# design 1

Design 1, register map, names as in the netlist:
Other sequential cells in the stronger gray, the rest of the logic in the fainter gray.
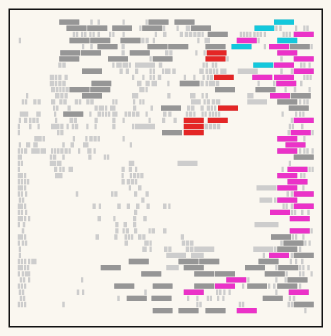

===== config.mk =====
export PLATFORM = sky130hd
export DESIGN_NAME = mem_stage
export DESIGN_NICKNAME = d
export VERILOG_FILES = /design/src/rtl/mem_stage_pkg.sv /design/src/rtl/mem_lane_align.sv /design/src/rtl/mem_stage.sv
export SDC_FILE = /design/constraint.sdc
export NUM_CORES = 1
export LEC_CHECK = 0
export ABC_AREA = 1
export CORE_AREA = 3 3 135 137
export DETAILED_ROUTE_END_ITERATION = 8
export DIE_AREA = 0 0 138 140
export DONT_BUFFER_PORTS = 1
export GPL_ROUTABILITY_DRIVEN = 0
export PLACE_DENSITY_LB_ADDON = 0.25
export SETUP_SLACK_MARGIN = 0.5
export SYNTH_ARGS = -nofsm -noshare
export SYNTH_HDL_FRONTEND = slang
export SYNTH_SLANG_ARGS = --single-unit

===== constraint.sdc =====
create_clock -name CLK -period 6.3 [get_ports CLK]
set_input_delay 1.26 -clock CLK [delete_from_list [all_inputs] [get_ports CLK]]
set_output_delay 1.26 -clock CLK [all_outputs]
set_load 0.01 [all_outputs]

===== src/rtl/mem_stage_pkg.sv =====
// mem_stage_pkg: ALU_Control access codes, FSM encoding, access sizes and
// small decode helpers shared by the memory stage and its lane aligner.
package mem_stage_pkg;

    // ALU_Control codes for memory operations (MIPS opcode values)
    localparam logic [5:0] ALU_LB  = 6'h20;
    localparam logic [5:0] ALU_LH  = 6'h21;
    localparam logic [5:0] ALU_LW  = 6'h23;
    localparam logic [5:0] ALU_LBU = 6'h24;
    localparam logic [5:0] ALU_LHU = 6'h25;
    localparam logic [5:0] ALU_SB  = 6'h28;
    localparam logic [5:0] ALU_SH  = 6'h29;
    localparam logic [5:0] ALU_SW  = 6'h2B;

    typedef enum logic {
        ST_IDLE = 1'b0,
        ST_WAIT = 1'b1
    } state_e;

    typedef enum logic [1:0] {
        SZ_BYTE = 2'd0,
        SZ_HALF = 2'd1,
        SZ_WORD = 2'd2
    } size_e;

    // Anything that is not an explicit byte/half code is treated as a word.
    function automatic size_e decode_size(input logic [5:0] ctl);
        case (ctl)
            ALU_LB, ALU_LBU, ALU_SB: return SZ_BYTE;
            ALU_LH, ALU_LHU, ALU_SH: return SZ_HALF;
            ALU_LW, ALU_SW:          return SZ_WORD;
            default:                 return SZ_WORD;
        endcase
    endfunction

    function automatic logic decode_signed(input logic [5:0] ctl);
        return (ctl == ALU_LB) || (ctl == ALU_LH);
    endfunction

    function automatic logic is_misaligned(input size_e size, input logic [1:0] addr_lo);
        case (size)
            SZ_HALF: return addr_lo[0];
            SZ_WORD: return addr_lo != 2'b00;
            default: return 1'b0;
        endcase
    endfunction

endpackage


===== src/rtl/mem_lane_align.sv =====
// mem_lane_align: combinational little-endian lane steering. Stores get
// replicated data plus byte enables; loads get the selected lane(s)
// sign- or zero-extended to 32 bits.
module mem_lane_align
    import mem_stage_pkg::*;
(
    input  size_e       size_i,
    input  logic        sign_i,
    input  logic [1:0]  addr_lo_i,
    input  logic [31:0] wdata_i,
    input  logic [31:0] rdata_i,
    output logic [31:0] wdata_o,
    output logic [3:0]  byte_en_o,
    output logic [31:0] rdata_o
);

    logic [7:0]  lane8;
    logic [15:0] lane16;

    // Lane select / replicate / extend by access size
    always_comb begin
        // NOTE: every output gets a default first so no path infers a latch.
        wdata_o   = wdata_i;
        byte_en_o = 4'b1111;
        rdata_o   = rdata_i;
        lane8     = 8'(rdata_i >> {addr_lo_i, 3'b000});
        lane16    = addr_lo_i[1] ? rdata_i[31:16] : rdata_i[15:0];
        case (size_i)
            SZ_BYTE: begin
                wdata_o   = {4{wdata_i[7:0]}};
                byte_en_o = 4'b0001 << addr_lo_i;
                rdata_o   = {{24{sign_i & lane8[7]}}, lane8};
            end
            SZ_HALF: begin
                wdata_o   = {2{wdata_i[15:0]}};
                byte_en_o = addr_lo_i[1] ? 4'b1100 : 4'b0011;
                rdata_o   = {{16{sign_i & lane16[15]}}, lane16};
            end
            default: ;
        endcase
    end

endmodule


===== src/rtl/mem_stage.sv =====
// mem_stage: data-memory access stage between execute and writeback.
// Issues req/ack accesses, stalls upstream while one is outstanding,
// abandons it after TIMEOUT wait cycles, and registers the WB result.
// Optional macro MEM_MISALIGN_TRAP_EN: misaligned half/word accesses are
// trapped (no request, bubble, Misalign_OUT pulse, BadAddr_OUT latched).
module mem_stage
    import mem_stage_pkg::*;
#(
    parameter int unsigned TIMEOUT = 64
) (
    input  logic        CLK,
    input  logic        RESET,
    input  logic [31:0] Instr1_IN,
    input  logic [31:0] Instr1_PC_IN,
    input  logic [31:0] ALU_result1_IN,
    input  logic [4:0]  WriteRegister1_IN,
    input  logic [31:0] MemWriteData1_IN,
    input  logic        RegWrite1_IN,
    input  logic [5:0]  ALU_Control1_IN,
    input  logic        MemRead1_IN,
    input  logic        MemWrite1_IN,
    output logic [31:0] DMem_Addr,
    output logic [31:0] DMem_WData,
    output logic [3:0]  DMem_ByteEn,
    output logic        DMem_Req,
    output logic        DMem_Write,
    input  logic        DMem_Ack,
    input  logic [31:0] DMem_RData,
    output logic        Stall_OUT,
    output logic [31:0] Instr1_OUT,
    output logic [31:0] Instr1_PC_OUT,
    output logic [31:0] WB_result_OUT,
    output logic [4:0]  WBWriteReg_OUT,
    output logic        RegWrite1_OUT,
    output logic        DMem_Err
`ifdef MEM_MISALIGN_TRAP_EN
    ,
    output logic        Misalign_OUT,
    output logic [31:0] BadAddr_OUT
`endif
);

    // The last WAIT cycle; its edge either completes (Ack) or times out.
    localparam logic [7:0] TO_LAST = 8'(TIMEOUT - 1);

    state_e      state_q, state_d;
    logic [7:0]  cnt_q, cnt_d;
    logic        req, stall, timeout, bubble, mis_trap;
    logic        access, is_store, err_q;
    size_e       size;
    logic [31:0] wdata_rep, load_data;
    logic [3:0]  byte_en;

    // A load wins when both MemRead and MemWrite are set.
    assign access   = MemRead1_IN | MemWrite1_IN;
    assign is_store = MemWrite1_IN & ~MemRead1_IN;
    assign size     = decode_size(ALU_Control1_IN);

    mem_lane_align u_align (
        .size_i    (size),
        .sign_i    (decode_signed(ALU_Control1_IN)),
        .addr_lo_i (ALU_result1_IN[1:0]),
        .wdata_i   (MemWriteData1_IN),
        .rdata_i   (DMem_RData),
        .wdata_o   (wdata_rep),
        .byte_en_o (byte_en),
        .rdata_o   (load_data)
    );

`ifdef MEM_MISALIGN_TRAP_EN
    assign mis_trap = (state_q == ST_IDLE) & access
                    & is_misaligned(size, ALU_result1_IN[1:0]);
`else
    assign mis_trap = 1'b0;
`endif

    // Next-state, request, stall and timeout decode
    always_comb begin
        state_d = state_q;
        cnt_d   = cnt_q;
        req     = 1'b0;
        stall   = 1'b0;
        timeout = 1'b0;
        case (state_q)
            ST_IDLE: begin
                if (access && !mis_trap) begin
                    req = 1'b1;
                    if (!DMem_Ack) begin
                        stall   = 1'b1;
                        state_d = ST_WAIT;
                    end
                end
            end
            ST_WAIT: begin
                req = 1'b1;
                if (DMem_Ack) begin
                    state_d = ST_IDLE;
                    cnt_d   = 8'd0;
                end else if (cnt_q == TO_LAST) begin
                    // Stall already released so upstream moves past the access.
                    timeout = 1'b1;
                    state_d = ST_IDLE;
                    cnt_d   = 8'd0;
                end else begin
                    stall = 1'b1;
                    cnt_d = cnt_q + 8'd1;
                end
            end
            default: state_d = ST_IDLE;
        endcase
    end

    assign bubble = stall | timeout | mis_trap;

    // Reset must silence the bus immediately, not at the next edge.
    assign DMem_Req    = req & ~RESET;
    assign DMem_Write  = DMem_Req & is_store;
    assign DMem_ByteEn = DMem_Req ? byte_en : 4'b0000;
    assign DMem_Addr   = {ALU_result1_IN[31:2], 2'b00};
    assign DMem_WData  = wdata_rep;
    assign Stall_OUT   = stall & ~RESET;
    assign DMem_Err    = err_q;

    // FSM state and wait counter registers
    always_ff @(posedge CLK or posedge RESET) begin
        if (RESET) begin
            state_q <= ST_IDLE;
            cnt_q   <= 8'd0;
            err_q   <= 1'b0;
        end else begin
            // NOTE: non-blocking assignments keep every register sampling pre-edge values.
            state_q <= state_d;
            cnt_q   <= cnt_d;
            err_q   <= timeout;
        end
    end

    // Writeback pipeline register: bubble while stalled, trapped or timed out
    always_ff @(posedge CLK or posedge RESET) begin
        if (RESET) begin
            Instr1_OUT     <= 32'd0;
            Instr1_PC_OUT  <= 32'd0;
            WB_result_OUT  <= 32'd0;
            WBWriteReg_OUT <= 5'd0;
            RegWrite1_OUT  <= 1'b0;
        end else if (bubble) begin
            Instr1_OUT     <= 32'd0;
            Instr1_PC_OUT  <= 32'd0;
            WB_result_OUT  <= 32'd0;
            WBWriteReg_OUT <= 5'd0;
            RegWrite1_OUT  <= 1'b0;
        end else begin
            Instr1_OUT     <= Instr1_IN;
            Instr1_PC_OUT  <= Instr1_PC_IN;
            WB_result_OUT  <= MemRead1_IN ? load_data : ALU_result1_IN;
            WBWriteReg_OUT <= WriteRegister1_IN;
            RegWrite1_OUT  <= RegWrite1_IN & ~is_store;
        end
    end

`ifdef MEM_MISALIGN_TRAP_EN
    // Misalignment pulse and faulting-address capture
    always_ff @(posedge CLK or posedge RESET) begin
        if (RESET) begin
            Misalign_OUT <= 1'b0;
            BadAddr_OUT  <= 32'd0;
        end else begin
            Misalign_OUT <= mis_trap;
            if (mis_trap) begin
                BadAddr_OUT <= ALU_result1_IN;
            end
        end
    end
`endif

endmodule


# design 2

--- config.mk ---
export PLATFORM = sky130hd
export DESIGN_NAME = sram_word_bridge
export DESIGN_NICKNAME = d
export VERILOG_FILES = /design/src/rtl/sram_pkg.sv /design/src/rtl/sram_word_bridge.sv
export SDC_FILE = /design/constraint.sdc
export NUM_CORES = 1
export LEC_CHECK = 0
export ABC_AREA = 1
export ABC_CLOCK_PERIOD_IN_PS = 6400
export CAP_MARGIN = 0
export CORE_UTILIZATION = 43
export CTS_BUF_LIST = sky130_fd_sc_hd__clkbuf_4 sky130_fd_sc_hd__clkbuf_8 sky130_fd_sc_hd__clkbuf_16
export DETAILED_ROUTE_END_ITERATION = 10
export PLACE_DENSITY = 0.71
export SYNTH_ARGS = -nofsm -noshare
export SYNTH_HDL_FRONTEND = slang
export SYNTH_SLANG_ARGS = --single-unit
--- constraint.sdc ---
create_clock -name clk -period 6.4 [get_ports clk]
set_input_delay 0.64 -clock clk [delete_from_list [all_inputs] [get_ports clk]]
set_output_delay 0.64 -clock clk [all_outputs]
set_load 0.005 [all_outputs]
--- src/rtl/sram_pkg.sv ---
// Shared definitions for the SPI SRAM controller and its word bridge:
// bridge state encoding, SRAM opcodes and the request-length helper.
package sram_pkg;

    typedef enum logic [2:0] {
        IDLE      = 3'd0,
        PUSH      = 3'd1,
        CMD       = 3'd2,
        WAIT_RISE = 3'd3,
        WAIT_FALL = 3'd4,
        POP       = 3'd5,
        RESP      = 3'd6
    } state_t;

    localparam logic [7:0] OP_READ  = 8'h03;
    localparam logic [7:0] OP_WRITE = 8'h02;
    localparam logic [7:0] OP_QUAD  = 8'h38;

    // req_len encodes byte count minus one.
    function automatic logic [2:0] byte_count(input logic [1:0] len);
        return {1'b0, len} + 3'd1;
    endfunction

endpackage

--- src/rtl/sram_word_bridge.sv ---
// Word-request front-end for the FIFO-based SPI SRAM controller: pushes write
// bytes, issues commands, waits out busy and assembles little-endian read words.
module sram_word_bridge
    import sram_pkg::*;
#(
    parameter int ADDR_WIDTH     = 16,
    parameter int FIFO_DEPTH     = 32,
    parameter int TIMEOUT_CYCLES = 65535
) (
    input  logic                          clk,
    input  logic                          rst,
    input  logic                          req_valid,
    output logic                          req_ready,
    input  logic                          req_write,
    input  logic [ADDR_WIDTH-1:0]         req_addr,
    input  logic [1:0]                    req_len,
    input  logic [31:0]                   req_wdata,
    output logic                          rsp_valid,
    input  logic                          rsp_ready,
    output logic [31:0]                   rsp_rdata,
    output logic                          rsp_err,
    input  logic                          mem_busy,
    output logic [7:0]                    mem_data_in,
    output logic                          mem_data_in_valid,
    input  logic [7:0]                    mem_data_out,
    output logic                          mem_data_out_read,
    output logic                          mem_write_cmd,
    output logic                          mem_read_cmd,
    output logic [$clog2(FIFO_DEPTH):0]   mem_read_cmd_size,
    output logic [ADDR_WIDTH-1:0]         mem_address
);

    localparam int SIZE_W = $clog2(FIFO_DEPTH) + 1;
    localparam int TMR_W  = $clog2(TIMEOUT_CYCLES + 1);

    state_t                  state, state_nxt;
    logic                    wr_q;
    logic [ADDR_WIDTH-1:0]   addr_q;
    logic [1:0]              len_q;
    logic [31:0]             wdata_q;
    logic [31:0]             rdata_q;
    logic                    err_q;
    logic [1:0]              cnt_q;
    logic [TMR_W-1:0]        tmr_q;
    logic                    accept;
    logic                    timeout_hit;
    logic                    timed_out;

    assign timed_out = (tmr_q == TMR_W'(TIMEOUT_CYCLES - 1));

    always_comb begin
        // NOTE: every output and next-state gets a default first so no path
        // through the case statement can infer a latch.
        state_nxt         = state;
        accept            = 1'b0;
        timeout_hit       = 1'b0;
        req_ready         = 1'b0;
        rsp_valid         = 1'b0;
        rsp_rdata         = '0;
        rsp_err           = 1'b0;
        mem_data_in       = '0;
        mem_data_in_valid = 1'b0;
        mem_data_out_read = 1'b0;
        mem_write_cmd     = 1'b0;
        mem_read_cmd      = 1'b0;
        mem_read_cmd_size = '0;
        mem_address       = '0;

        case (state)
            IDLE: begin
                req_ready = !mem_busy && !rst;
                accept    = req_valid && req_ready;
                if (accept) state_nxt = req_write ? PUSH : CMD;
            end
            PUSH: begin
                mem_data_in_valid = 1'b1;
                mem_data_in       = wdata_q[{cnt_q, 3'b000} +: 8];
                if (cnt_q == len_q) state_nxt = CMD;
            end
            CMD: begin
                mem_write_cmd     = wr_q;
                mem_read_cmd      = !wr_q;
                mem_address       = addr_q;
                mem_read_cmd_size = SIZE_W'(byte_count(len_q));
                state_nxt         = WAIT_RISE;
            end
            WAIT_RISE: begin
                mem_address = addr_q;
                if (mem_busy) begin
                    state_nxt = WAIT_FALL;
                end else if (timed_out) begin
                    timeout_hit = 1'b1;
                    state_nxt   = RESP;
                end
            end
            WAIT_FALL: begin
                mem_address = addr_q;
                if (!mem_busy) begin
                    state_nxt = wr_q ? RESP : POP;
                end else if (timed_out) begin
                    timeout_hit = 1'b1;
                    state_nxt   = RESP;
                end
            end
            POP: begin
                mem_data_out_read = 1'b1;
                if (cnt_q == len_q) state_nxt = RESP;
            end
            RESP: begin
                rsp_valid = 1'b1;
                rsp_rdata = rdata_q;
                rsp_err   = err_q;
                if (rsp_ready) state_nxt = IDLE;
            end
            default: state_nxt = IDLE;
        endcase
    end

    always_ff @(posedge clk or posedge rst) begin
        if (rst) begin
            state   <= IDLE;
            wr_q    <= 1'b0;
            addr_q  <= '0;
            len_q   <= '0;
            wdata_q <= '0;
            rdata_q <= '0;
            err_q   <= 1'b0;
            cnt_q   <= '0;
            tmr_q   <= '0;
        end else begin
            state <= state_nxt;

            // Byte counter and timer both restart on every state change.
            if (state_nxt != state)                        cnt_q <= '0;
            else if (state == PUSH || state == POP)        cnt_q <= cnt_q + 2'd1;

            if (state_nxt != state)                          tmr_q <= '0;
            else if (state == WAIT_RISE || state == WAIT_FALL) tmr_q <= tmr_q + 1'b1;

            if (accept) begin
                wr_q    <= req_write;
                addr_q  <= req_addr;
                len_q   <= req_len;
                wdata_q <= req_wdata;
                rdata_q <= '0;
                err_q   <= 1'b0;
            end

            if (state == POP) rdata_q[{cnt_q, 3'b000} +: 8] <= mem_data_out;
            if (timeout_hit)  err_q <= 1'b1;
        end
    end

endmodule
# design 3

<file path="src/rtl/tristate_bus_arbiter.sv">
// Arbiter and enable generator for a shared tristate bus: one owner at a time,
// a settle/capture phase, then a dead turnaround cycle before the next owner.
// Optional build macro: ROUND_ROBIN_EN (round-robin; fixed lowest-index priority otherwise).
module tristate_bus_arbiter #(
  parameter int NSRC = 4,
  parameter int DW   = 4,
  parameter int HOLD = 1
) (
  input  logic                     clk,
  input  logic                     rst_n,
  input  logic [NSRC-1:0]          req,
  input  logic [DW-1:0]            bus_in,
  output logic [NSRC-1:0]          en,
  output logic [$clog2(NSRC)-1:0]  grant_id,
  output logic                     busy,
  output logic [DW-1:0]            rx_data,
  output logic                     rx_valid,
  output logic [1:0]               fsm_state
);

  localparam int GW = $clog2(NSRC);
  localparam logic [NSRC-1:0] ONE = NSRC'(1);

  // Handshake: req is a level, sampled only in IDLE; once granted the
  // transfer always runs DRIVE -> CAPTURE -> TURN, and rx_valid marks the
  // single cycle in which rx_data holds the newly captured value.
  typedef enum logic [1:0] {
    IDLE    = 2'd0,
    DRIVE   = 2'd1,
    CAPTURE = 2'd2,
    TURN    = 2'd3
  } state_t;

  state_t        state;
  logic [3:0]    cnt;
  logic [GW-1:0] win;

  assign fsm_state = state;

`ifdef ROUND_ROBIN_EN
  logic [GW-1:0] rr_ptr;

  // Search starts at rr_ptr and wraps, so the last owner is considered last.
  always_comb begin
    logic          found;
    logic [GW-1:0] idx;
    int            j;
    win   = '0;
    found = 1'b0;
    idx   = '0;
    for (int k = 0; k < NSRC; k++) begin
      j = int'(rr_ptr) + k;
      if (j >= NSRC) j = j - NSRC;
      idx = GW'(j);
      if (!found && req[idx]) begin
        win   = idx;
        found = 1'b1;
      end
    end
  end
`else
  always_comb begin
    win = '0;
    for (int k = NSRC - 1; k >= 0; k--) begin
      if (req[k]) win = GW'(k);
    end
  end
`endif

  always_ff @(posedge clk) begin
    if (!rst_n) begin
      state    <= IDLE;
      en       <= '0;
      grant_id <= '0;
      busy     <= 1'b0;
      rx_data  <= '0;
      rx_valid <= 1'b0;
      cnt      <= '0;
`ifdef ROUND_ROBIN_EN
      rr_ptr   <= '0;
`endif
    end else begin
      rx_valid <= 1'b0;
      case (state)
        IDLE: begin
          if (|req) begin
            grant_id <= win;
            en       <= ONE << win;
            busy     <= 1'b1;
            cnt      <= 4'(HOLD - 1);
            state    <= DRIVE;
`ifdef ROUND_ROBIN_EN
            rr_ptr   <= (win == GW'(NSRC - 1)) ? '0 : win + GW'(1);
`endif
          end
        end
        DRIVE: begin
          if (cnt == 4'd0) state <= CAPTURE;
          else cnt <= cnt - 4'd1;
        end
        CAPTURE: begin
          // Enable drops here so TURN is a cycle with no driver on the bus.
          rx_data  <= bus_in;
          rx_valid <= 1'b1;
          en       <= '0;
          state    <= TURN;
        end
        TURN: begin
          busy  <= 1'b0;
          state <= IDLE;
        end
        default: begin
          en    <= '0;
          busy  <= 1'b0;
          state <= IDLE;
        end
      endcase
    end
  end

endmodule

</file>
<file path="config.mk">
export PLATFORM = sky130hd
export DESIGN_NAME = tristate_bus_arbiter
export DESIGN_NICKNAME = d
export VERILOG_FILES = /design/src/rtl/tristate_bus_arbiter.sv
export SDC_FILE = /design/constraint.sdc
export NUM_CORES = 1
export LEC_CHECK = 0
export ABC_AREA = 1
export CELL_PAD_IN_SITES_DETAIL_PLACEMENT = 0
export CELL_PAD_IN_SITES_GLOBAL_PLACEMENT = 1
export CORE_ASPECT_RATIO = 2
export CORE_MARGIN = 3
export CORE_UTILIZATION = 33
export CTS_BUF_LIST = sky130_fd_sc_hd__clkbuf_4 sky130_fd_sc_hd__clkbuf_8 sky130_fd_sc_hd__clkbuf_16
export DETAILED_ROUTE_END_ITERATION = 10
export PLACE_DENSITY_LB_ADDON = 0.15
export RECOVER_POWER = 50
export SLEW_MARGIN = 5
export SYNTH_ARGS = -nofsm -noshare
export SYNTH_HDL_FRONTEND = slang
export SYNTH_SLANG_ARGS = --single-unit
</file>
<file path="constraint.sdc">
create_clock -name clk -period 1.7 [get_ports clk]
set_clock_uncertainty 0.15 [all_clocks]
set_input_delay 0.255 -clock clk [delete_from_list [all_inputs] [get_ports clk]]
set_output_delay 0.255 -clock clk [all_outputs]
set_load 0.05 [all_outputs]
</file>
Design 3, register map, names as in the netlist:
Other sequential cells in the stronger gray, the rest of the logic in the fainter gray.
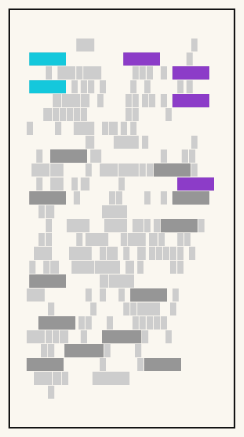
[purple] `en` | placed flops: 4 | where: north-east
[cyan] `grant_id` | placed flops: 2
not colored: 12

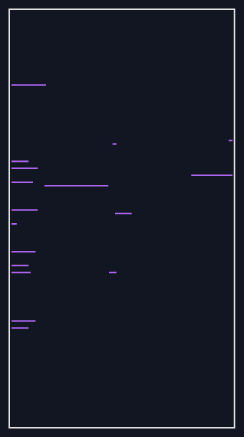
Design 3: the metal 3 layer
share of all routed wire: 3.3%
longest straight run: 12.2 um
nets with wire on the layer: 14
via count: 905
met3 GRT Util: 1.97%
final wirelength: 2.03 mm

==> flow_metrics.py, design 3 <==
# Flow results
metrics = {
    "power_and_ir_drop": {
        "switching_power_uw": 1190,
        "power.leakage_uw": 0.000594,
        "top_power_group": "combinational logic",
    },
    "synthesis": {
        "yosysSeqAreaShare_pct": 38.1,
        "yosysWarnings": 0,
        "ys_sh_mux_pct": 0,
        "syn_area_um2": 945,
    },
    "cells_and_area": {
        "comb_cells": 106,
        "regArea_um2": 363,
        "inv_count": 16,
        "clk_share_pct": 4.63,
        "syn2layout_area_growth_pct": 26.0,
    },
    "clocking": {
        "cts_root_buf": "clkbuf_8",
        "clkSinkCount": 18,
    },
    "placed_design": {
        "dp_slack_ns": 0.0335,
        "gp_congestion": 0.769,
    },
    "routing": {
        "via_per_inst": 4.59,
    },
    "outcome": {
        "outcome": "finished clean",
    },
    "critical_path": {
        "crit_family": "simple AND/OR/NAND/NOR gates",
        "crit_buf_inv": 1,
    },
    "global_routing": {
        "grt_pass1_vias": 916,
    },
}
[design 3: cells in the mapped netlist]
cell      number
nand2_1       39
nor2_1        39
dfxtp_1       18
inv_1         15
a21oi_1        6
ha_1           6
o21ai_0        5
nand2_2        3
nand3_1        3
nand3_2        2
buf_2          1
clkbuf_8       1
inv_2          1
nand2_4        1
nor2_4         1
or2_1          1
[design 3: cell families (layout without fill, tap and decap cells)]
family | count (synthesis) | count (layout)
compound gates | 11 | 11
flops | 18 | 18
buf+inv | 18 | 45
simple gates | 89 | 89
fa+ha+maj | 6 | 6
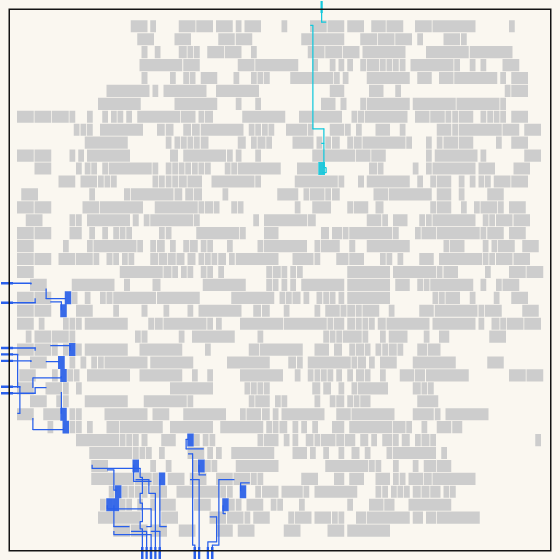
Design 2: wires at chosen ports, followed through buffers
[blue] `req_addr` | bits: 16 | direction: input | end cells: 16 | wire: 284 um
[cyan] `mem_data_out_read` | bits: 1 | direction: output | end cells: 1 | wire: 38.4 um
Port Buffers: 129
I/O pins: 133

==> flow_metrics.py, design 2 <==
# Flow results
metrics = {
    "outcome": {
        "outcome": "finished clean",
    },
    "cells_and_area": {
        "fin_util_pct": 58.2,
        "syn2layout_area_growth_pct": 31.1,
        "layout_top_cells": "nand2_1, clkdlybuf4s50_1, dfrtp_1",
    },
    "critical_path": {
        "cp_cell_sequence": "inv_1 > a21oi_1 > o21ai_0 > a21oi_1 > clkdlybuf4s50_1",
        "worstReg2RegEnd": "rdata_q[22]",
        "endpoint": "mem_data_in[0]",
        "crit_family": "buffers and inverters",
    },
    "synthesis": {
        "edf_count": 0,
        "synth.cellmix.xorXnorShare_pct": 2.13,
        "synth_chip_area_um2": 5350,
    },
    "timing": {
        "max_slew.worst_pin.slew_ns": 0.857,
        "rsz0062_at_grt": "no",
        "finClkSkew_ns": 0.00615,
    },
    "clocking": {
        "cts_buffers": 9,
    },
    "routing": {
        "vias": 4799,
        "dr.first_iter.drc_count": 282,
    },
    "placed_design": {
        "dpl.hpwl_mm": 9.49,
        "placed_cells": 965,
    },
    "die": {
        "die_x_um": 114,
        "fp_util_pct": 44.4,
        "chip_area_um2": 12900,
    },
    "global_routing": {
        "grt_util_met3_pct": 2.71,
        "grt_use_total_pct": 21.4,
    },
}
==> design 2: cell type report <==
class                   instances  share of cell area, %
clock buffers                   9                   3.21
clock inverters                 7                  0.856
inverters                      93                   5.01
multi-input cells             467                   31.8
flip-flops and latches        105                   37.4
well taps                     168                   3.00
repair buffers                132                   18.7
==> design 2: registers in the layout, indices dropped and copies added, names as in the netlist <==
signal / count
state: 3
wr_q: 1
err_q: 1
addr_q: 16
len_q: 2
tmr_q: 16
wdata_q: 32
cnt_q: 2
rdata_q: 32
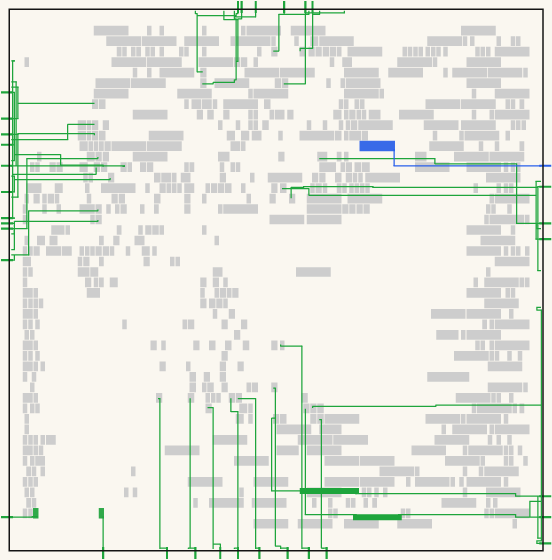
Design 1: wires at chosen ports, followed through buffers
[blue] `DMem_Err` | bits: 1 | direction: output | end cells: 1 | wire: 42.2 um
[green] `DMem_Addr` | bits: 32 | direction: output | end cells: 2 | wire: 1500 um

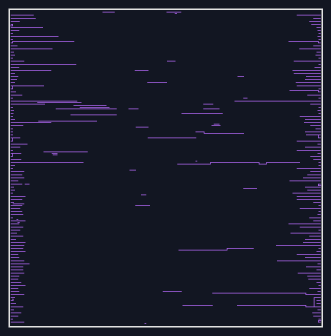
Design 1: the metal 3 layer
longest straight run: 41.4 um
share of all routed wire: 9.0%
wire length on this layer: 1600 um
via count: 4107
final wirelength: 17.8 mm
met3 GRT Util: 5.60%

Notes on 'register map, names as in the netlist' of design 1 above:
[magenta] `Instr1_OUT` | placed flops: 32 | where: a column on the right
[cyan] `WBWriteReg_OUT` | placed flops: 5 | where: north-east
[red] `cnt_q` | placed flops: 8
Flop area: 2800 um^2
total sequential power: 825 uW

==> flow_metrics.py, design 1 <==
# Flow results
metrics = {
    "cells_and_area": {
        "n_all_buffers": 4,
        "nNetsFinal": 791,
        "comb_area_share_pct": 31.0,
        "largest_class": "sequential cells",
        "ff_count": 112,
    },
    "timing": {
        "period_minus_slack_ns": 3.91,
        "rsz0062_at_grt": "no",
        "finalSetupTns_ns": 0,
    },
    "synthesis": {
        "top_logic_kind": "simple AND/OR/NAND/NOR gates",
        "edf_count": 0,
        "synth_chip_area_um2": 5370,
        "async_flop_share_pct": 100,
        "synthCells": 663,
        "synth_flop_count": 112,
        "yosysWarnings": 0,
    },
    "outcome": {
        "outcome": "finished clean",
    },
    "die": {
        "placementRows": 48,
    },
    "critical_path": {
        "crit_family": "simple AND/OR/NAND/NOR gates",
        "crit_path_end_kind": "primary output",
    },
    "routing": {
        "ant_nets": 0,
    },
    "global_routing": {
        "grt_pass1_wl_mm": 26.0,
    },
    "power_and_ir_drop": {
        "power_frac_clock_pct": 38.0,
        "max-vdd-ir-drop_mv": 0.126,
    },
}
-- design 1: worst paths after layout --
check                              startpoint                end  slack (ns)  depth (start not counted)
setup / recovery           ALU_Control1_IN[5]     DMem_ByteEn[1]        2.39                          8
hold / removal                       cnt_q[0]           cnt_q[0]        0.51                          1
setup reg to reg                      state_q  WB_result_OUT[15]        3.93                          6
hold reg to reg                      cnt_q[0]           cnt_q[0]        0.51                          1
max in group asynchronous               RESET  WB_result_OUT[15]        4.18                          2
min in group asynchronous               RESET  WB_result_OUT[30]        0.80                          1

==> notes/layouts.md <==
Pictures saved along the way, in no particular order.

Placement view.
shot_01.png
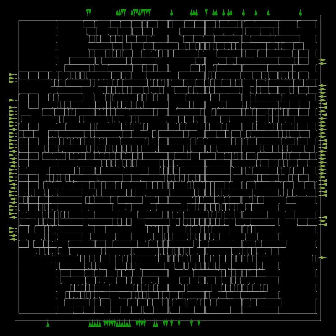
shot_02.png
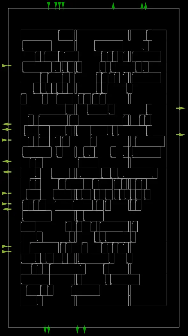
shot_03.png
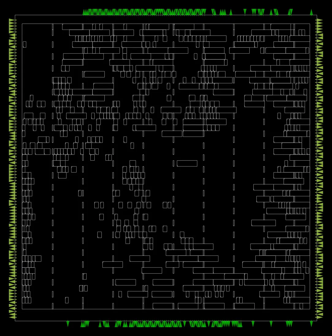
- fewest cells: shot_02.png
- most cells: shot_01.png
shot_02.png -> design 3
shot_03.png -> design 1
shot_01.png -> design 2


# design 4

`config.mk`:
```
export PLATFORM = sky130hd
export DESIGN_NAME = inv_mix_column_iter
export DESIGN_NICKNAME = d
export VERILOG_FILES = /design/src/rtl/inv_mix_column_iter.sv
export SDC_FILE = /design/constraint.sdc
export NUM_CORES = 1
export LEC_CHECK = 0
export ABC_AREA = 1
export CORE_UTILIZATION = 40
export CTS_CLUSTER_SIZE = 16
export DETAILED_ROUTE_END_ITERATION = 6
export PLACE_DENSITY_LB_ADDON = 0.3
export SETUP_SLACK_MARGIN = 0.15
export SYNTH_ARGS = -nofsm -noshare
export SYNTH_HDL_FRONTEND = slang
export SYNTH_SLANG_ARGS = --single-unit
```
`constraint.sdc`:
```
create_clock -name clk -period 5.94 [get_ports clk]
set_clock_uncertainty 0.05 [all_clocks]
set_input_delay 1.485 -clock clk [delete_from_list [all_inputs] [get_ports clk]]
set_output_delay 1.485 -clock clk [all_outputs]
set_load 0.02 [all_outputs]
```
`src/rtl/inv_mix_column_iter.sv`:
```
// AES-128 InvMixColumns stage: accepts one state, transforms COLS_PER_CYCLE columns per
// cycle in place, then holds the result on a valid/ready output until consumed.
module inv_mix_column_iter #(
  parameter int COLS_PER_CYCLE = 1
) (
  input  logic         clk,
  input  logic         rst,
  input  logic         in_valid,
  output logic         in_ready,
  input  logic [127:0] in_data,
  output logic         out_valid,
  input  logic         out_ready,
  output logic [127:0] out_data,
  output logic         busy
);

  if (COLS_PER_CYCLE != 1 && COLS_PER_CYCLE != 2 && COLS_PER_CYCLE != 4) begin : g_bad_cols
    $error("inv_mix_column_iter: COLS_PER_CYCLE must be 1, 2 or 4");
  end

  typedef enum logic [1:0] {
    IDLE,
    BUSY,
    DONE
  } state_t;

  localparam logic [2:0] STEP = 3'(COLS_PER_CYCLE);

  state_t       state_q, state_d;
  logic [1:0]   col_q, col_d;
  logic [127:0] data_q, data_d;
  logic [127:0] mixed;
  logic [2:0]   col_next;
  logic         last_step;
  logic         accept;

  function automatic logic [7:0] xtime(input logic [7:0] b);
    return {b[6:0], 1'b0} ^ (b[7] ? 8'h1b : 8'h00);
  endfunction

  // Row 0 is the most significant byte of the column word.
  function automatic logic [31:0] inv_mix_col(input logic [31:0] c);
    logic [7:0] r [4];
    logic [7:0] x2, x4, x8;
    logic [7:0] m9 [4];
    logic [7:0] mb [4];
    logic [7:0] md [4];
    logic [7:0] me [4];
    for (int i = 0; i < 4; i++) begin
      r[i]  = c[31-8*i -: 8];
      x2    = xtime(r[i]);
      x4    = xtime(x2);
      x8    = xtime(x4);
      m9[i] = x8 ^ r[i];
      mb[i] = x8 ^ x2 ^ r[i];
      md[i] = x8 ^ x4 ^ r[i];
      me[i] = x8 ^ x4 ^ x2;
    end
    return {me[0] ^ mb[1] ^ md[2] ^ m9[3],
            m9[0] ^ me[1] ^ mb[2] ^ md[3],
            md[0] ^ m9[1] ^ me[2] ^ mb[3],
            mb[0] ^ md[1] ^ m9[2] ^ me[3]};
  endfunction

  // Only the columns in the current window are replaced; the rest pass through untouched.
  always_comb begin
    mixed = data_q;
    for (int k = 0; k < 4; k++) begin
      if (k >= int'(col_q) && k < int'(col_q) + COLS_PER_CYCLE) begin
        mixed[32*k +: 32] = inv_mix_col(data_q[32*k +: 32]);
      end
    end
  end

  assign col_next  = {1'b0, col_q} + STEP;
  assign last_step = col_next[2];
  assign in_ready  = (state_q == IDLE) | ((state_q == DONE) & out_ready);
  assign accept    = in_valid & in_ready;

  always_comb begin
    state_d = state_q;
    col_d   = col_q;
    data_d  = data_q;
    case (state_q)
      IDLE, DONE: begin
        if (accept) begin
          data_d  = in_data;
          col_d   = 2'd0;
          state_d = BUSY;
        end else if (state_q == DONE && out_ready) begin
          state_d = IDLE;
        end
      end
      BUSY: begin
        data_d = mixed;
        if (last_step) begin
          col_d   = 2'd0;
          state_d = DONE;
        end else begin
          col_d = col_next[1:0];
        end
      end
      default: state_d = IDLE;
    endcase
  end

  always_ff @(posedge clk or posedge rst) begin
    if (rst) begin
      state_q <= IDLE;
      col_q   <= 2'd0;
      data_q  <= '0;
    end else begin
      state_q <= state_d;
      col_q   <= col_d;
      data_q  <= data_d;
    end
  end

  assign out_valid = (state_q == DONE);
  assign busy      = (state_q == BUSY);
  assign out_data  = data_q;

endmodule
```
# design 5

File: config.mk
export PLATFORM = sky130hd
export DESIGN_NAME = membus_arbiter
export DESIGN_NICKNAME = d
export VERILOG_FILES = /design/src/rtl/svconfig.sv /design/src/rtl/membus_pkg.sv /design/src/rtl/membus_arbiter_rr_sel2.sv /design/src/rtl/membus_arbiter.sv
export SDC_FILE = /design/constraint.sdc
export NUM_CORES = 1
export LEC_CHECK = 0
export CAP_MARGIN = 30
export CORE_AREA = 2 2 109 111
export DETAILED_ROUTE_END_ITERATION = 12
export DIE_AREA = 0 0 111 113
export SLEW_MARGIN = 20
export SYNTH_ARGS = -nofsm -noshare
export SYNTH_HDL_FRONTEND = slang
export SYNTH_SLANG_ARGS = --single-unit
File: constraint.sdc
create_clock -name clk -period 1.5 [get_ports clk]
set_input_delay 0.3 -clock clk [delete_from_list [all_inputs] [get_ports clk]]
set_output_delay 0.3 -clock clk [all_outputs]
set_load 0.02 [all_outputs]
File: src/rtl/svconfig.sv
// Platform-wide constants shared by the core and its test harness.
package svconfig;
  localparam logic [31:0] TEST_EXIT_ADDR     = 32'h0000_1000;
  localparam logic [31:0] TEST_WDATA_SUCCESS = 32'd1;
endpackage

File: src/rtl/membus_pkg.sv
// Types and parameter defaults for the I/D memory-port arbiter.
package membus_pkg;
  import svconfig::*;

  typedef enum logic [1:0] {IDLE, BUSY_I, BUSY_D} arb_state_t;
  typedef enum logic {SEL_I = 1'b0, SEL_D = 1'b1} master_sel_t;

  localparam int          DEF_ADDR_WIDTH   = 32;
  localparam int          DEF_DATA_WIDTH   = 32;
  localparam logic [31:0] DEF_EXIT_ADDR    = TEST_EXIT_ADDR;
  localparam logic [31:0] DEF_EXIT_SUCCESS = TEST_WDATA_SUCCESS;
endpackage

File: src/rtl/membus_arbiter_rr_sel2.sv
// Two-way round-robin picker; a held (stalled) request overrides arbitration.
// Latency: combinational. Backpressure: none, selection only.
// Ready gating is left to the caller.
module rr_sel2
  import membus_pkg::*;
(
  input  logic        i_valid,
  input  logic        d_valid,
  input  master_sel_t last_grant,
  input  logic        lock_valid,
  input  master_sel_t lock_sel,
  output master_sel_t sel
);

  always_comb begin
    sel = SEL_I;
    if (lock_valid) begin
      sel = lock_sel;
    end else if (i_valid && d_valid) begin
      sel = (last_grant == SEL_I) ? SEL_D : SEL_I;
    end else if (d_valid) begin
      sel = SEL_D;
    end
  end

endmodule

File: src/rtl/membus_arbiter.sv
// Shares one memory port between fetch (I) and load/store (D); optional exit snoop under TEST_EXIT_MONITOR_EN.
// Latency: request and response both pass through combinationally (0 cycles).
// Backpressure: one outstanding txn; loser and stalled cycles see ready=0, new issue allowed in response cycle.
module membus_arbiter
  import membus_pkg::*;
#(
  parameter int                    ADDR_WIDTH   = DEF_ADDR_WIDTH,
  parameter int                    DATA_WIDTH   = DEF_DATA_WIDTH,
  parameter logic [ADDR_WIDTH-1:0] EXIT_ADDR    = ADDR_WIDTH'(DEF_EXIT_ADDR),
  parameter logic [DATA_WIDTH-1:0] EXIT_SUCCESS = DATA_WIDTH'(DEF_EXIT_SUCCESS)
) (
  input  logic                    clk,
  input  logic                    rst,
  input  logic                    i_valid,
  output logic                    i_ready,
  input  logic [ADDR_WIDTH-1:0]   i_addr,
  output logic                    i_rvalid,
  output logic [DATA_WIDTH-1:0]   i_rdata,
  input  logic                    d_valid,
  output logic                    d_ready,
  input  logic [ADDR_WIDTH-1:0]   d_addr,
  input  logic                    d_wen,
  input  logic [DATA_WIDTH-1:0]   d_wdata,
  input  logic [DATA_WIDTH/8-1:0] d_wmask,
  output logic                    d_rvalid,
  output logic [DATA_WIDTH-1:0]   d_rdata,
  output logic                    mem_valid,
  input  logic                    mem_ready,
  output logic [ADDR_WIDTH-1:0]   mem_addr,
  output logic                    mem_wen,
  output logic [DATA_WIDTH-1:0]   mem_wdata,
  output logic [DATA_WIDTH/8-1:0] mem_wmask,
  input  logic                    mem_rvalid,
  input  logic [DATA_WIDTH-1:0]   mem_rdata,
  output logic                    test_done,
  output logic                    test_success
);

  arb_state_t  state_q, state_d;
  master_sel_t last_grant_q, last_grant_d;
  master_sel_t lock_sel_q, lock_sel_d;
  master_sel_t sel;
  logic        lock_valid_q, lock_valid_d;
  logic        can_issue, sel_valid, accept, sel_is_d;

  rr_sel2 u_rr_sel2 (
    .i_valid    (i_valid),
    .d_valid    (d_valid),
    .last_grant (last_grant_q),
    .lock_valid (lock_valid_q),
    .lock_sel   (lock_sel_q),
    .sel        (sel)
  );

  // The response cycle frees the port, so a new request may issue alongside it.
  assign can_issue = (state_q == IDLE) || mem_rvalid;
  assign sel_is_d  = (sel == SEL_D);
  assign sel_valid = sel_is_d ? d_valid : i_valid;
  assign mem_valid = can_issue && sel_valid;
  assign accept    = mem_valid && mem_ready;

  assign i_ready   = !sel_is_d && mem_ready && can_issue;
  assign d_ready   =  sel_is_d && mem_ready && can_issue;

  assign mem_addr  = sel_is_d ? d_addr : i_addr;
  assign mem_wen   = sel_is_d && d_wen;
  assign mem_wdata = sel_is_d ? d_wdata : '0;
  assign mem_wmask = sel_is_d ? d_wmask : '0;

  assign i_rvalid  = mem_rvalid && (state_q == BUSY_I);
  assign d_rvalid  = mem_rvalid && (state_q == BUSY_D);
  assign i_rdata   = mem_rdata;
  assign d_rdata   = mem_rdata;

  always_ff @(posedge clk or negedge rst) begin
    if (!rst) begin
      state_q      <= IDLE;
      last_grant_q <= SEL_D;
      lock_valid_q <= 1'b0;
      lock_sel_q   <= SEL_I;
    end else begin
      state_q      <= state_d;
      last_grant_q <= last_grant_d;
      lock_valid_q <= lock_valid_d;
      lock_sel_q   <= lock_sel_d;
    end
  end

  always_comb begin
    state_d      = state_q;
    last_grant_d = last_grant_q;
    lock_valid_d = lock_valid_q;
    lock_sel_d   = lock_sel_q;
    if (mem_rvalid && state_q != IDLE) begin
      state_d = IDLE;
    end
    if (accept) begin
      state_d      = sel_is_d ? BUSY_D : BUSY_I;
      last_grant_d = sel;
      lock_valid_d = 1'b0;
    end else if (mem_valid) begin
      // Stalled: pin the presented master so a late competitor cannot swap fields.
      lock_valid_d = 1'b1;
      lock_sel_d   = sel;
    end
  end

  rvalid_in_idle_a: assert property (@(posedge clk) disable iff (!rst)
    !(mem_rvalid && state_q == IDLE));

`ifdef TEST_EXIT_MONITOR_EN
  logic done_q, success_q;

  always_ff @(posedge clk or negedge rst) begin
    if (!rst) begin
      done_q    <= 1'b0;
      success_q <= 1'b0;
    end else if (!done_q && accept && sel_is_d && d_wen && d_addr == EXIT_ADDR) begin
      done_q    <= 1'b1;
      success_q <= (d_wdata == EXIT_SUCCESS);
    end
  end

  assign test_done    = done_q;
  assign test_success = success_q;
`else
  localparam logic unused_exit_cfg = ^{EXIT_ADDR, EXIT_SUCCESS};
  assign test_done    = 1'b0;
  assign test_success = 1'b0;
`endif

endmodule

# design 6

$ cat config.mk
export PLATFORM = sky130hd
export DESIGN_NAME = bsp_irq_ctrl
export DESIGN_NICKNAME = d
export VERILOG_FILES = /design/src/rtl/bsp_irq_ctrl_pkg.sv /design/src/rtl/bsp_rr_arbiter.sv /design/src/rtl/bsp_irq_ctrl.sv
export SDC_FILE = /design/constraint.sdc
export NUM_CORES = 1
export LEC_CHECK = 0
export ABC_CLOCK_PERIOD_IN_PS = 5400
export CORE_UTILIZATION = 45
export CTS_BUF_LIST = sky130_fd_sc_hd__clkbuf_4 sky130_fd_sc_hd__clkbuf_8
export CTS_CLUSTER_SIZE = 25
export DETAILED_ROUTE_END_ITERATION = 8
export PLACE_DENSITY = 0.78
export SYNTH_ARGS = -nofsm -noshare
export SYNTH_HDL_FRONTEND = slang
export SYNTH_SLANG_ARGS = --single-unit
$ cat constraint.sdc
create_clock -name clk -period 5.4 [get_ports clk]
set_input_delay 0.54 -clock clk [delete_from_list [all_inputs] [get_ports clk]]
set_output_delay 0.54 -clock clk [all_outputs]
set_load 0.01 [all_outputs]
$ cat src/rtl/bsp_irq_ctrl_pkg.sv
// bsp_irq_ctrl_pkg: shared BSP constants for the interrupt controller.
//   Contents: interrupt source bit mapping, vector ID width, ack timeout,
//             CSR word addresses and the request FSM state type.
package bsp_irq_ctrl_pkg;

    localparam int unsigned BSP_AVMM_NUM_IRQ_USED   = 3;
    localparam int unsigned BSP_NUM_INTERRUPT_LINES = 4;

    // Source bit mapping within irq_in / pending / mask
    localparam int unsigned BSP_DMA0_IRQ_BIT   = 0;
    localparam int unsigned BSP_KERNEL_IRQ_BIT = 1;
    localparam int unsigned BSP_DMA1_IRQ_BIT   = 2;

    localparam int unsigned BSP_IRQ_ID_WIDTH    = $clog2(BSP_NUM_INTERRUPT_LINES);
    localparam int unsigned BSP_IRQ_ACK_TIMEOUT = 1024;

    localparam logic [1:0] IRQ_CSR_STATUS = 2'd0;
    localparam logic [1:0] IRQ_CSR_MASK   = 2'd1;
    localparam logic [1:0] IRQ_CSR_COUNT  = 2'd2;

    typedef enum logic [1:0] {
        IDLE     = 2'd0,
        REQ      = 2'd1,
        WAIT_ACK = 2'd2
    } t_irq_fsm;

endpackage

$ cat src/rtl/bsp_rr_arbiter.sv
// bsp_rr_arbiter: combinational round-robin pick.
//   req_i       : request vector, one bit per source
//   ptr_i       : index with highest priority this round
//   grant_o     : first requesting index at or after ptr_i, wrapping
//   any_grant_o : at least one request present
module bsp_rr_arbiter #(
    parameter int unsigned N = 3,
    parameter int unsigned W = 2
) (
    input  logic [N-1:0] req_i,
    input  logic [W-1:0] ptr_i,
    output logic [W-1:0] grant_o,
    output logic         any_grant_o
);

    logic         hi_found, lo_found;
    logic [W-1:0] hi_idx, lo_idx;

    // hi_* tracks the first request at/after the pointer, lo_* the first
    // overall; lo_* is the wrapped-around winner when nothing is above ptr.
    always_comb begin
        hi_found = 1'b0;
        lo_found = 1'b0;
        hi_idx   = '0;
        lo_idx   = '0;
        for (int unsigned i = 0; i < N; i++) begin
            if (req_i[i]) begin
                if (!hi_found && (W'(i) >= ptr_i)) begin
                    hi_found = 1'b1;
                    hi_idx   = W'(i);
                end
                if (!lo_found) begin
                    lo_found = 1'b1;
                    lo_idx   = W'(i);
                end
            end
        end
        any_grant_o = lo_found;
        grant_o     = hi_found ? hi_idx : lo_idx;
    end

endmodule

$ cat src/rtl/bsp_irq_ctrl.sv
// bsp_irq_ctrl: BSP interrupt controller towards the host channel.
//   clk, reset_n           : clock, asynchronous active-low reset
//   irq_in                 : level interrupt sources (edge-captured)
//   csr_*                  : CSR port (STATUS / MASK / COUNT), 1-cycle read latency
//   irq_req_valid/id/ready : one outstanding request with its vector ID
//   irq_ack_valid/id       : host completion; clears the serviced source
module bsp_irq_ctrl
    import bsp_irq_ctrl_pkg::*;
#(
    parameter int unsigned NUM_IRQ      = BSP_AVMM_NUM_IRQ_USED,
    parameter int unsigned IRQ_ID_WIDTH = BSP_IRQ_ID_WIDTH,
    parameter int unsigned ACK_TIMEOUT  = BSP_IRQ_ACK_TIMEOUT,
    parameter int unsigned CNT_WIDTH    = 32
) (
    input  logic                    clk,
    input  logic                    reset_n,
    input  logic [NUM_IRQ-1:0]      irq_in,
    input  logic [1:0]              csr_address,
    input  logic                    csr_write,
    input  logic                    csr_read,
    input  logic [63:0]             csr_writedata,
    output logic [63:0]             csr_readdata,
    output logic                    csr_readdatavalid,
    output logic                    irq_req_valid,
    output logic [IRQ_ID_WIDTH-1:0] irq_req_id,
    input  logic                    irq_req_ready,
    input  logic                    irq_ack_valid,
    input  logic [IRQ_ID_WIDTH-1:0] irq_ack_id
);

    localparam int unsigned TMO_W = $clog2(ACK_TIMEOUT);

    t_irq_fsm                state_q, state_d;
    logic [NUM_IRQ-1:0]      irq_d_q, pending_q, pending_d, mask_q, mask_d;
    logic [NUM_IRQ-1:0]      rise, eligible, w1c, ack_clr;
    logic                    tmo_flag_q, tmo_flag_d;
    logic [CNT_WIDTH-1:0]    count_q, count_d;
    logic [IRQ_ID_WIDTH-1:0] ptr_q, ptr_d, cur_id_q, cur_id_d, next_ptr, grant;
    logic [TMO_W-1:0]        tmo_cnt_q, tmo_cnt_d;
    logic [63:0]             rdata_q, rdata_d;
    logic                    rvalid_q;
    logic                    any_grant, ack_hit, tmo_fire;
    logic                    wr_status, wr_mask, wr_count;
    logic                    unused_wdata;

    assign unused_wdata = ^{csr_writedata[63:9], csr_writedata[7:NUM_IRQ]};

    assign rise     = irq_in & ~irq_d_q;
    assign eligible = pending_q & ~mask_q;
    assign next_ptr = (cur_id_q == IRQ_ID_WIDTH'(NUM_IRQ - 1)) ? '0 : cur_id_q + 1'b1;

    assign wr_status = csr_write && (csr_address == IRQ_CSR_STATUS);
    assign wr_mask   = csr_write && (csr_address == IRQ_CSR_MASK);
    assign wr_count  = csr_write && (csr_address == IRQ_CSR_COUNT);

    bsp_rr_arbiter #(
        .N (NUM_IRQ),
        .W (IRQ_ID_WIDTH)
    ) u_arb (
        .req_i       (eligible),
        .ptr_i       (ptr_q),
        .grant_o     (grant),
        .any_grant_o (any_grant)
    );

    always_comb begin
        state_d   = state_q;
        cur_id_d  = cur_id_q;
        ptr_d     = ptr_q;
        tmo_cnt_d = tmo_cnt_q;
        ack_clr   = '0;
        ack_hit   = 1'b0;
        tmo_fire  = 1'b0;
        unique case (state_q)
            IDLE: begin
                if (any_grant) begin
                    cur_id_d = grant;
                    state_d  = REQ;
                end
            end
            // Request is latched: later mask/W1C changes do not withdraw it.
            REQ: begin
                if (irq_req_ready) begin
                    tmo_cnt_d = TMO_W'(ACK_TIMEOUT - 1);
                    state_d   = WAIT_ACK;
                end
            end
            WAIT_ACK: begin
                if (irq_ack_valid && (irq_ack_id == cur_id_q)) begin
                    ack_hit = 1'b1;
                    ack_clr = NUM_IRQ'(1) << cur_id_q;
                    ptr_d   = next_ptr;
                    state_d = IDLE;
                end else if (tmo_cnt_q == '0) begin
                    tmo_fire = 1'b1;
                    ptr_d    = next_ptr;
                    state_d  = IDLE;
                end else begin
                    tmo_cnt_d = tmo_cnt_q - 1'b1;
                end
            end
            default: state_d = IDLE;
        endcase
    end

    // A fresh edge in the same cycle as a clear keeps the source pending.
    always_comb begin
        w1c        = wr_status ? csr_writedata[NUM_IRQ-1:0] : '0;
        pending_d  = (pending_q & ~(w1c | ack_clr)) | rise;
        tmo_flag_d = tmo_fire | (tmo_flag_q & ~(wr_status & csr_writedata[8]));
        mask_d     = wr_mask ? csr_writedata[NUM_IRQ-1:0] : mask_q;
        count_d    = count_q;
        if (wr_count) begin
            count_d = '0;
        end else if (ack_hit && (count_q != '1)) begin
            count_d = count_q + 1'b1;
        end
    end

    always_comb begin
        rdata_d = '0;
        unique case (csr_address)
            IRQ_CSR_STATUS: begin
                rdata_d[NUM_IRQ-1:0] = pending_q;
                rdata_d[8]           = tmo_flag_q;
                rdata_d[17:16]       = state_q;
            end
            IRQ_CSR_MASK:  rdata_d[NUM_IRQ-1:0]   = mask_q;
            IRQ_CSR_COUNT: rdata_d[CNT_WIDTH-1:0] = count_q;
            default:       rdata_d = '0;
        endcase
    end

    always_ff @(posedge clk or negedge reset_n) begin
        if (!reset_n) begin
            state_q    <= IDLE;
            irq_d_q    <= '0;
            pending_q  <= '0;
            mask_q     <= '0;
            tmo_flag_q <= 1'b0;
            count_q    <= '0;
            ptr_q      <= '0;
            cur_id_q   <= '0;
            tmo_cnt_q  <= '0;
            rdata_q    <= '0;
            rvalid_q   <= 1'b0;
        end else begin
            state_q    <= state_d;
            irq_d_q    <= irq_in;
            pending_q  <= pending_d;
            mask_q     <= mask_d;
            tmo_flag_q <= tmo_flag_d;
            count_q    <= count_d;
            ptr_q      <= ptr_d;
            cur_id_q   <= cur_id_d;
            tmo_cnt_q  <= tmo_cnt_d;
            rdata_q    <= csr_read ? rdata_d : '0;
            rvalid_q   <= csr_read;
        end
    end

    // Valid decoded from state so an asynchronous reset drops it at once.
    assign irq_req_valid     = (state_q == REQ);
    assign irq_req_id        = cur_id_q;
    assign csr_readdata      = rdata_q;
    assign csr_readdatavalid = rvalid_q;

endmodule

# design 7

===== src/rtl/cpu_core_mc_if.sv =====
// Bus bundle between cpu_core_mc and its instruction/data memories.
// master: the core (drives requests, addresses, store data).
// slave : the memory side (drives acks and read data).
//   imem_req/imem_addr -> fetch request, imem_rdata/imem_ack <- fetch reply
//   dmem_req/dmem_we/dmem_addr/dmem_wdata -> data access, dmem_rdata/dmem_ack <- reply
interface cpu_core_mc_if #(
  parameter int DATA_W  = 8,
  parameter int PC_W    = 8,
  parameter int DADDR_W = 6
);
  logic               imem_req;
  logic [PC_W-1:0]    imem_addr;
  logic [15:0]        imem_rdata;
  logic               imem_ack;
  logic               dmem_req;
  logic               dmem_we;
  logic [DADDR_W-1:0] dmem_addr;
  logic [DATA_W-1:0]  dmem_wdata;
  logic [DATA_W-1:0]  dmem_rdata;
  logic               dmem_ack;

  modport master (
    output imem_req, imem_addr, dmem_req, dmem_we, dmem_addr, dmem_wdata,
    input  imem_rdata, imem_ack, dmem_rdata, dmem_ack
  );
  modport slave (
    input  imem_req, imem_addr, dmem_req, dmem_we, dmem_addr, dmem_wdata,
    output imem_rdata, imem_ack, dmem_rdata, dmem_ack
  );
endinterface


===== src/rtl/cpu_core_mc.sv =====
// Multi-cycle CPU core: FETCH -> EXEC (-> MEM) -> FETCH, with req/ack
// memory handshakes so wait states are tolerated. Eight GPRs, {N,Z,C}
// flags, relative branches, sticky halt / illegal-opcode stop.
// Ports:
//   clk, reset   clock, async active-high reset
//   bus          master side of cpu_core_mc_if (imem/dmem handshakes)
//   pc_out       current PC
//   flags        {N, Z, C}
//   halted       core stopped
//   illegal      stop caused by an illegal opcode
module cpu_core_mc #(
  parameter int DATA_W  = 8,
  parameter int PC_W    = 8,
  parameter int DADDR_W = 6
) (
  input  logic            clk,
  input  logic            reset,
  cpu_core_mc_if.master   bus,
  output logic [PC_W-1:0] pc_out,
  output logic [2:0]      flags,
  output logic            halted,
  output logic            illegal
);
  localparam logic [3:0] OP_ADD  = 4'h1, OP_SUB = 4'h2, OP_AND = 4'h3,
                         OP_OR   = 4'h4, OP_XOR = 4'h5, OP_ADDI = 4'h6,
                         OP_LDI  = 4'h7, OP_LD  = 4'h8, OP_ST  = 4'h9,
                         OP_JMP  = 4'hA, OP_BZ  = 4'hB, OP_BN  = 4'hC,
                         OP_HALT = 4'hD, OP_IL0 = 4'hE, OP_IL1 = 4'hF;

  typedef enum logic [1:0] {S_FETCH, S_EXEC, S_MEM, S_HALT} state_e;

  state_e                 state_q;
  logic [PC_W-1:0]        pc_q;
  logic [7:0][DATA_W-1:0] regs_q;
  logic [2:0]             flags_q;
  logic [15:0]            ir_q;
  logic                   imem_req_q, dmem_req_q, dmem_we_q;
  logic [DADDR_W-1:0]     dmem_addr_q;
  logic [DATA_W-1:0]      dmem_wdata_q;
  logic                   halted_q, illegal_q;

  // Decode fields of the latched instruction
  logic [3:0] op;
  logic [2:0] rd, rs;
  logic [5:0] imm;
  assign op  = ir_q[15:12];
  assign rd  = ir_q[11:9];
  assign rs  = ir_q[8:6];
  assign imm = ir_q[5:0];

  logic [DATA_W-1:0] rd_v, rs_v, imm_s, imm_z;
  assign rd_v  = regs_q[rd];
  assign rs_v  = regs_q[rs];
  assign imm_s = DATA_W'($signed(imm));
  assign imm_z = DATA_W'(imm);

  // Next-PC candidates and data address; all wrap by truncation
  logic [PC_W-1:0]    pc_seq_d, br_tgt_d, jmp_tgt_d;
  logic [DADDR_W-1:0] daddr_d;
  assign pc_seq_d  = pc_q + PC_W'(1);
  assign br_tgt_d  = pc_seq_d + PC_W'($signed(imm));
  assign jmp_tgt_d = PC_W'(rs_v) + PC_W'(imm);
  assign daddr_d   = DADDR_W'(rs_v) + DADDR_W'(imm);

  // ALU: one extra bit carries carry-out (ADD/ADDI) or borrow (SUB)
  logic [DATA_W:0]   ext_d;
  logic [DATA_W-1:0] alu_d;
  logic              alu_c_d;
  always_comb begin
    ext_d   = '0;
    alu_d   = '0;
    alu_c_d = 1'b0;
    case (op)
      OP_ADD:  ext_d = {1'b0, rd_v} + {1'b0, rs_v};
      OP_SUB:  ext_d = {1'b0, rd_v} - {1'b0, rs_v};
      OP_ADDI: ext_d = {1'b0, rd_v} + {1'b0, imm_s};
      default: ;
    endcase
    case (op)
      OP_ADD, OP_SUB, OP_ADDI: begin
        alu_d   = ext_d[DATA_W-1:0];
        alu_c_d = ext_d[DATA_W];
      end
      OP_AND:  alu_d = rd_v & rs_v;
      OP_OR:   alu_d = rd_v | rs_v;
      OP_XOR:  alu_d = rd_v ^ rs_v;
      default: ;
    endcase
  end

  always_ff @(posedge clk or posedge reset) begin
    if (reset) begin
      state_q      <= S_FETCH;
      pc_q         <= '0;
      regs_q       <= '0;
      flags_q      <= '0;
      ir_q         <= '0;
      imem_req_q   <= 1'b1;
      dmem_req_q   <= 1'b0;
      dmem_we_q    <= 1'b0;
      dmem_addr_q  <= '0;
      dmem_wdata_q <= '0;
      halted_q     <= 1'b0;
      illegal_q    <= 1'b0;
    end else begin
      case (state_q)
        S_FETCH: begin
          if (imem_req_q && bus.imem_ack) begin
            ir_q       <= bus.imem_rdata;
            imem_req_q <= 1'b0;
            state_q    <= S_EXEC;
          end
        end
        S_EXEC: begin
          // Default completion: sequential PC and back to fetch;
          // the cases below override for memory, control flow and stop.
          pc_q       <= pc_seq_d;
          state_q    <= S_FETCH;
          imem_req_q <= 1'b1;
          case (op)
            OP_ADD, OP_SUB, OP_AND, OP_OR, OP_XOR, OP_ADDI: begin
              regs_q[rd] <= alu_d;
              flags_q    <= {alu_d[DATA_W-1], alu_d == '0, alu_c_d};
            end
            OP_LDI: regs_q[rd] <= imm_z;
            OP_LD, OP_ST: begin
              pc_q         <= pc_q;
              state_q      <= S_MEM;
              imem_req_q   <= 1'b0;
              dmem_req_q   <= 1'b1;
              dmem_we_q    <= (op == OP_ST);
              dmem_addr_q  <= daddr_d;
              dmem_wdata_q <= rd_v;
            end
            OP_JMP: pc_q <= jmp_tgt_d;
            OP_BZ:  if (flags_q[1]) pc_q <= br_tgt_d;
            OP_BN:  if (flags_q[2]) pc_q <= br_tgt_d;
            OP_HALT, OP_IL0, OP_IL1: begin
              pc_q       <= pc_q;
              state_q    <= S_HALT;
              imem_req_q <= 1'b0;
              halted_q   <= 1'b1;
              illegal_q  <= (op != OP_HALT);
            end
            default: ;  // NOP
          endcase
        end
        S_MEM: begin
          if (dmem_req_q && bus.dmem_ack) begin
            if (!dmem_we_q) regs_q[rd] <= bus.dmem_rdata;
            dmem_req_q <= 1'b0;
            dmem_we_q  <= 1'b0;
            pc_q       <= pc_seq_d;
            state_q    <= S_FETCH;
            imem_req_q <= 1'b1;
          end
        end
        default: ;  // S_HALT: sticky until reset
      endcase
    end
  end

  assign bus.imem_req   = imem_req_q;
  assign bus.imem_addr  = pc_q;
  assign bus.dmem_req   = dmem_req_q;
  assign bus.dmem_we    = dmem_we_q;
  assign bus.dmem_addr  = dmem_addr_q;
  assign bus.dmem_wdata = dmem_wdata_q;
  assign pc_out         = pc_q;
  assign flags          = flags_q;
  assign halted         = halted_q;
  assign illegal        = illegal_q;
endmodule


===== src/flat_wrapper.sv =====
// flat-port wrapper written by rule: the top's interface ports become plain ports
module cpu_core_mc_flat 
#(
  parameter int DATA_W  = 8,
  parameter int PC_W    = 8,
  parameter int DADDR_W = 6
)
  (clk, reset, pc_out, flags, halted, illegal, bus_imem_req, bus_imem_addr, bus_dmem_req, bus_dmem_we, bus_dmem_addr, bus_dmem_wdata, bus_imem_rdata, bus_imem_ack, bus_dmem_rdata, bus_dmem_ack);
  cpu_core_mc_if #(.DATA_W(DATA_W), .PC_W(PC_W), .DADDR_W(DADDR_W)) bus_i ();
  input  logic clk;
  input  logic reset;
  output logic [PC_W-1:0] pc_out;
  output logic [2:0] flags;
  output logic halted;
  output logic illegal;
  output wire logic [$bits(bus_i.imem_req)-1:0] bus_imem_req;
  output wire logic [$bits(bus_i.imem_addr)-1:0] bus_imem_addr;
  output wire logic [$bits(bus_i.dmem_req)-1:0] bus_dmem_req;
  output wire logic [$bits(bus_i.dmem_we)-1:0] bus_dmem_we;
  output wire logic [$bits(bus_i.dmem_addr)-1:0] bus_dmem_addr;
  output wire logic [$bits(bus_i.dmem_wdata)-1:0] bus_dmem_wdata;
  input wire logic [$bits(bus_i.imem_rdata)-1:0] bus_imem_rdata;
  input wire logic [$bits(bus_i.imem_ack)-1:0] bus_imem_ack;
  input wire logic [$bits(bus_i.dmem_rdata)-1:0] bus_dmem_rdata;
  input wire logic [$bits(bus_i.dmem_ack)-1:0] bus_dmem_ack;
  assign bus_imem_req = bus_i.imem_req;
  assign bus_imem_addr = bus_i.imem_addr;
  assign bus_dmem_req = bus_i.dmem_req;
  assign bus_dmem_we = bus_i.dmem_we;
  assign bus_dmem_addr = bus_i.dmem_addr;
  assign bus_dmem_wdata = bus_i.dmem_wdata;
  assign bus_i.imem_rdata = bus_imem_rdata;
  assign bus_i.imem_ack = bus_imem_ack;
  assign bus_i.dmem_rdata = bus_dmem_rdata;
  assign bus_i.dmem_ack = bus_dmem_ack;
  cpu_core_mc #(.DATA_W(DATA_W), .PC_W(PC_W), .DADDR_W(DADDR_W)) u_core (.clk(clk), .reset(reset), .bus(bus_i), .pc_out(pc_out), .flags(flags), .halted(halted), .illegal(illegal));
endmodule

===== config.mk =====
export PLATFORM = sky130hd
export DESIGN_NAME = cpu_core_mc_flat
export DESIGN_NICKNAME = d
export VERILOG_FILES = /design/src/rtl/cpu_core_mc_if.sv /design/src/rtl/cpu_core_mc.sv /design/src/flat_wrapper.sv
export SDC_FILE = /design/constraint.sdc
export NUM_CORES = 1
export LEC_CHECK = 0
export ABC_AREA = 1
export CAP_MARGIN = 20
export CORE_UTILIZATION = 55
export CTS_CLUSTER_DIAMETER = 150
export DETAILED_ROUTE_END_ITERATION = 8
export PLACE_DENSITY = 0.76
export SYNTH_ARGS = -nofsm -noshare
export SYNTH_HDL_FRONTEND = slang
export SYNTH_SLANG_ARGS = --single-unit

===== constraint.sdc =====
create_clock -name clk -period 5.35 [get_ports clk]
set_input_delay 1.605 -clock clk [delete_from_list [all_inputs] [get_ports clk]]
set_output_delay 1.605 -clock clk [all_outputs]
set_load 0.005 [all_outputs]

Design 4, wires at chosen ports, followed through buffers:
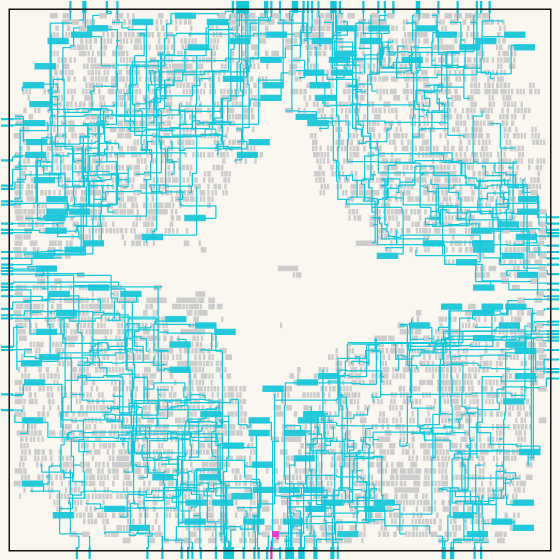
[cyan] `out_data` | bits: 128 | direction: output | end cells: 128 | wire: 16900 um
[magenta] `rst` | bits: 1 | direction: input | end cells: 1 | wire: 6.50 um

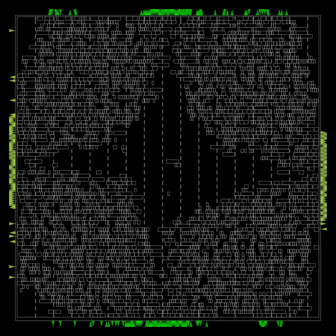
Design 4: placement view
fill count: 5604
fraction of area in registers: 13.4%
row count: 84
final core occ: 46.9%

==> flow_metrics.py, design 4 <==
# Flow results
metrics = {
    "clocking": {
        "ctsHoldBuffers": 0,
        "cts_tree": "done",
    },
    "global_routing": {
        "grt_most_used_layer": "met2",
        "met1_usage_pct": 39.6,
    },
    "synthesis": {
        "synth-adder-area-share_pct": 0.236,
        "fp_nets": 3973,
        "synthCells": 3837,
        "synth.cellmix.xorXnorShare_pct": 21.2,
        "yosysSeqAreaShare_pct": 15.6,
        "syn_area_per_cell_um2": 5.53,
    },
    "critical_path": {
        "required_ns": 4.41,
        "endpoint": "in_ready",
        "slowest_delay_ns": 0.62,
        "r2r_slack_ns": 2.63,
        "crit_arrival_ns": 2.75,
        "crit_family": "buffers and inverters",
        "crit_path_end_kind": "primary output",
        "r2r_cells": 9,
    },
    "placed_design": {
        "dp_slack_ns": 1.61,
        "place_area_um2": 23900,
    },
    "routing": {
        "wl_met2_mm": 34.3,
        "wl_met1_mm": 35.2,
        "ant_nets": 0,
    },
    "die": {
        "io_pins": 263,
        "design.core.area_um2": 52400,
        "die_height_um": 232,
    },
    "timing": {
        "period_minus_slack_ns": 4.29,
        "fin_crit_sh_pct": 72.2,
        "relSlewSlack_pct": 25.7,
    },
    "cells_and_area": {
        "final_cells": 4681,
    },
    "outcome": {
        "outcome": "finished clean",
    },
    "flow_run": {
        "maxCapViolations": 0,
    },
}
==> design 4: synthesized netlist by cell type, types with 22 or more instances <==
master	n	area, um^2
clkbuf_1	30	113
nand3b_1	22	165
dfrtp_1	132	3300
xnor2_1	168	1470
nor2_1	97	364
inv_2	37	139
nand2_2	40	250
nand3_1	373	1870
xor2_1	309	2710
buf_4	31	233
o21ai_0	118	591
inv_1	362	1360
nand2_1	1919	7200
buf_2	59	295
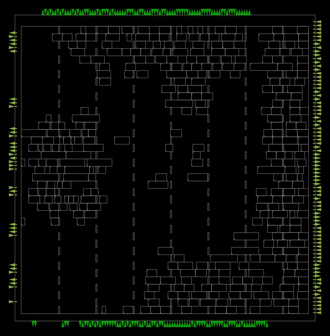
Design 5: placement view
TAP cells: 143
final core occ: 35.5%
fraction of area in registers: 3.16%
core box area: 11300 um^2

==> flow_metrics.py, design 5 <==
# Flow results
metrics = {
    "timing": {
        "finClkSkew_ns": 0.0000961,
        "setup_ws_ns": -0.610,
        "setup_violations": 73,
        "fmax_ghz": 0.474,
    },
    "routing": {
        "wirelength_mm": 7.07,
        "drc_errors": 0,
    },
    "placed_design": {
        "placed_cells": 449,
    },
    "cells_and_area": {
        "num_antenna_cells": 0,
        "lay_top_count": "clkdlybuf4s50_1",
        "layout_top_cells": "clkdlybuf4s50_1, buf_6, mux2_4",
    },
    "outcome": {
        "outcome": "finished, violations left",
        "violations": "negative setup slack",
    },
    "synthesis": {
        "top_logic_kind": "buffers and inverters",
        "synth_top_area_share_pct": 30.1,
        "ys_cells": 179,
        "syn_area_per_cell_um2": 9.18,
    },
    "clocking": {
        "post-cts-setup-buffers": 22,
    },
    "global_routing": {
        "grt.overflow.total": 0,
    },
}
==> design 5: sequential cells by signal, indices dropped and copies added (netlist names) <==
| name | count |
|---|---|
| lock_valid_q | 1 |
| lock_sel_q | 1 |
| state_q | 2 |
| last_grant_q | 1 |
==> design 5: worst max-delay path, delay by kind of cell (launching register included) <==
| family | cells | cell delay (ns) |
|---|---|---|
| and+or+nand+nor | 1 | 0.13 |
| DFF | 1 | 0.52 |
| buffers and inverters | 3 | 0.42 |
| muxes | 1 | 0.31 |
| AOI/OAI and AO/OA | 1 | 0.20 |
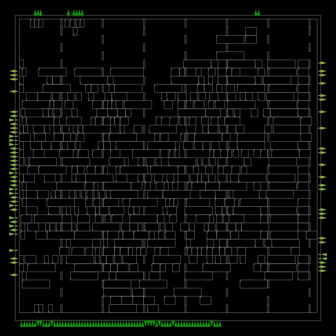
Design 6: placement view
row count: 36
fraction of area in registers: 43.7%
Non-Filler Instances: 632

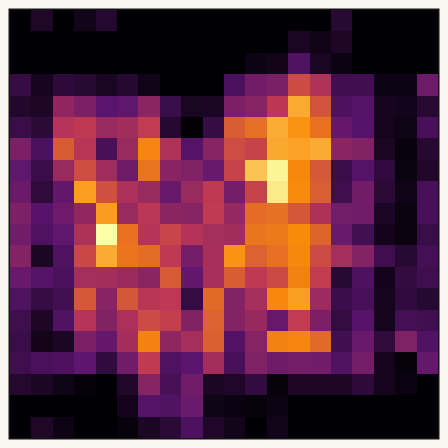
Design 6: wire density map
20 x 20 tiles, from black (low) to pale yellow (high), scaled to the fullest tile. Values are wire area over tile area, all layers added.
nearly empty tiles: 20%
densest ninth of the die: center
fullest tile: 0.52
tiles over half the peak: 19%
via count: 3443
overall routing resource usage: 18.3%
WL/cell: 14.1 um
final wirelength: 8.90 mm

==> flow_metrics.py, design 6 <==
# Flow results
metrics = {
    "clocking": {
        "path_clk_slew_ns": 0.09,
    },
    "die": {
        "chip_area_um2": 10400,
        "fp_util_pct": 46.2,
    },
    "critical_path": {
        "r2r_slack_ns": 2.46,
        "crit_buf_inv": 1,
        "crit_type": "primary input to flip-flop",
        "startpoint": "irq_ack_id[0]",
        "r2r_cells": 5,
        "worstReg2RegEnd": "count_q[12]",
    },
    "global_routing": {
        "grt_pass1_wl_mm": 14.9,
        "grt_pass1_vias": 3235,
        "grt_max_degree": 69,
        "grt.overflow.total": 0,
        "grtUsageMet2_pct": 30.7,
        "grt_most_used_layer": "met2",
    },
    "synthesis": {
        "synth_cell_types": 54,
        "synthTopCellsByArea": "dfrtp_1, buf_4, and2_1",
        "yosysMostFrequentCell": "dfrtp_1",
        "yosys.area.top_type": "dfrtp_1",
        "synth_chip_area_um2": 4490,
    },
    "cells_and_area": {
        "regArea_um2": 2280,
        "layout_top_cells": "dfrtp_1, clkdlybuf4s50_1, nand2_1",
        "n_all_buffers": 54,
        "largest_class": "sequential cells",
        "ff_count": 91,
    },
    "timing": {
        "setup_violations": 0,
        "period_minus_slack_ns": 3.01,
        "finClkSkew_ns": 0.0109,
        "fmax_ghz": 0.332,
        "relSlewSlack_pct": 12.7,
        "setup_ws_ns": 2.39,
    },
    "outcome": {
        "outcome": "finished clean",
    },
    "routing": {
        "wl_met3_um": 472,
        "ant_nets": 0,
    },
}
==> design 6: cell families (layout without fill, tap and decap cells) <==
group / Yosys count / in the layout / share of synthesized area, %
multiplexers: 9 / 9 / 2.09
AND/OR/NAND/NOR: 182 / 182 / 24.0
AND-OR/OR-AND: 96 / 96 / 13.7
flip-flops: 91 / 91 / 50.7
buffers and inverters: 59 / 82 / 7.88
XOR/XNOR: 5 / 5 / 0.975
adder cells (fa/ha/maj): 2 / 2 / 0.557
other: 1 / 32 / 0.0835
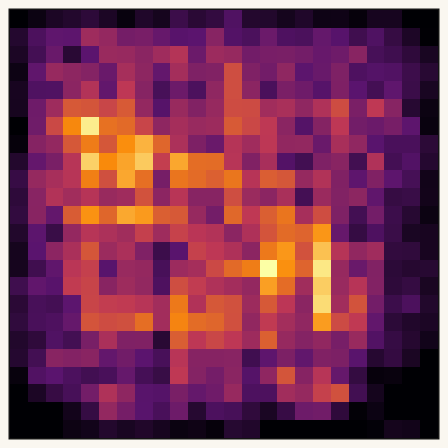
Design 7: wire density map
24 x 24 tiles, from black (low) to pale yellow (high), scaled to the fullest tile. Values are wire area over tile area, all layers added.
nearly empty tiles: 5.9%
tiles over half the peak: 20%
fullest tile: 0.81
mean over tiles: 0.27

==> flow_metrics.py, design 7 <==
# Flow results
metrics = {
    "clocking": {
        "clkSinkCount": 112,
        "post-cts-setup-buffers": 0,
        "cts_root_buf": "clkbuf_16",
    },
    "synthesis": {
        "yosys.area.top_type": "dfrtp_1",
        "ff_type": "dfrtp_1",
        "synth_top_area_share_pct": 35.2,
        "ys_sh_aoi_pct": 16.2,
        "synth.cellmix.xorXnorShare_pct": 1.33,
    },
    "critical_path": {
        "startpoint_type": "flip-flop",
    },
    "cells_and_area": {
        "final_cells": 1339,
        "syn2layout_area_growth_pct": 12.6,
        "fin_util_pct": 63.7,
        "bufAreaShareNonClock_pct": 7.89,
    },
    "placed_design": {
        "io_buffers": 65,
        "place_area_um2": 8580,
    },
    "timing": {
        "finalSetupTns_ns": 0,
        "finalHoldViolations": 0,
        "relSlewSlack_pct": 27.8,
    },
    "global_routing": {
        "grtUsageMet2_pct": 54.3,
    },
    "outcome": {
        "outcome": "finished clean",
    },
    "routing": {
        "vias": 7664,
    },
    "die": {
        "io_pins": 66,
    },
}
-- design 7: flip-flops by register name (all words and copies together), names as in the netlist --
name                   flops
u_core.illegal             1
u_core.halted              1
u_core.regs_q             64
u_core.bus.imem_addr       8
u_core.bus.dmem_req        1
u_core.bus.dmem_we         1
u_core.bus.dmem_wdata      8
u_core.state_q             2
u_core.ir_q               16
u_core.bus.dmem_addr       6
u_core.bus.imem_req        1
u_core.flags               3

# design 8

Design 8, placement view:
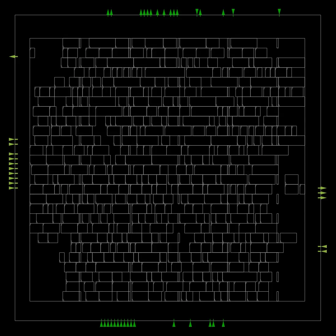

File: src/rtl/pong_pkg.sv
// rtl/pong_pkg.sv - shared court constants, serve angles and rule-engine state encoding.
package pong_pkg;
  localparam int COURT_SIZE = 64;
  localparam int COURT_MAX  = COURT_SIZE - 1;

  localparam logic [3:0] ANG_RIGHT = 4'd0;
  localparam logic [3:0] ANG_LEFT  = 4'd12;

  typedef enum logic [1:0] {
    ST_SERVE = 2'd0,
    ST_PLAY  = 2'd1,
    ST_OVER  = 2'd2
  } state_t;
endpackage

File: src/rtl/court_ctrl_if.sv
// rtl/court_ctrl_if.sv - ball/paddle inputs and ball-mover/score outputs of court_ctrl.
interface court_ctrl_if;
  logic       tick;
  logic [5:0] ball_x;
  logic [5:0] ball_y;
  logic [3:0] ball_radius;
  logic [5:0] paddle_l_y;
  logic [5:0] paddle_r_y;
  logic       flip_x;
  logic       flip_y;
  logic [3:0] angle;
  logic       ball_reset;
  logic [3:0] score_l;
  logic [3:0] score_r;
  logic       game_over;
  logic       winner;

  modport master (
    output tick, ball_x, ball_y, ball_radius, paddle_l_y, paddle_r_y,
    input  flip_x, flip_y, angle, ball_reset, score_l, score_r, game_over, winner
  );

  modport slave (
    input  tick, ball_x, ball_y, ball_radius, paddle_l_y, paddle_r_y,
    output flip_x, flip_y, angle, ball_reset, score_l, score_r, game_over, winner
  );
endinterface

File: src/rtl/paddle_hit.sv
// rtl/paddle_hit.sv - combinational hit/edge/zone/goal compare for one paddle face.
module paddle_hit
  import pong_pkg::*;
#(
  parameter int FACE_X     = 2,
  parameter bit RIGHT_SIDE = 1'b0,
  parameter int PADDLE_H   = 8
) (
  input  logic [5:0] i_ball_x,
  input  logic [5:0] i_ball_y,
  input  logic [3:0] i_ball_radius,
  input  logic [5:0] i_paddle_y,
  output logic       o_hit,
  output logic       o_edge,
  output logic       o_outer,
  output logic       o_miss
);
  localparam int QUARTER = PADDLE_H / 4;

  logic [7:0] w_bx;
  logic [7:0] w_by;
  logic [7:0] w_r;
  logic [7:0] w_top;
  logic [7:0] w_bot_raw;
  logic [7:0] w_bot;
  logic [7:0] w_ofs;
  logic       w_in_x;
  logic       w_in_y;

  // 8-bit widening keeps face +/- radius and paddle bottom from wrapping
  assign w_bx      = {2'b00, i_ball_x};
  assign w_by      = {2'b00, i_ball_y};
  assign w_r       = {4'b0000, i_ball_radius};
  assign w_top     = {2'b00, i_paddle_y};
  assign w_bot_raw = w_top + 8'(PADDLE_H - 1);
  assign w_bot     = (w_bot_raw > 8'(COURT_MAX)) ? 8'(COURT_MAX) : w_bot_raw;
  assign w_ofs     = w_by - w_top;

  generate
    if (RIGHT_SIDE) begin : g_right
      assign w_in_x = w_bx >= (8'(FACE_X - 1) - w_r);
      assign o_miss = w_bx >= (8'(COURT_MAX) - w_r);
    end else begin : g_left
      assign w_in_x = w_bx <= (8'(FACE_X + 1) + w_r);
      assign o_miss = w_bx <= w_r;
    end
  endgenerate

  assign w_in_y  = (w_by >= w_top) && (w_by <= w_bot);
  assign o_hit   = w_in_x && w_in_y;
  assign o_edge  = (w_by == w_top) || (w_by == w_bot_raw);
  assign o_outer = (w_ofs < 8'(QUARTER)) || (w_ofs >= 8'(PADDLE_H - QUARTER));
endmodule

File: src/rtl/court_ctrl.sv
// rtl/court_ctrl.sv - pong rule engine: hits, misses, score, serve/play/over sequencing.
// Optional COURT_PADDLE_ANGLE_EN: paddle zone loads angle instead of pulsing flip_x.
module court_ctrl
  import pong_pkg::*;
#(
  parameter int PADDLE_H    = 8,
  parameter int LEFT_X      = 2,
  parameter int RIGHT_X     = 61,
  parameter int HOLD_CYCLES = 4,
  parameter int SERVE_TICKS = 16,
  parameter int WIN_SCORE   = 9
) (
  input  logic         clk,
  input  logic         reset,
  court_ctrl_if.slave  bus
);
  localparam logic [7:0] SERVE_LAST = 8'(SERVE_TICKS - 1);
  localparam logic [7:0] HOLD_LOAD  = 8'(HOLD_CYCLES);
  localparam logic [3:0] WIN        = 4'(WIN_SCORE);

  state_t     r_state;
  state_t     w_state_next;
  logic [7:0] r_serve_cnt;
  logic [7:0] r_hold;
  logic       r_flip_x;
  logic       r_flip_y;
  logic [3:0] r_angle;
  logic       r_ball_reset;
  logic [3:0] r_score_l;
  logic [3:0] r_score_r;
  logic       r_game_over;
  logic       r_winner;

  logic       w_l_hit, w_l_edge, w_l_outer, w_l_goal;
  logic       w_r_hit, w_r_edge, w_r_outer, w_r_goal;
  logic       w_play;
  logic       w_acc_l;
  logic       w_acc_r;
  logic       w_acc;
  logic       w_miss_l;
  logic       w_miss_r;
  logic [3:0] w_score_l_inc;
  logic [3:0] w_score_r_inc;
  logic       w_ball_reset_nxt;
  logic       w_game_over_nxt;

  paddle_hit #(.FACE_X(LEFT_X), .RIGHT_SIDE(1'b0), .PADDLE_H(PADDLE_H)) u_hit_l (
    .i_ball_x      (bus.ball_x),
    .i_ball_y      (bus.ball_y),
    .i_ball_radius (bus.ball_radius),
    .i_paddle_y    (bus.paddle_l_y),
    .o_hit         (w_l_hit),
    .o_edge        (w_l_edge),
    .o_outer       (w_l_outer),
    .o_miss        (w_l_goal)
  );

  paddle_hit #(.FACE_X(RIGHT_X), .RIGHT_SIDE(1'b1), .PADDLE_H(PADDLE_H)) u_hit_r (
    .i_ball_x      (bus.ball_x),
    .i_ball_y      (bus.ball_y),
    .i_ball_radius (bus.ball_radius),
    .i_paddle_y    (bus.paddle_r_y),
    .o_hit         (w_r_hit),
    .o_edge        (w_r_edge),
    .o_outer       (w_r_outer),
    .o_miss        (w_r_goal)
  );

  assign w_play  = (r_state == ST_PLAY);
  assign w_acc_l = w_play && (r_hold == 8'd0) && w_l_hit;
  assign w_acc_r = w_play && (r_hold == 8'd0) && w_r_hit && !w_l_hit;
  assign w_acc   = w_acc_l || w_acc_r;

  // Any raw hit, even one masked by the hold window, cancels a point that cycle
  assign w_miss_l = w_play && w_l_goal && !w_l_hit && !w_r_hit;
  assign w_miss_r = w_play && w_r_goal && !w_r_hit && !w_l_hit && !w_miss_l;

  assign w_score_l_inc = r_score_l + 4'd1;
  assign w_score_r_inc = r_score_r + 4'd1;

  always_ff @(posedge clk) begin
    if (reset) r_state <= ST_SERVE;
    else       r_state <= w_state_next;
  end

  always_comb begin
    w_state_next = r_state;
    case (r_state)
      ST_SERVE: if (bus.tick && (r_serve_cnt == SERVE_LAST)) w_state_next = ST_PLAY;
      ST_PLAY: begin
        if (w_miss_l)      w_state_next = (w_score_r_inc == WIN) ? ST_OVER : ST_SERVE;
        else if (w_miss_r) w_state_next = (w_score_l_inc == WIN) ? ST_OVER : ST_SERVE;
      end
      ST_OVER:  w_state_next = ST_OVER;
      default:  w_state_next = ST_SERVE;
    endcase
  end

  always_comb begin
    w_ball_reset_nxt = (w_state_next != ST_PLAY);
    w_game_over_nxt  = (w_state_next == ST_OVER);
  end

  always_ff @(posedge clk) begin
    if (reset) begin
      r_serve_cnt  <= 8'd0;
      r_hold       <= 8'd0;
      r_flip_x     <= 1'b0;
      r_flip_y     <= 1'b0;
      r_angle      <= ANG_RIGHT;
      r_ball_reset <= 1'b1;
      r_score_l    <= 4'd0;
      r_score_r    <= 4'd0;
      r_game_over  <= 1'b0;
      r_winner     <= 1'b0;
    end else begin
      r_ball_reset <= w_ball_reset_nxt;
      r_game_over  <= w_game_over_nxt;
`ifdef COURT_PADDLE_ANGLE_EN
      r_flip_x <= 1'b0;
      if (w_acc_l)      r_angle <= w_l_outer ? (ANG_RIGHT + 4'd1) : ANG_RIGHT;
      else if (w_acc_r) r_angle <= w_r_outer ? (ANG_LEFT - 4'd1) : ANG_LEFT;
`else
      r_flip_x <= w_acc;
`endif
      r_flip_y <= (w_acc_l && w_l_edge) || (w_acc_r && w_r_edge);

      if (w_acc)                r_hold <= HOLD_LOAD;
      else if (r_hold != 8'd0)  r_hold <= r_hold - 8'd1;

      if (r_state != ST_SERVE)  r_serve_cnt <= 8'd0;
      else if (bus.tick)        r_serve_cnt <= (r_serve_cnt == SERVE_LAST) ? 8'd0 : r_serve_cnt + 8'd1;

      if (w_miss_l) begin
        r_score_r <= w_score_r_inc;
        r_angle   <= ANG_LEFT;
        if (w_score_r_inc == WIN) r_winner <= 1'b1;
      end else if (w_miss_r) begin
        r_score_l <= w_score_l_inc;
        r_angle   <= ANG_RIGHT;
        if (w_score_l_inc == WIN) r_winner <= 1'b0;
      end
    end
  end

`ifndef COURT_PADDLE_ANGLE_EN
  logic w_zone_unused;
  assign w_zone_unused = w_l_outer ^ w_r_outer;
`endif

  assign bus.flip_x     = r_flip_x;
  assign bus.flip_y     = r_flip_y;
  assign bus.angle      = r_angle;
  assign bus.ball_reset = r_ball_reset;
  assign bus.score_l    = r_score_l;
  assign bus.score_r    = r_score_r;
  assign bus.game_over  = r_game_over;
  assign bus.winner     = r_winner;
endmodule

File: src/flat_wrapper.sv
// flat-port wrapper written by rule: the top's interface ports become plain ports
module court_ctrl_flat import pong_pkg::*;
#(
  parameter int PADDLE_H    = 8,
  parameter int LEFT_X      = 2,
  parameter int RIGHT_X     = 61,
  parameter int HOLD_CYCLES = 4,
  parameter int SERVE_TICKS = 16,
  parameter int WIN_SCORE   = 9
)
  (clk, reset, bus_tick, bus_ball_x, bus_ball_y, bus_ball_radius, bus_paddle_l_y, bus_paddle_r_y, bus_flip_x, bus_flip_y, bus_angle, bus_ball_reset, bus_score_l, bus_score_r, bus_game_over, bus_winner);
  court_ctrl_if bus_i ();
  input  logic clk;
  input  logic reset;
  input wire logic [$bits(bus_i.tick)-1:0] bus_tick;
  input wire logic [$bits(bus_i.ball_x)-1:0] bus_ball_x;
  input wire logic [$bits(bus_i.ball_y)-1:0] bus_ball_y;
  input wire logic [$bits(bus_i.ball_radius)-1:0] bus_ball_radius;
  input wire logic [$bits(bus_i.paddle_l_y)-1:0] bus_paddle_l_y;
  input wire logic [$bits(bus_i.paddle_r_y)-1:0] bus_paddle_r_y;
  output wire logic [$bits(bus_i.flip_x)-1:0] bus_flip_x;
  output wire logic [$bits(bus_i.flip_y)-1:0] bus_flip_y;
  output wire logic [$bits(bus_i.angle)-1:0] bus_angle;
  output wire logic [$bits(bus_i.ball_reset)-1:0] bus_ball_reset;
  output wire logic [$bits(bus_i.score_l)-1:0] bus_score_l;
  output wire logic [$bits(bus_i.score_r)-1:0] bus_score_r;
  output wire logic [$bits(bus_i.game_over)-1:0] bus_game_over;
  output wire logic [$bits(bus_i.winner)-1:0] bus_winner;
  assign bus_i.tick = bus_tick;
  assign bus_i.ball_x = bus_ball_x;
  assign bus_i.ball_y = bus_ball_y;
  assign bus_i.ball_radius = bus_ball_radius;
  assign bus_i.paddle_l_y = bus_paddle_l_y;
  assign bus_i.paddle_r_y = bus_paddle_r_y;
  assign bus_flip_x = bus_i.flip_x;
  assign bus_flip_y = bus_i.flip_y;
  assign bus_angle = bus_i.angle;
  assign bus_ball_reset = bus_i.ball_reset;
  assign bus_score_l = bus_i.score_l;
  assign bus_score_r = bus_i.score_r;
  assign bus_game_over = bus_i.game_over;
  assign bus_winner = bus_i.winner;
  court_ctrl #(.PADDLE_H(PADDLE_H), .LEFT_X(LEFT_X), .RIGHT_X(RIGHT_X), .HOLD_CYCLES(HOLD_CYCLES), .SERVE_TICKS(SERVE_TICKS), .WIN_SCORE(WIN_SCORE)) u_core (.clk(clk), .reset(reset), .bus(bus_i));
endmodule
File: config.mk
export PLATFORM = sky130hd
export DESIGN_NAME = court_ctrl_flat
export DESIGN_NICKNAME = d
export VERILOG_FILES = /design/src/rtl/pong_pkg.sv /design/src/rtl/court_ctrl_if.sv /design/src/rtl/paddle_hit.sv /design/src/rtl/court_ctrl.sv /design/src/flat_wrapper.sv
export SDC_FILE = /design/constraint.sdc
export NUM_CORES = 1
export LEC_CHECK = 0
export CAP_MARGIN = 20
export CORE_MARGIN = 4
export CORE_UTILIZATION = 49
export DETAILED_ROUTE_END_ITERATION = 8
export PLACE_DENSITY = 0.77
export SKIP_CTS_REPAIR_TIMING = 1
export SLEW_MARGIN = 30
export SYNTH_ARGS = -nofsm -noshare
export SYNTH_HDL_FRONTEND = slang
export SYNTH_SLANG_ARGS = --single-unit
File: constraint.sdc
create_clock -name clk -period 2.8 [get_ports clk]
set_input_delay 0.56 -clock clk [delete_from_list [all_inputs] [get_ports clk]]
set_output_delay 0.56 -clock clk [all_outputs]
set_load 0.01 [all_outputs]
# design 9

**src/rtl/apb_pkg.sv**
```systemverilog
// Shared APB definitions: completer FSM encoding, wait-counter width and width helpers.
package apb_pkg;

    typedef enum logic {
        IDLE   = 1'b0,
        ACCESS = 1'b1
    } apb_state_e;

    // Wait-state counter covers 0..15 extra ACCESS cycles.
    localparam int unsigned CntWidth = 4;

    function automatic int unsigned clog2(input int unsigned value);
        int unsigned result;
        result = 0;
        while ((64'd1 << result) < 64'(value)) begin
            result++;
        end
        return result;
    endfunction

    function automatic int unsigned strb_width(input int unsigned data_width);
        return data_width / 8;
    endfunction

endpackage

```
**src/rtl/apb_strb_merge.sv**
```systemverilog
// Byte-lane merge: lanes with a set strobe take the new word, the rest keep the old word.
module apb_strb_merge
    import apb_pkg::*;
#(
    parameter  int unsigned DataWidth = 32,
    localparam int unsigned StrbWidth = strb_width(DataWidth)
) (
    input  logic [DataWidth-1:0] old_word,
    input  logic [DataWidth-1:0] new_word,
    input  logic [StrbWidth-1:0] strb,
    output logic [DataWidth-1:0] merged_c
);

    always_comb begin
        merged_c = old_word;
        for (int unsigned b = 0; b < StrbWidth; b++) begin
            if (strb[b]) begin
                merged_c[8*b +: 8] = new_word[8*b +: 8];
            end
        end
    end

endmodule

```
**src/rtl/apb_completer_regfile.sv**
```systemverilog
// APB4 completer over a bank of word registers with strobed writes, wait states,
// PSLVERR on bad accesses and read-only slots fed live from the fabric.
module apb_completer_regfile
    import apb_pkg::*;
#(
    parameter int unsigned                     DataWidth  = 32,
    parameter int unsigned                     AddrWidth  = 32,
    parameter int unsigned                     NumRegs    = 8,
    parameter int unsigned                     WaitStates = 0,
    parameter logic [NumRegs-1:0]              RoMask     = '0,
    parameter logic [NumRegs*DataWidth-1:0]    ResetVal   = '0
) (
    input  logic                           PCLK,
    input  logic                           reset,
    input  logic                           PSEL,
    input  logic                           PENABLE,
    input  logic                           PWRITE,
    input  logic [AddrWidth-1:0]           PADDR,
    input  logic [DataWidth-1:0]           PWDATA,
    input  logic [DataWidth/8-1:0]         PSTRB,
    output logic [DataWidth-1:0]           PRDATA,
    output logic                           PREADY,
    output logic                           PSLVERR,
    input  logic [NumRegs*DataWidth-1:0]   RegIn,
    output logic [NumRegs*DataWidth-1:0]   RegOut,
    output logic [NumRegs-1:0]             WrPulse
);

    localparam int unsigned StrbWidth = strb_width(DataWidth);
    localparam int unsigned OffBits   = clog2(StrbWidth);
    localparam int unsigned IdxW      = (NumRegs > 1) ? clog2(NumRegs) : 1;

    apb_state_e           state_q, state_d;
    logic [CntWidth-1:0]  cnt_q, cnt_d;
    logic                 cap_en_c;
    logic                 ready_c;
    logic                 commit_c;

    logic                 wr_q;
    logic                 err_q;
    logic [IdxW-1:0]      idx_q;
    logic [DataWidth-1:0] wdata_q;
    logic [StrbWidth-1:0] strb_q;
    logic [NumRegs-1:0]   wr_pulse_q;

    logic [AddrWidth-1:0] idx_full_c;
    logic                 misalign_c;
    logic                 oob_c;
    logic                 ro_hit_c;
    logic                 dec_err_c;

    logic [DataWidth-1:0] reg_view [NumRegs];
    logic [DataWidth-1:0] reg_in_w [NumRegs];
    logic [DataWidth-1:0] merged_c;
    logic [DataWidth-1:0] rd_word_c;

    // Setup-phase decode; the read-only check only applies to in-range indices.
    assign idx_full_c = PADDR >> OffBits;
    assign misalign_c = (PADDR & AddrWidth'(StrbWidth - 1)) != '0;
    assign oob_c      = idx_full_c >= AddrWidth'(NumRegs);
    assign ro_hit_c   = !oob_c && RoMask[idx_full_c[IdxW-1:0]];
    assign dec_err_c  = misalign_c || oob_c || (PWRITE && ro_hit_c);

    always_ff @(posedge PCLK or negedge reset) begin
        if (!reset) begin
            state_q <= IDLE;
            cnt_q   <= '0;
        end else begin
            state_q <= state_d;
            cnt_q   <= cnt_d;
        end
    end

    // Next state, wait counting and completion strobes.
    always_comb begin
        state_d  = state_q;
        cnt_d    = cnt_q;
        cap_en_c = 1'b0;
        ready_c  = 1'b0;
        commit_c = 1'b0;
        case (state_q)
            IDLE: begin
                if (PSEL && !PENABLE) begin
                    cap_en_c = 1'b1;
                    cnt_d    = CntWidth'(WaitStates);
                    state_d  = ACCESS;
                end
            end
            ACCESS: begin
                if (!PSEL) begin
                    state_d = IDLE;
                end else if (cnt_q != '0) begin
                    cnt_d = cnt_q - CntWidth'(1);
                end else begin
                    ready_c  = 1'b1;
                    commit_c = wr_q && !err_q;
                    state_d  = IDLE;
                end
            end
            default: state_d = IDLE;
        endcase
    end

    // Request captured at setup; bus changes during ACCESS do not matter.
    always_ff @(posedge PCLK or negedge reset) begin
        if (!reset) begin
            wr_q    <= 1'b0;
            err_q   <= 1'b0;
            idx_q   <= '0;
            wdata_q <= '0;
            strb_q  <= '0;
        end else if (cap_en_c) begin
            wr_q    <= PWRITE;
            err_q   <= dec_err_c;
            idx_q   <= idx_full_c[IdxW-1:0];
            wdata_q <= PWDATA;
            strb_q  <= PSTRB;
        end
    end

    apb_strb_merge #(
        .DataWidth (DataWidth)
    ) u_merge (
        .old_word (reg_view[idx_q]),
        .new_word (wdata_q),
        .strb     (strb_q),
        .merged_c (merged_c)
    );

    // Register bank: read-only slots are plain wires from RegIn.
    for (genvar i = 0; i < NumRegs; i++) begin : g_reg
        assign reg_in_w[i] = RegIn[i*DataWidth +: DataWidth];
        if (RoMask[i]) begin : g_ro
            assign reg_view[i] = reg_in_w[i];
        end else begin : g_rw
            logic [DataWidth-1:0] q;
            always_ff @(posedge PCLK or negedge reset) begin
                if (!reset) begin
                    q <= ResetVal[i*DataWidth +: DataWidth];
                end else if (commit_c && (idx_q == IdxW'(i))) begin
                    q <= merged_c;
                end
            end
            assign reg_view[i] = q;
        end
        assign RegOut[i*DataWidth +: DataWidth] = reg_view[i];
    end

    always_ff @(posedge PCLK or negedge reset) begin
        if (!reset) begin
            wr_pulse_q <= '0;
        end else if (commit_c) begin
            wr_pulse_q <= NumRegs'(1) << idx_q;
        end else begin
            wr_pulse_q <= '0;
        end
    end

    // Read-only data is taken live in the completion cycle.
    assign rd_word_c = RoMask[idx_q] ? reg_in_w[idx_q] : reg_view[idx_q];

    assign PREADY  = ready_c;
    assign PSLVERR = ready_c && err_q;
    assign PRDATA  = (ready_c && !wr_q && !err_q) ? rd_word_c : '0;
    assign WrPulse = wr_pulse_q;

endmodule

```
**config.mk**
```make
export PLATFORM = sky130hd
export DESIGN_NAME = apb_completer_regfile
export DESIGN_NICKNAME = d
export VERILOG_FILES = /design/src/rtl/apb_pkg.sv /design/src/rtl/apb_strb_merge.sv /design/src/rtl/apb_completer_regfile.sv
export SDC_FILE = /design/constraint.sdc
export NUM_CORES = 1
export LEC_CHECK = 0
export CAP_MARGIN = 20
export CORE_AREA = 2 2 247 249
export DETAILED_ROUTE_END_ITERATION = 16
export DIE_AREA = 0 0 249 251
export PLACE_DENSITY = 0.47
export RECOVER_POWER = 25
export SLEW_MARGIN = 40
export SYNTH_ARGS = -nofsm -noshare
export SYNTH_HDL_FRONTEND = slang
export SYNTH_HIERARCHICAL = 1
export SYNTH_SLANG_ARGS = --single-unit
```
**constraint.sdc**
```tcl
create_clock -name PCLK -period 6.4 [get_ports PCLK]
set_input_delay 0.96 -clock PCLK [delete_from_list [all_inputs] [get_ports PCLK]]
set_output_delay 0.96 -clock PCLK [all_outputs]
set_load 0.005 [all_outputs]
```
# design 10

==> src/rtl/extend_arbiter.sv <==
// Round-robin arbiter sharing one zero/sign-extension unit among NUM_REQ requesters,
// with a single registered output stage. Optional stall statistic: EXTEND_ARBITER_STATS_EN.
module extend_arbiter #(
  parameter int unsigned NUM_REQ    = 2,
  parameter int unsigned DATA_WIDTH = 64,
  localparam int unsigned ID_W      = (NUM_REQ > 1) ? $clog2(NUM_REQ) : 1
) (
  input  logic                          clk,
  input  logic                          reset,
  input  logic [NUM_REQ-1:0]            req_valid,
  output logic [NUM_REQ-1:0]            req_ready,
  input  logic [NUM_REQ*DATA_WIDTH-1:0] req_data,
  input  logic [NUM_REQ*2-1:0]          req_size,
  input  logic [NUM_REQ-1:0]            req_signed,
  output logic                          out_valid,
  input  logic                          out_ready,
  output logic [DATA_WIDTH-1:0]         out_data,
  output logic [ID_W-1:0]               out_id,
  output logic [15:0]                   stall_count
);

  typedef enum logic [0:0] {StEmpty, StFull} state_e;

  state_e                  state_q;
  logic [ID_W-1:0]         rr_ptr_q;
  logic [DATA_WIDTH-1:0]   out_data_q;
  logic [ID_W-1:0]         out_id_q;

  logic                    can_accept;
  logic                    found;
  logic [ID_W-1:0]         cand;
  logic [ID_W-1:0]         win_id;
  logic [DATA_WIDTH-1:0]   sel_data;
  logic [1:0]              sel_size;
  logic                    sel_signed;
  logic                    transfer;

  function automatic logic [DATA_WIDTH-1:0] extend(input logic [DATA_WIDTH-1:0] d,
                                                   input logic [1:0]            sz,
                                                   input logic                  sg);
    logic [DATA_WIDTH-1:0] r;
    unique case (sz)
      2'b00:   r = {{(DATA_WIDTH-8){sg & d[7]}}, d[7:0]};
      2'b01:   r = {{(DATA_WIDTH-16){sg & d[15]}}, d[15:0]};
      2'b10:   r = {{(DATA_WIDTH-32){sg & d[31]}}, d[31:0]};
      default: r = d;
    endcase
    return r;
  endfunction

  assign out_valid  = (state_q == StFull);
  assign can_accept = !out_valid || out_ready;

  // Search begins one past the last winner and wraps, giving round-robin fairness.
  always_comb begin
    found  = 1'b0;
    cand   = '0;
    win_id = '0;
    for (int unsigned k = 1; k <= NUM_REQ; k++) begin
      cand = ID_W'((32'(rr_ptr_q) + k) % NUM_REQ);
      if (!found && req_valid[cand]) begin
        found  = 1'b1;
        win_id = cand;
      end
    end
  end

  always_comb begin
    sel_data   = '0;
    sel_size   = '0;
    sel_signed = 1'b0;
    for (int unsigned i = 0; i < NUM_REQ; i++) begin
      if (ID_W'(i) == win_id) begin
        sel_data   = req_data[i*DATA_WIDTH +: DATA_WIDTH];
        sel_size   = req_size[i*2 +: 2];
        sel_signed = req_signed[i];
      end
    end
  end

  always_comb begin
    req_ready = '0;
    if (found && can_accept && !reset) begin
      req_ready = NUM_REQ'(1) << win_id;
    end
  end

  assign transfer = |req_ready;

  always_ff @(posedge clk or posedge reset) begin
    if (reset) begin
      state_q    <= StEmpty;
      rr_ptr_q   <= ID_W'(NUM_REQ - 1);
      out_data_q <= '0;
      out_id_q   <= '0;
    end else begin
      unique case (state_q)
        StEmpty: begin
          if (transfer) begin
            state_q    <= StFull;
            rr_ptr_q   <= win_id;
            out_data_q <= extend(sel_data, sel_size, sel_signed);
            out_id_q   <= win_id;
          end
        end
        StFull: begin
          if (transfer) begin
            rr_ptr_q   <= win_id;
            out_data_q <= extend(sel_data, sel_size, sel_signed);
            out_id_q   <= win_id;
          end else if (out_ready) begin
            state_q <= StEmpty;
          end
        end
        default: state_q <= StEmpty;
      endcase
    end
  end

  assign out_data = out_data_q;
  assign out_id   = out_id_q;

`ifdef EXTEND_ARBITER_STATS_EN
  logic [15:0] stall_q;

  always_ff @(posedge clk or posedge reset) begin
    if (reset) begin
      stall_q <= '0;
    end else if (out_valid && !out_ready && stall_q != 16'hFFFF) begin
      stall_q <= stall_q + 16'd1;
    end
  end

  assign stall_count = stall_q;
`else
  assign stall_count = 16'h0000;
`endif

endmodule

==> config.mk <==
export PLATFORM = sky130hd
export DESIGN_NAME = extend_arbiter
export DESIGN_NICKNAME = d
export VERILOG_FILES = /design/src/rtl/extend_arbiter.sv
export SDC_FILE = /design/constraint.sdc
export NUM_CORES = 1
export LEC_CHECK = 0
export CORE_MARGIN = 10
export CORE_UTILIZATION = 39
export CTS_BUF_LIST = sky130_fd_sc_hd__clkbuf_8
export CTS_CLUSTER_SIZE = 16
export DETAILED_ROUTE_END_ITERATION = 7
export PLACE_DENSITY = 0.84
export SLEW_MARGIN = 5
export SYNTH_ARGS = -nofsm -noshare
export SYNTH_HDL_FRONTEND = slang
export SYNTH_SLANG_ARGS = --single-unit
export TNS_END_PERCENT = 20
==> constraint.sdc <==
create_clock -name clk -period 3.2 [get_ports clk]
set_input_delay 0.8 -clock clk [delete_from_list [all_inputs] [get_ports clk]]
set_output_delay 0.8 -clock clk [all_outputs]
set_load 0.02 [all_outputs]
# design 11

<file path="config.mk">
export PLATFORM = sky130hd
export DESIGN_NAME = accel_run_ctrl
export DESIGN_NICKNAME = d
export VERILOG_FILES = /design/src/rtl/accel_pkg.sv /design/src/rtl/accel_wr_mux.sv /design/src/rtl/accel_run_ctrl.sv
export SDC_FILE = /design/constraint.sdc
export NUM_CORES = 1
export LEC_CHECK = 0
export ABC_AREA = 1
export CAP_MARGIN = 10
export CORE_MARGIN = 2
export CORE_UTILIZATION = 44
export DETAILED_ROUTE_END_ITERATION = 8
export GPL_ROUTABILITY_DRIVEN = 0
export PLACE_DENSITY = 0.81
export SLEW_MARGIN = 30
export SYNTH_ARGS = -nofsm -noshare
export SYNTH_HDL_FRONTEND = slang
export SYNTH_SLANG_ARGS = --single-unit
</file>
<file path="constraint.sdc">
create_clock -name clk -period 2.3 [get_ports clk]
set_input_delay 0.46 -clock clk [delete_from_list [all_inputs] [get_ports clk]]
set_output_delay 0.46 -clock clk [all_outputs]
set_load 0.05 [all_outputs]
</file>
<file path="src/rtl/accel_pkg.sv">
// Shared types and widths for the accelerator run controller.
package accel_pkg;

  localparam int ADDR_W = 12;
  localparam int IR_DW  = 32;
  localparam int ST_DW  = 18;
  localparam int CNT_W  = 13;

  typedef enum logic [1:0] {
    S_IDLE   = 2'd0,
    S_ARM    = 2'd1,
    S_RUN    = 2'd2,
    S_FINISH = 2'd3
  } state_e;

  typedef enum logic [1:0] {
    ST_OK      = 2'b00,
    ST_TIMEOUT = 2'b01,
    ST_ABORT   = 2'b10
  } status_e;

  // Write counters stick at all-ones instead of wrapping.
  function automatic logic [CNT_W-1:0] sat_inc(input logic [CNT_W-1:0] v);
    return (&v) ? v : v + 1'b1;
  endfunction

endpackage

</file>
<file path="src/rtl/accel_wr_mux.sv">
// Registered host write stage and regfile_state port owner mux.
module accel_wr_mux
  import accel_pkg::*;
(
  input  logic              clk,
  input  logic              rst,
  input  logic              host_fire_i,
  input  logic              host_ok_i,
  input  logic              host_sel_i,
  input  logic [ADDR_W-1:0] host_addr_i,
  input  logic [IR_DW-1:0]  host_data_i,
  input  logic              run_own_i,
  input  logic              fsm_we_i,
  input  logic [ADDR_W-1:0] fsm_waddr_i,
  input  logic [ST_DW-1:0]  fsm_wdata_i,
  output logic              ir_we_o,
  output logic [ADDR_W-1:0] ir_waddr_o,
  output logic [IR_DW-1:0]  ir_wdata_o,
  output logic              st_we_o,
  output logic [ADDR_W-1:0] st_waddr_o,
  output logic [ST_DW-1:0]  st_wdata_o
);

  logic              wr_vld_q;
  logic              wr_sel_q;
  logic [ADDR_W-1:0] wr_addr_q;
  logic [IR_DW-1:0]  wr_data_q;

  // Out-of-range writes complete the handshake but never raise a write enable.
  always_ff @(posedge clk) begin
    if (rst) begin
      wr_vld_q  <= 1'b0;
      wr_sel_q  <= 1'b0;
      wr_addr_q <= '0;
      wr_data_q <= '0;
    end else begin
      wr_vld_q <= host_fire_i & host_ok_i;
      if (host_fire_i) begin
        wr_sel_q  <= host_sel_i;
        wr_addr_q <= host_addr_i;
        wr_data_q <= host_data_i;
      end
    end
  end

  assign ir_we_o    = wr_vld_q & ~wr_sel_q;
  assign ir_waddr_o = wr_addr_q;
  assign ir_wdata_o = wr_data_q;

  // The core owns the state port during RUN and FINISH so a last write-back survives.
  assign st_we_o    = run_own_i ? fsm_we_i    : (wr_vld_q & wr_sel_q);
  assign st_waddr_o = run_own_i ? fsm_waddr_i : wr_addr_q;
  assign st_wdata_o = run_own_i ? fsm_wdata_i : wr_data_q[ST_DW-1:0];

endmodule

</file>
<file path="src/rtl/accel_run_ctrl.sv">
// Load/run sequencer in front of the accelerator core: host loads, start level, completion.
module accel_run_ctrl
  import accel_pkg::*;
#(
  parameter int DEPTH   = 4096,
  parameter int TIMEOUT = 1048576,
  parameter int TO_W    = 21
) (
  input  logic              clk,
  input  logic              rst,
  input  logic              host_valid,
  output logic              host_ready,
  input  logic              host_sel,
  input  logic [ADDR_W-1:0] host_addr,
  input  logic [IR_DW-1:0]  host_data,
  input  logic              host_go,
  input  logic              host_abort,
  output logic              ir_we_o,
  output logic [ADDR_W-1:0] ir_waddr_o,
  output logic [IR_DW-1:0]  ir_wdata_o,
  output logic              st_we_o,
  output logic [ADDR_W-1:0] st_waddr_o,
  output logic [ST_DW-1:0]  st_wdata_o,
  input  logic              fsm_we_i,
  input  logic [ADDR_W-1:0] fsm_waddr_i,
  input  logic [ST_DW-1:0]  fsm_wdata_i,
  output logic              acc_start_o,
  input  logic              acc_done_i,
  output logic              busy_o,
  output logic              done_o,
  output logic [1:0]        status_o,
  output logic              addr_err_o,
  output logic [CNT_W-1:0]  ir_cnt_o,
  output logic [CNT_W-1:0]  st_cnt_o
);

  localparam logic [TO_W-1:0] RUN_LAST = TO_W'(TIMEOUT - 1);

  state_e           state_q;
  status_e          status_q;
  logic             acc_start_q;
  logic             done_q;
  logic             busy_q;
  logic             addr_err_q;
  logic [TO_W-1:0]  run_cnt_q;
  logic [CNT_W-1:0] ir_cnt_q;
  logic [CNT_W-1:0] st_cnt_q;
  logic             accept;
  logic             addr_ok;
  logic             run_own;

  assign host_ready = (state_q == S_IDLE);
  assign accept     = host_valid & host_ready;
  assign addr_ok    = (int'(host_addr) < DEPTH);
  assign run_own    = (state_q == S_RUN) || (state_q == S_FINISH);

  always_ff @(posedge clk) begin
    if (rst) begin
      state_q     <= S_IDLE;
      status_q    <= ST_OK;
      acc_start_q <= 1'b0;
      done_q      <= 1'b0;
      busy_q      <= 1'b0;
      run_cnt_q   <= '0;
    end else begin
      done_q <= 1'b0;
      case (state_q)
        S_IDLE: begin
          if (host_go) begin
            state_q <= S_ARM;
            busy_q  <= 1'b1;
          end
        end
        S_ARM: begin
          state_q     <= S_RUN;
          status_q    <= ST_OK;
          run_cnt_q   <= '0;
          acc_start_q <= 1'b1;
        end
        S_RUN: begin
          run_cnt_q <= run_cnt_q + 1'b1;
          // Completion outranks abort, abort outranks timeout.
          if (acc_done_i || host_abort || run_cnt_q == RUN_LAST) begin
            state_q     <= S_FINISH;
            acc_start_q <= 1'b0;
            done_q      <= 1'b1;
            if (acc_done_i)      status_q <= ST_OK;
            else if (host_abort) status_q <= ST_ABORT;
            else                 status_q <= ST_TIMEOUT;
          end
        end
        default: begin
          state_q <= S_IDLE;
          busy_q  <= 1'b0;
        end
      endcase
    end
  end

  // Load bookkeeping restarts with every run.
  always_ff @(posedge clk) begin
    if (rst || state_q == S_ARM) begin
      addr_err_q <= 1'b0;
      ir_cnt_q   <= '0;
      st_cnt_q   <= '0;
    end else if (accept) begin
      if (!addr_ok)      addr_err_q <= 1'b1;
      else if (host_sel) st_cnt_q   <= sat_inc(st_cnt_q);
      else               ir_cnt_q   <= sat_inc(ir_cnt_q);
    end
  end

  accel_wr_mux u_wr_mux (
    .clk        (clk),
    .rst        (rst),
    .host_fire_i(accept),
    .host_ok_i  (addr_ok),
    .host_sel_i (host_sel),
    .host_addr_i(host_addr),
    .host_data_i(host_data),
    .run_own_i  (run_own),
    .fsm_we_i   (fsm_we_i),
    .fsm_waddr_i(fsm_waddr_i),
    .fsm_wdata_i(fsm_wdata_i),
    .ir_we_o    (ir_we_o),
    .ir_waddr_o (ir_waddr_o),
    .ir_wdata_o (ir_wdata_o),
    .st_we_o    (st_we_o),
    .st_waddr_o (st_waddr_o),
    .st_wdata_o (st_wdata_o)
  );

  assign acc_start_o = acc_start_q;
  assign busy_o      = busy_q;
  assign done_o      = done_q;
  assign status_o    = status_q;
  assign addr_err_o  = addr_err_q;
  assign ir_cnt_o    = ir_cnt_q;
  assign st_cnt_o    = st_cnt_q;

endmodule

</file>
Design 10, wires at chosen ports, followed through buffers:
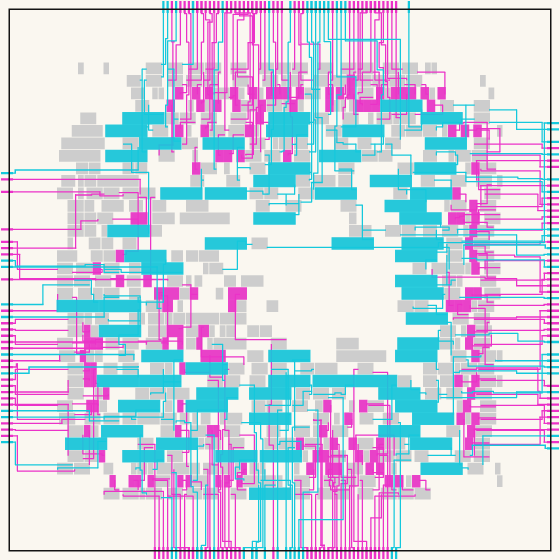
[magenta] `req_data` | bits: 128 | direction: input | end cells: 134 | wire: 3650 um
[cyan] `out_data` | bits: 64 | direction: output | end cells: 64 | wire: 2550 um
I/O pins: 223
Port Buffers: 206

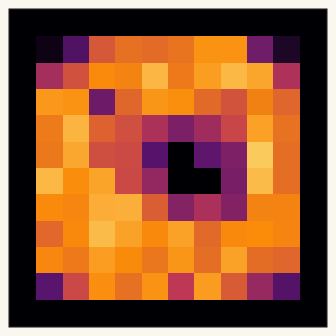
Design 10: local utilization
12 x 12 tiles, from black (low) to pale yellow (high), 0 to 100% covered.
emptiest ninth of the die: north-west
fullest tile: 88%
mean over tiles: 42%
tiles over 75% full: 20%
core box area: 9240 um^2
final core occ: 64.8%
fp util: 40.0%

==> flow_metrics.py, design 10 <==
# Flow results
metrics = {
    "synthesis": {
        "ys_sh_mux_pct": 1.12,
        "ff_type": "dfrtp_1",
        "edf_count": 0,
        "top_logic_kind": "simple AND/OR/NAND/NOR gates",
        "yosysWarnings": 0,
        "simple_gate_share_pct": 23.6,
        "synth.cellmix.xorXnorShare_pct": 0,
        "synth_cell_types": 33,
        "ys_sh_aoi_pct": 20.6,
        "syn_area_per_cell_um2": 8.94,
    },
    "clocking": {
        "cts_tree": "done",
        "path_clk_slew_ns": 0.07,
        "clk_latency_ns": 0.34,
        "cts_root_buf": "clkbuf_8",
    },
    "timing": {
        "relSlewSlack_pct": 45.2,
        "rsz0062_at_grt": "no",
        "finClkSkew_ns": 0.0102,
        "finalSetupTns_ns": 0,
        "timing.hold.ws_ns": 0.492,
    },
    "power_and_ir_drop": {
        "p_int_uw": 2070,
        "power_frac_comb_pct": 39.2,
        "p_total_uw": 3090,
        "max-vdd-ir-drop_mv": 0.278,
        "cellPowerDensity_nw_per_um2": 515,
    },
    "critical_path": {
        "crit_arrival_ns": 2.12,
        "required_ns": 2.40,
        "crit_type": "primary input to primary output",
        "startpoint": "req_valid[1]",
        "r2r-start": "rr_ptr_q",
    },
    "outcome": {
        "outcome": "finished clean",
    },
    "global_routing": {
        "grt_max_degree": 62,
    },
    "cells_and_area": {
        "syn2layout_area_growth_pct": 61.9,
        "fillCellCount": 758,
    },
    "routing": {
        "ant_nets": 0,
        "wl_met3_mm": 1.03,
        "wl_met2_mm": 7.09,
    },
    "die": {
        "placementRows": 35,
    },
    "placed_design": {
        "gp_congestion": 0.793,
    },
}
-- design 10: sequential cells by signal, summed over array words and instances (netlist names) --
signal	count
out_data	64
out_id	1
out_valid	1
rr_ptr_q	1
-- design 10: final cells by class --
cell class                      count  area [um^2]  share of cell area, %
Clock buffer                        9          124                   2.07
Tap cell                          129          161                   2.69
Multi-Input combinational cell    305         1750                   29.3
Inverter                            1         3.75                 0.0627
Clock inverter                      7         92.6                   1.55
Sequential cell                    67         1680                   28.0
Timing Repair Buffer              221         2180                   36.3
-- design 10: what timing repair did --
action	in CTS	in global routing
gates cloned	0	0
setup endpoints to repair	1	1
gates resized	1	1
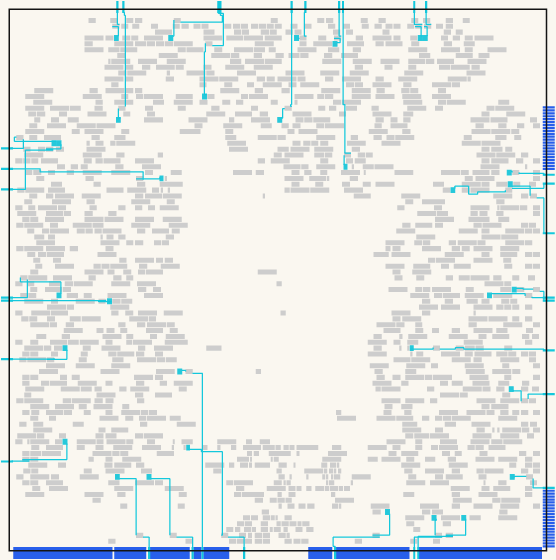
Design 9: wires at chosen ports, followed through buffers
[blue] `RegIn` | bits: 256 | direction: input | end cells: 0
[cyan] `PRDATA` | bits: 32 | direction: output | end cells: 32 | wire: 1240 um
I/O pins: 627
Port Buffers: 370

==> flow_metrics.py, design 9 <==
# Flow results
metrics = {
    "cells_and_area": {
        "comb_cells": 517,
        "seq_share_pct": 38.2,
        "n_all_buffers": 394,
        "regMostFlops": "g.g_rw.q",
        "ff_count": 310,
        "num_antenna_cells": 0,
    },
    "outcome": {
        "outcome": "finished, violations left",
        "violations": "max-capacitance violations, max-slew violations",
    },
    "critical_path": {
        "endpoint": "PRDATA[11]",
        "worstSetupPathDepth": 7,
        "required_ns": 5.44,
        "crit_path_top_delay_cell": "or4_2",
        "startpoint_type": "flip-flop",
        "worstReg2RegEnd": "g_reg[5].g_rw.q[25]",
    },
    "power_and_ir_drop": {
        "power_frac_clock_pct": 43.1,
        "p_total_uw": 5110,
    },
    "routing": {
        "wire_per_inst_um": 24.7,
    },
    "timing": {
        "relSlewSlack_pct": -116,
        "finalMaxSlewViolations": 57,
    },
    "synthesis": {
        "ys_cells": 895,
        "async_flop_share_pct": 100,
        "synthCells": 895,
    },
    "clocking": {
        "cts_resized": 0,
        "clk_latency_ns": 0.55,
    },
    "worst_hold_path": {
        "min_path_type": "flip-flop to flip-flop",
    },
    "flow_run": {
        "maxCapViolations": 1,
    },
    "die": {
        "chip_area_um2": 62500,
    },
}
design 9: routing by layer:
layer	GRT usage, %	wire length [um]	part of all wire, %
met4	3.65	817	1.6
met1	20.6	21800	42
met5	0	0	0
met2	26.3	23900	47
met3	6.63	4760	9.3
design 9: logic make-up (layout without fill, tap and decap cells):
logic type,after synthesis,in the layout,share of synthesized area [%]
muxes,419,419,39.4
DFF,310,310,53.9
and+or+nand+nor,84,84,3.57
buffers and inverters,68,466,2.44
AOI/OAI and AO/OA,11,11,0.452
xor gates and xnor gates,2,2,0.122
adders and majority gates,1,1,0.0870
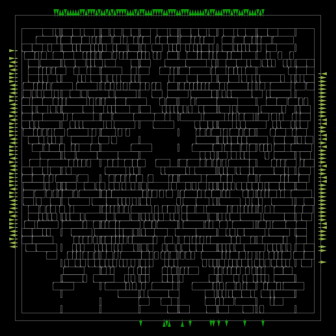
Design 11: placement view
fraction of area in registers: 28.8%
fill count: 888
Non-Filler Instances: 1033
TAP cells: 136

==> flow_metrics.py, design 11 <==
# Flow results
metrics = {
    "outcome": {
        "outcome": "finished clean",
    },
    "die": {
        "die_height_um": 108,
    },
    "power_and_ir_drop": {
        "cellPowerDensity_nw_per_um2": 1200,
        "max-vdd-ir-drop_mv": 0.754,
        "switching_share_pct": 50.9,
    },
    "critical_path": {
        "worstReg2RegEnd": "st_cnt_o[8]",
        "slowest_delay_ns": 0.37,
    },
    "global_routing": {
        "grt_use_total_pct": 22.9,
        "grt_max_degree": 50,
    },
    "synthesis": {
        "synth-adder-area-share_pct": 1.84,
        "yosysSeqAreaShare_pct": 42.0,
        "ys_cells": 708,
        "synthCells": 708,
    },
    "worst_hold_path": {
        "hold_depth": 2,
    },
    "clocking": {
        "cts.htree.levels": 3,
        "clkSinkCount": 100,
        "cts_buffers": 9,
        "clk_path_buf_depth": 2,
    },
    "timing": {
        "finClkSkew_ns": 0.0226,
    },
}
## design 11: per-layer routing
layer  global-route usage [%]  share of wire (%)  vias to the layer above  wire length, um
met5                        0                  0                        -                0
met2                     41.0                 50                      171             6820
met4                     7.14                1.8                        0              242
met1                     26.7                 42                     2337             5730
met3                     5.97                7.0                       24              956
li1                         -                  -                     2609                -
## design 11: layout make-up
class / instances / area (um^2)
fill: 888 / 3460
inverter: 47 / 176
clock buffer: 9 / 124
clock inverter: 7 / 80.1
timing repair buffer: 202 / 1960
multi-input combinational: 532 / 2440
tap: 136 / 170
sequential: 100 / 2000
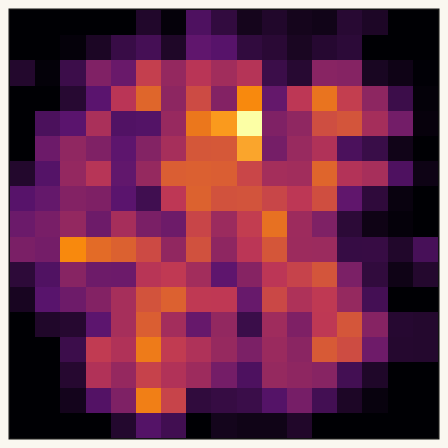
Design 8: wire density map
17 x 17 tiles, from black (low) to pale yellow (high), scaled to the fullest tile. Values are wire area over tile area, all layers added.
mean over tiles: 0.17
tiles over half the peak: 19%
fullest tile: 0.58

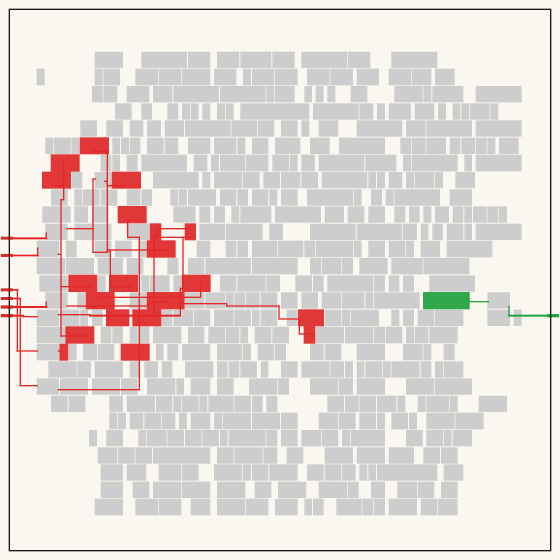
Design 8: wires at chosen ports, followed through buffers
[green] `bus_flip_x` | bits: 1 | direction: output | end cells: 1 | wire: 11.6 um
[red] `bus_ball_x` | bits: 6 | direction: input | end cells: 21 | wire: 317 um

Notes on 'placement view' of design 8 above:
Non-Filler Instances: 553
TAP cells: 72
row count: 27
fill count: 409
core box area: 5640 um^2

==> flow_metrics.py, design 8 <==
# Flow results
metrics = {
    "critical_path": {
        "startpoint": "bus_paddle_l_y[1]",
        "cp_cell_sequence": "dlymetal6s2s_1 > buf_4 > o311ai_1 > xnor2_1 > nor2_1 > ha_1 > a21oi_2 > a21oi_1 > a22oi_2 > a21oi_4 > or3_4",
        "crit_arrival_ns": 2.90,
    },
    "cells_and_area": {
        "logic_area_um2": 2250,
        "seq_share_pct": 15.2,
    },
    "global_routing": {
        "grt_most_used_layer": "met2",
        "grtUsageMet2_pct": 38.1,
    },
    "worst_hold_path": {
        "hold_depth": 2,
    },
    "routing": {
        "via_per_inst": 5.44,
        "ant_nets": 0,
        "dr.first_iter.drc_count": 110,
    },
    "timing": {
        "fin_crit_sh_pct": 97.6,
        "timing.hold.ws_ns": 0.459,
    },
    "synthesis": {
        "ff_type": "dfxtp_1",
    },
    "outcome": {
        "outcome": "finished clean",
    },
}
==> design 8: logic make-up after synthesis <==
logic type	count (synthesis)
buffers and inverters	41
adders and majority gates	49
muxes	11
xor gates and xnor gates	28
AOI/OAI and AO/OA	71
DFF	32
other	1
and+or+nand+nor	133
==> design 8: where the power goes <==
group          switching, uW  internal [uW]  total, uW  leakage [uW]
logic                    341            337        678       0.00172
registers               36.2            496        532      0.000260
clock network            175            264        439     0.0000552
total                    553           1100       1650       0.00203

==> gallery <==
The metal 3 layer.
picture 1
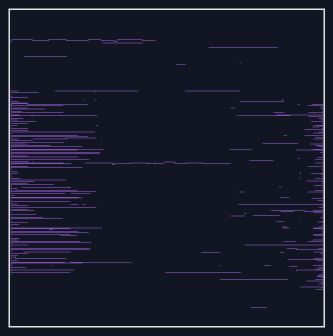
picture 2
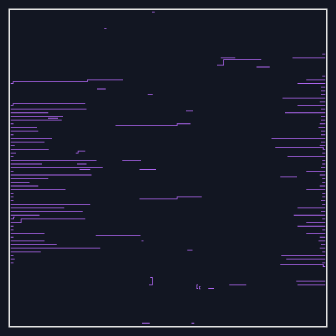
picture 3
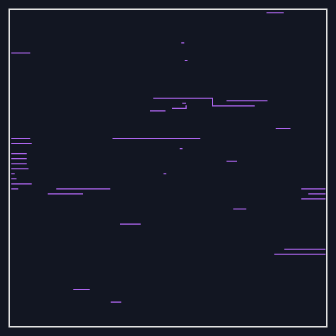
picture 4
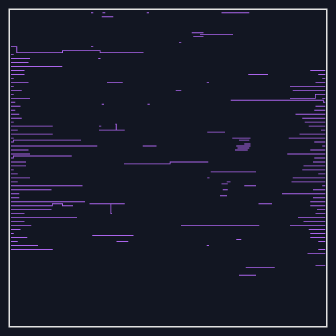
- design 9 = picture 1
- design 11 = picture 4
- design 10 = picture 2
- design 8 = picture 3



==> gallery <==
Wires at chosen ports, followed through buffers.
Plate I
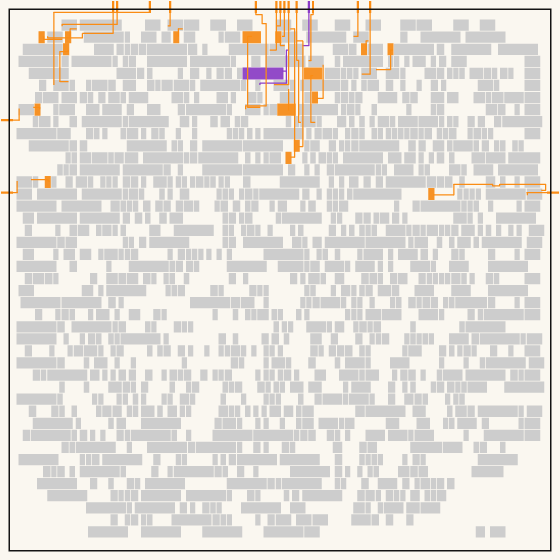
Plate II
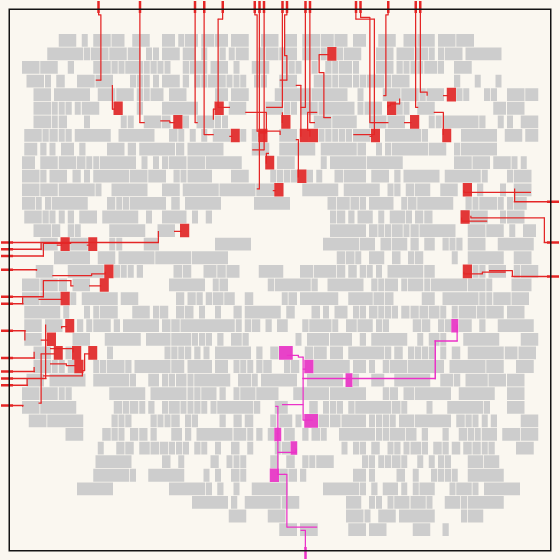
Plate III
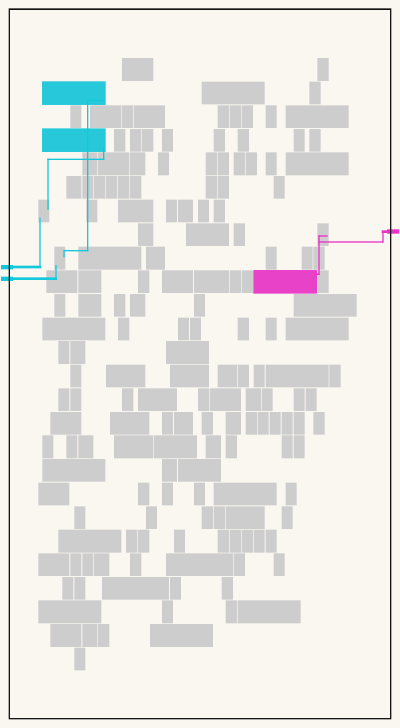
Plate IV
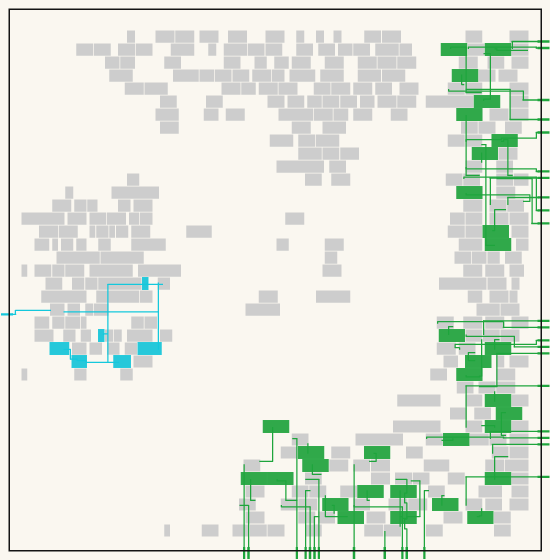
Plate V
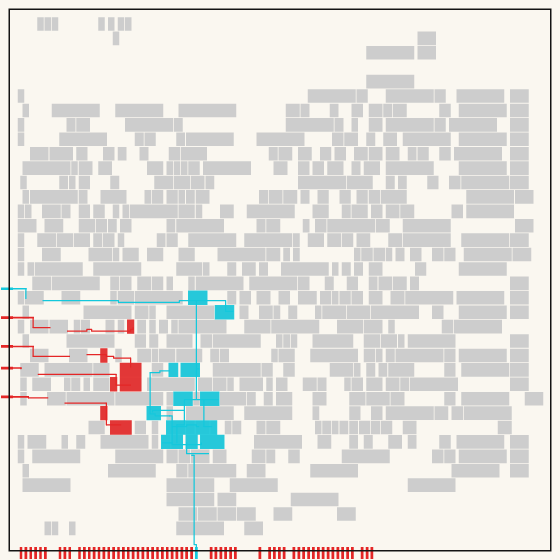
Plate II: design 11
Plate III: design 3
Plate IV: design 5
Plate V: design 6
Plate I: design 7


==> notes/layouts.md <==
Pictures saved along the way, in no particular order.

Wire density map.
panel A
23 x 23 tiles, from black (low) to pale yellow (high), scaled to the fullest tile. Values are wire area over tile area, all layers added.
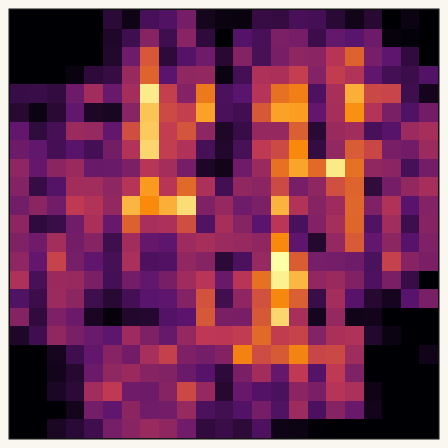
panel B
22 x 22 tiles, from black (low) to pale yellow (high), scaled to the fullest tile. Values are wire area over tile area, all layers added.
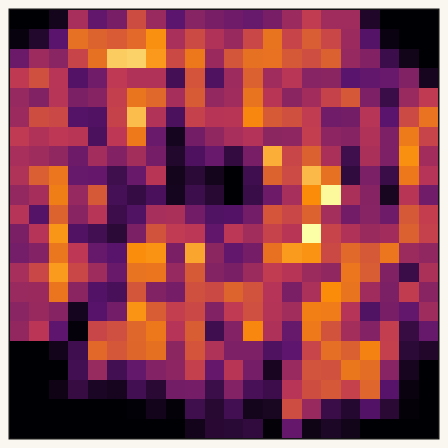
panel C
9 x 16 tiles, from black (low) to pale yellow (high), scaled to the fullest tile. Values are wire area over tile area, all layers added.
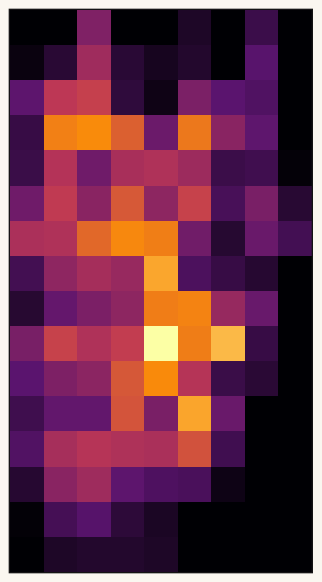
panel D
28 x 28 tiles, from black (low) to pale yellow (high), scaled to the fullest tile. Values are wire area over tile area, all layers added.
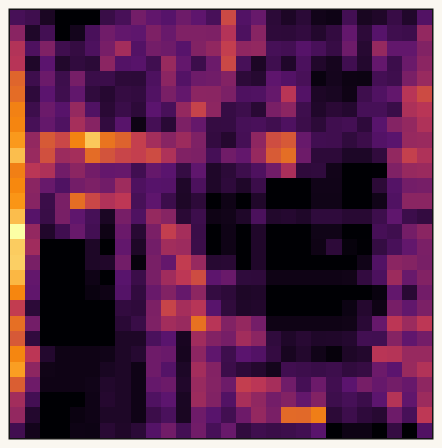
panel E
22 x 23 tiles, from black (low) to pale yellow (high), scaled to the fullest tile. Values are wire area over tile area, all layers added.
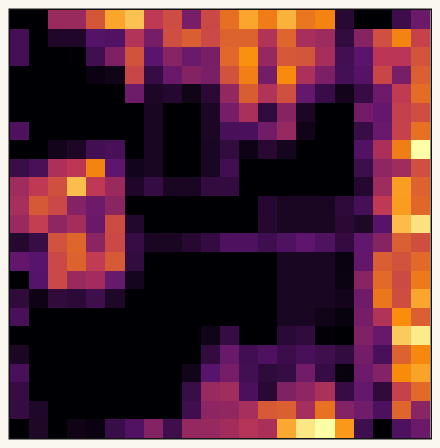
panel F
23 x 23 tiles, from black (low) to pale yellow (high), scaled to the fullest tile. Values are wire area over tile area, all layers added.
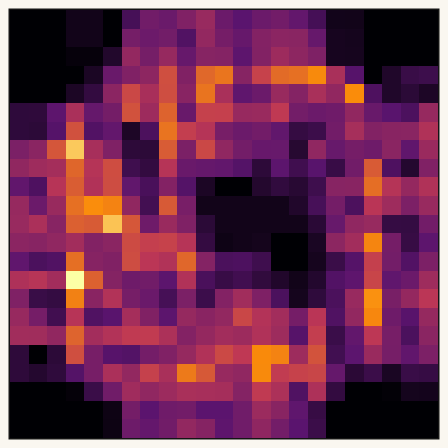
design 2 -> panel A
design 11 -> panel B
design 3 -> panel C
design 1 -> panel D
design 10 -> panel F
design 5 -> panel E

Key to panel B:
mean over tiles: 0.19
emptiest ninth of the die: south-west
tiles over half the peak: 31%

Power is estimated from default activity; no workload was simulated.
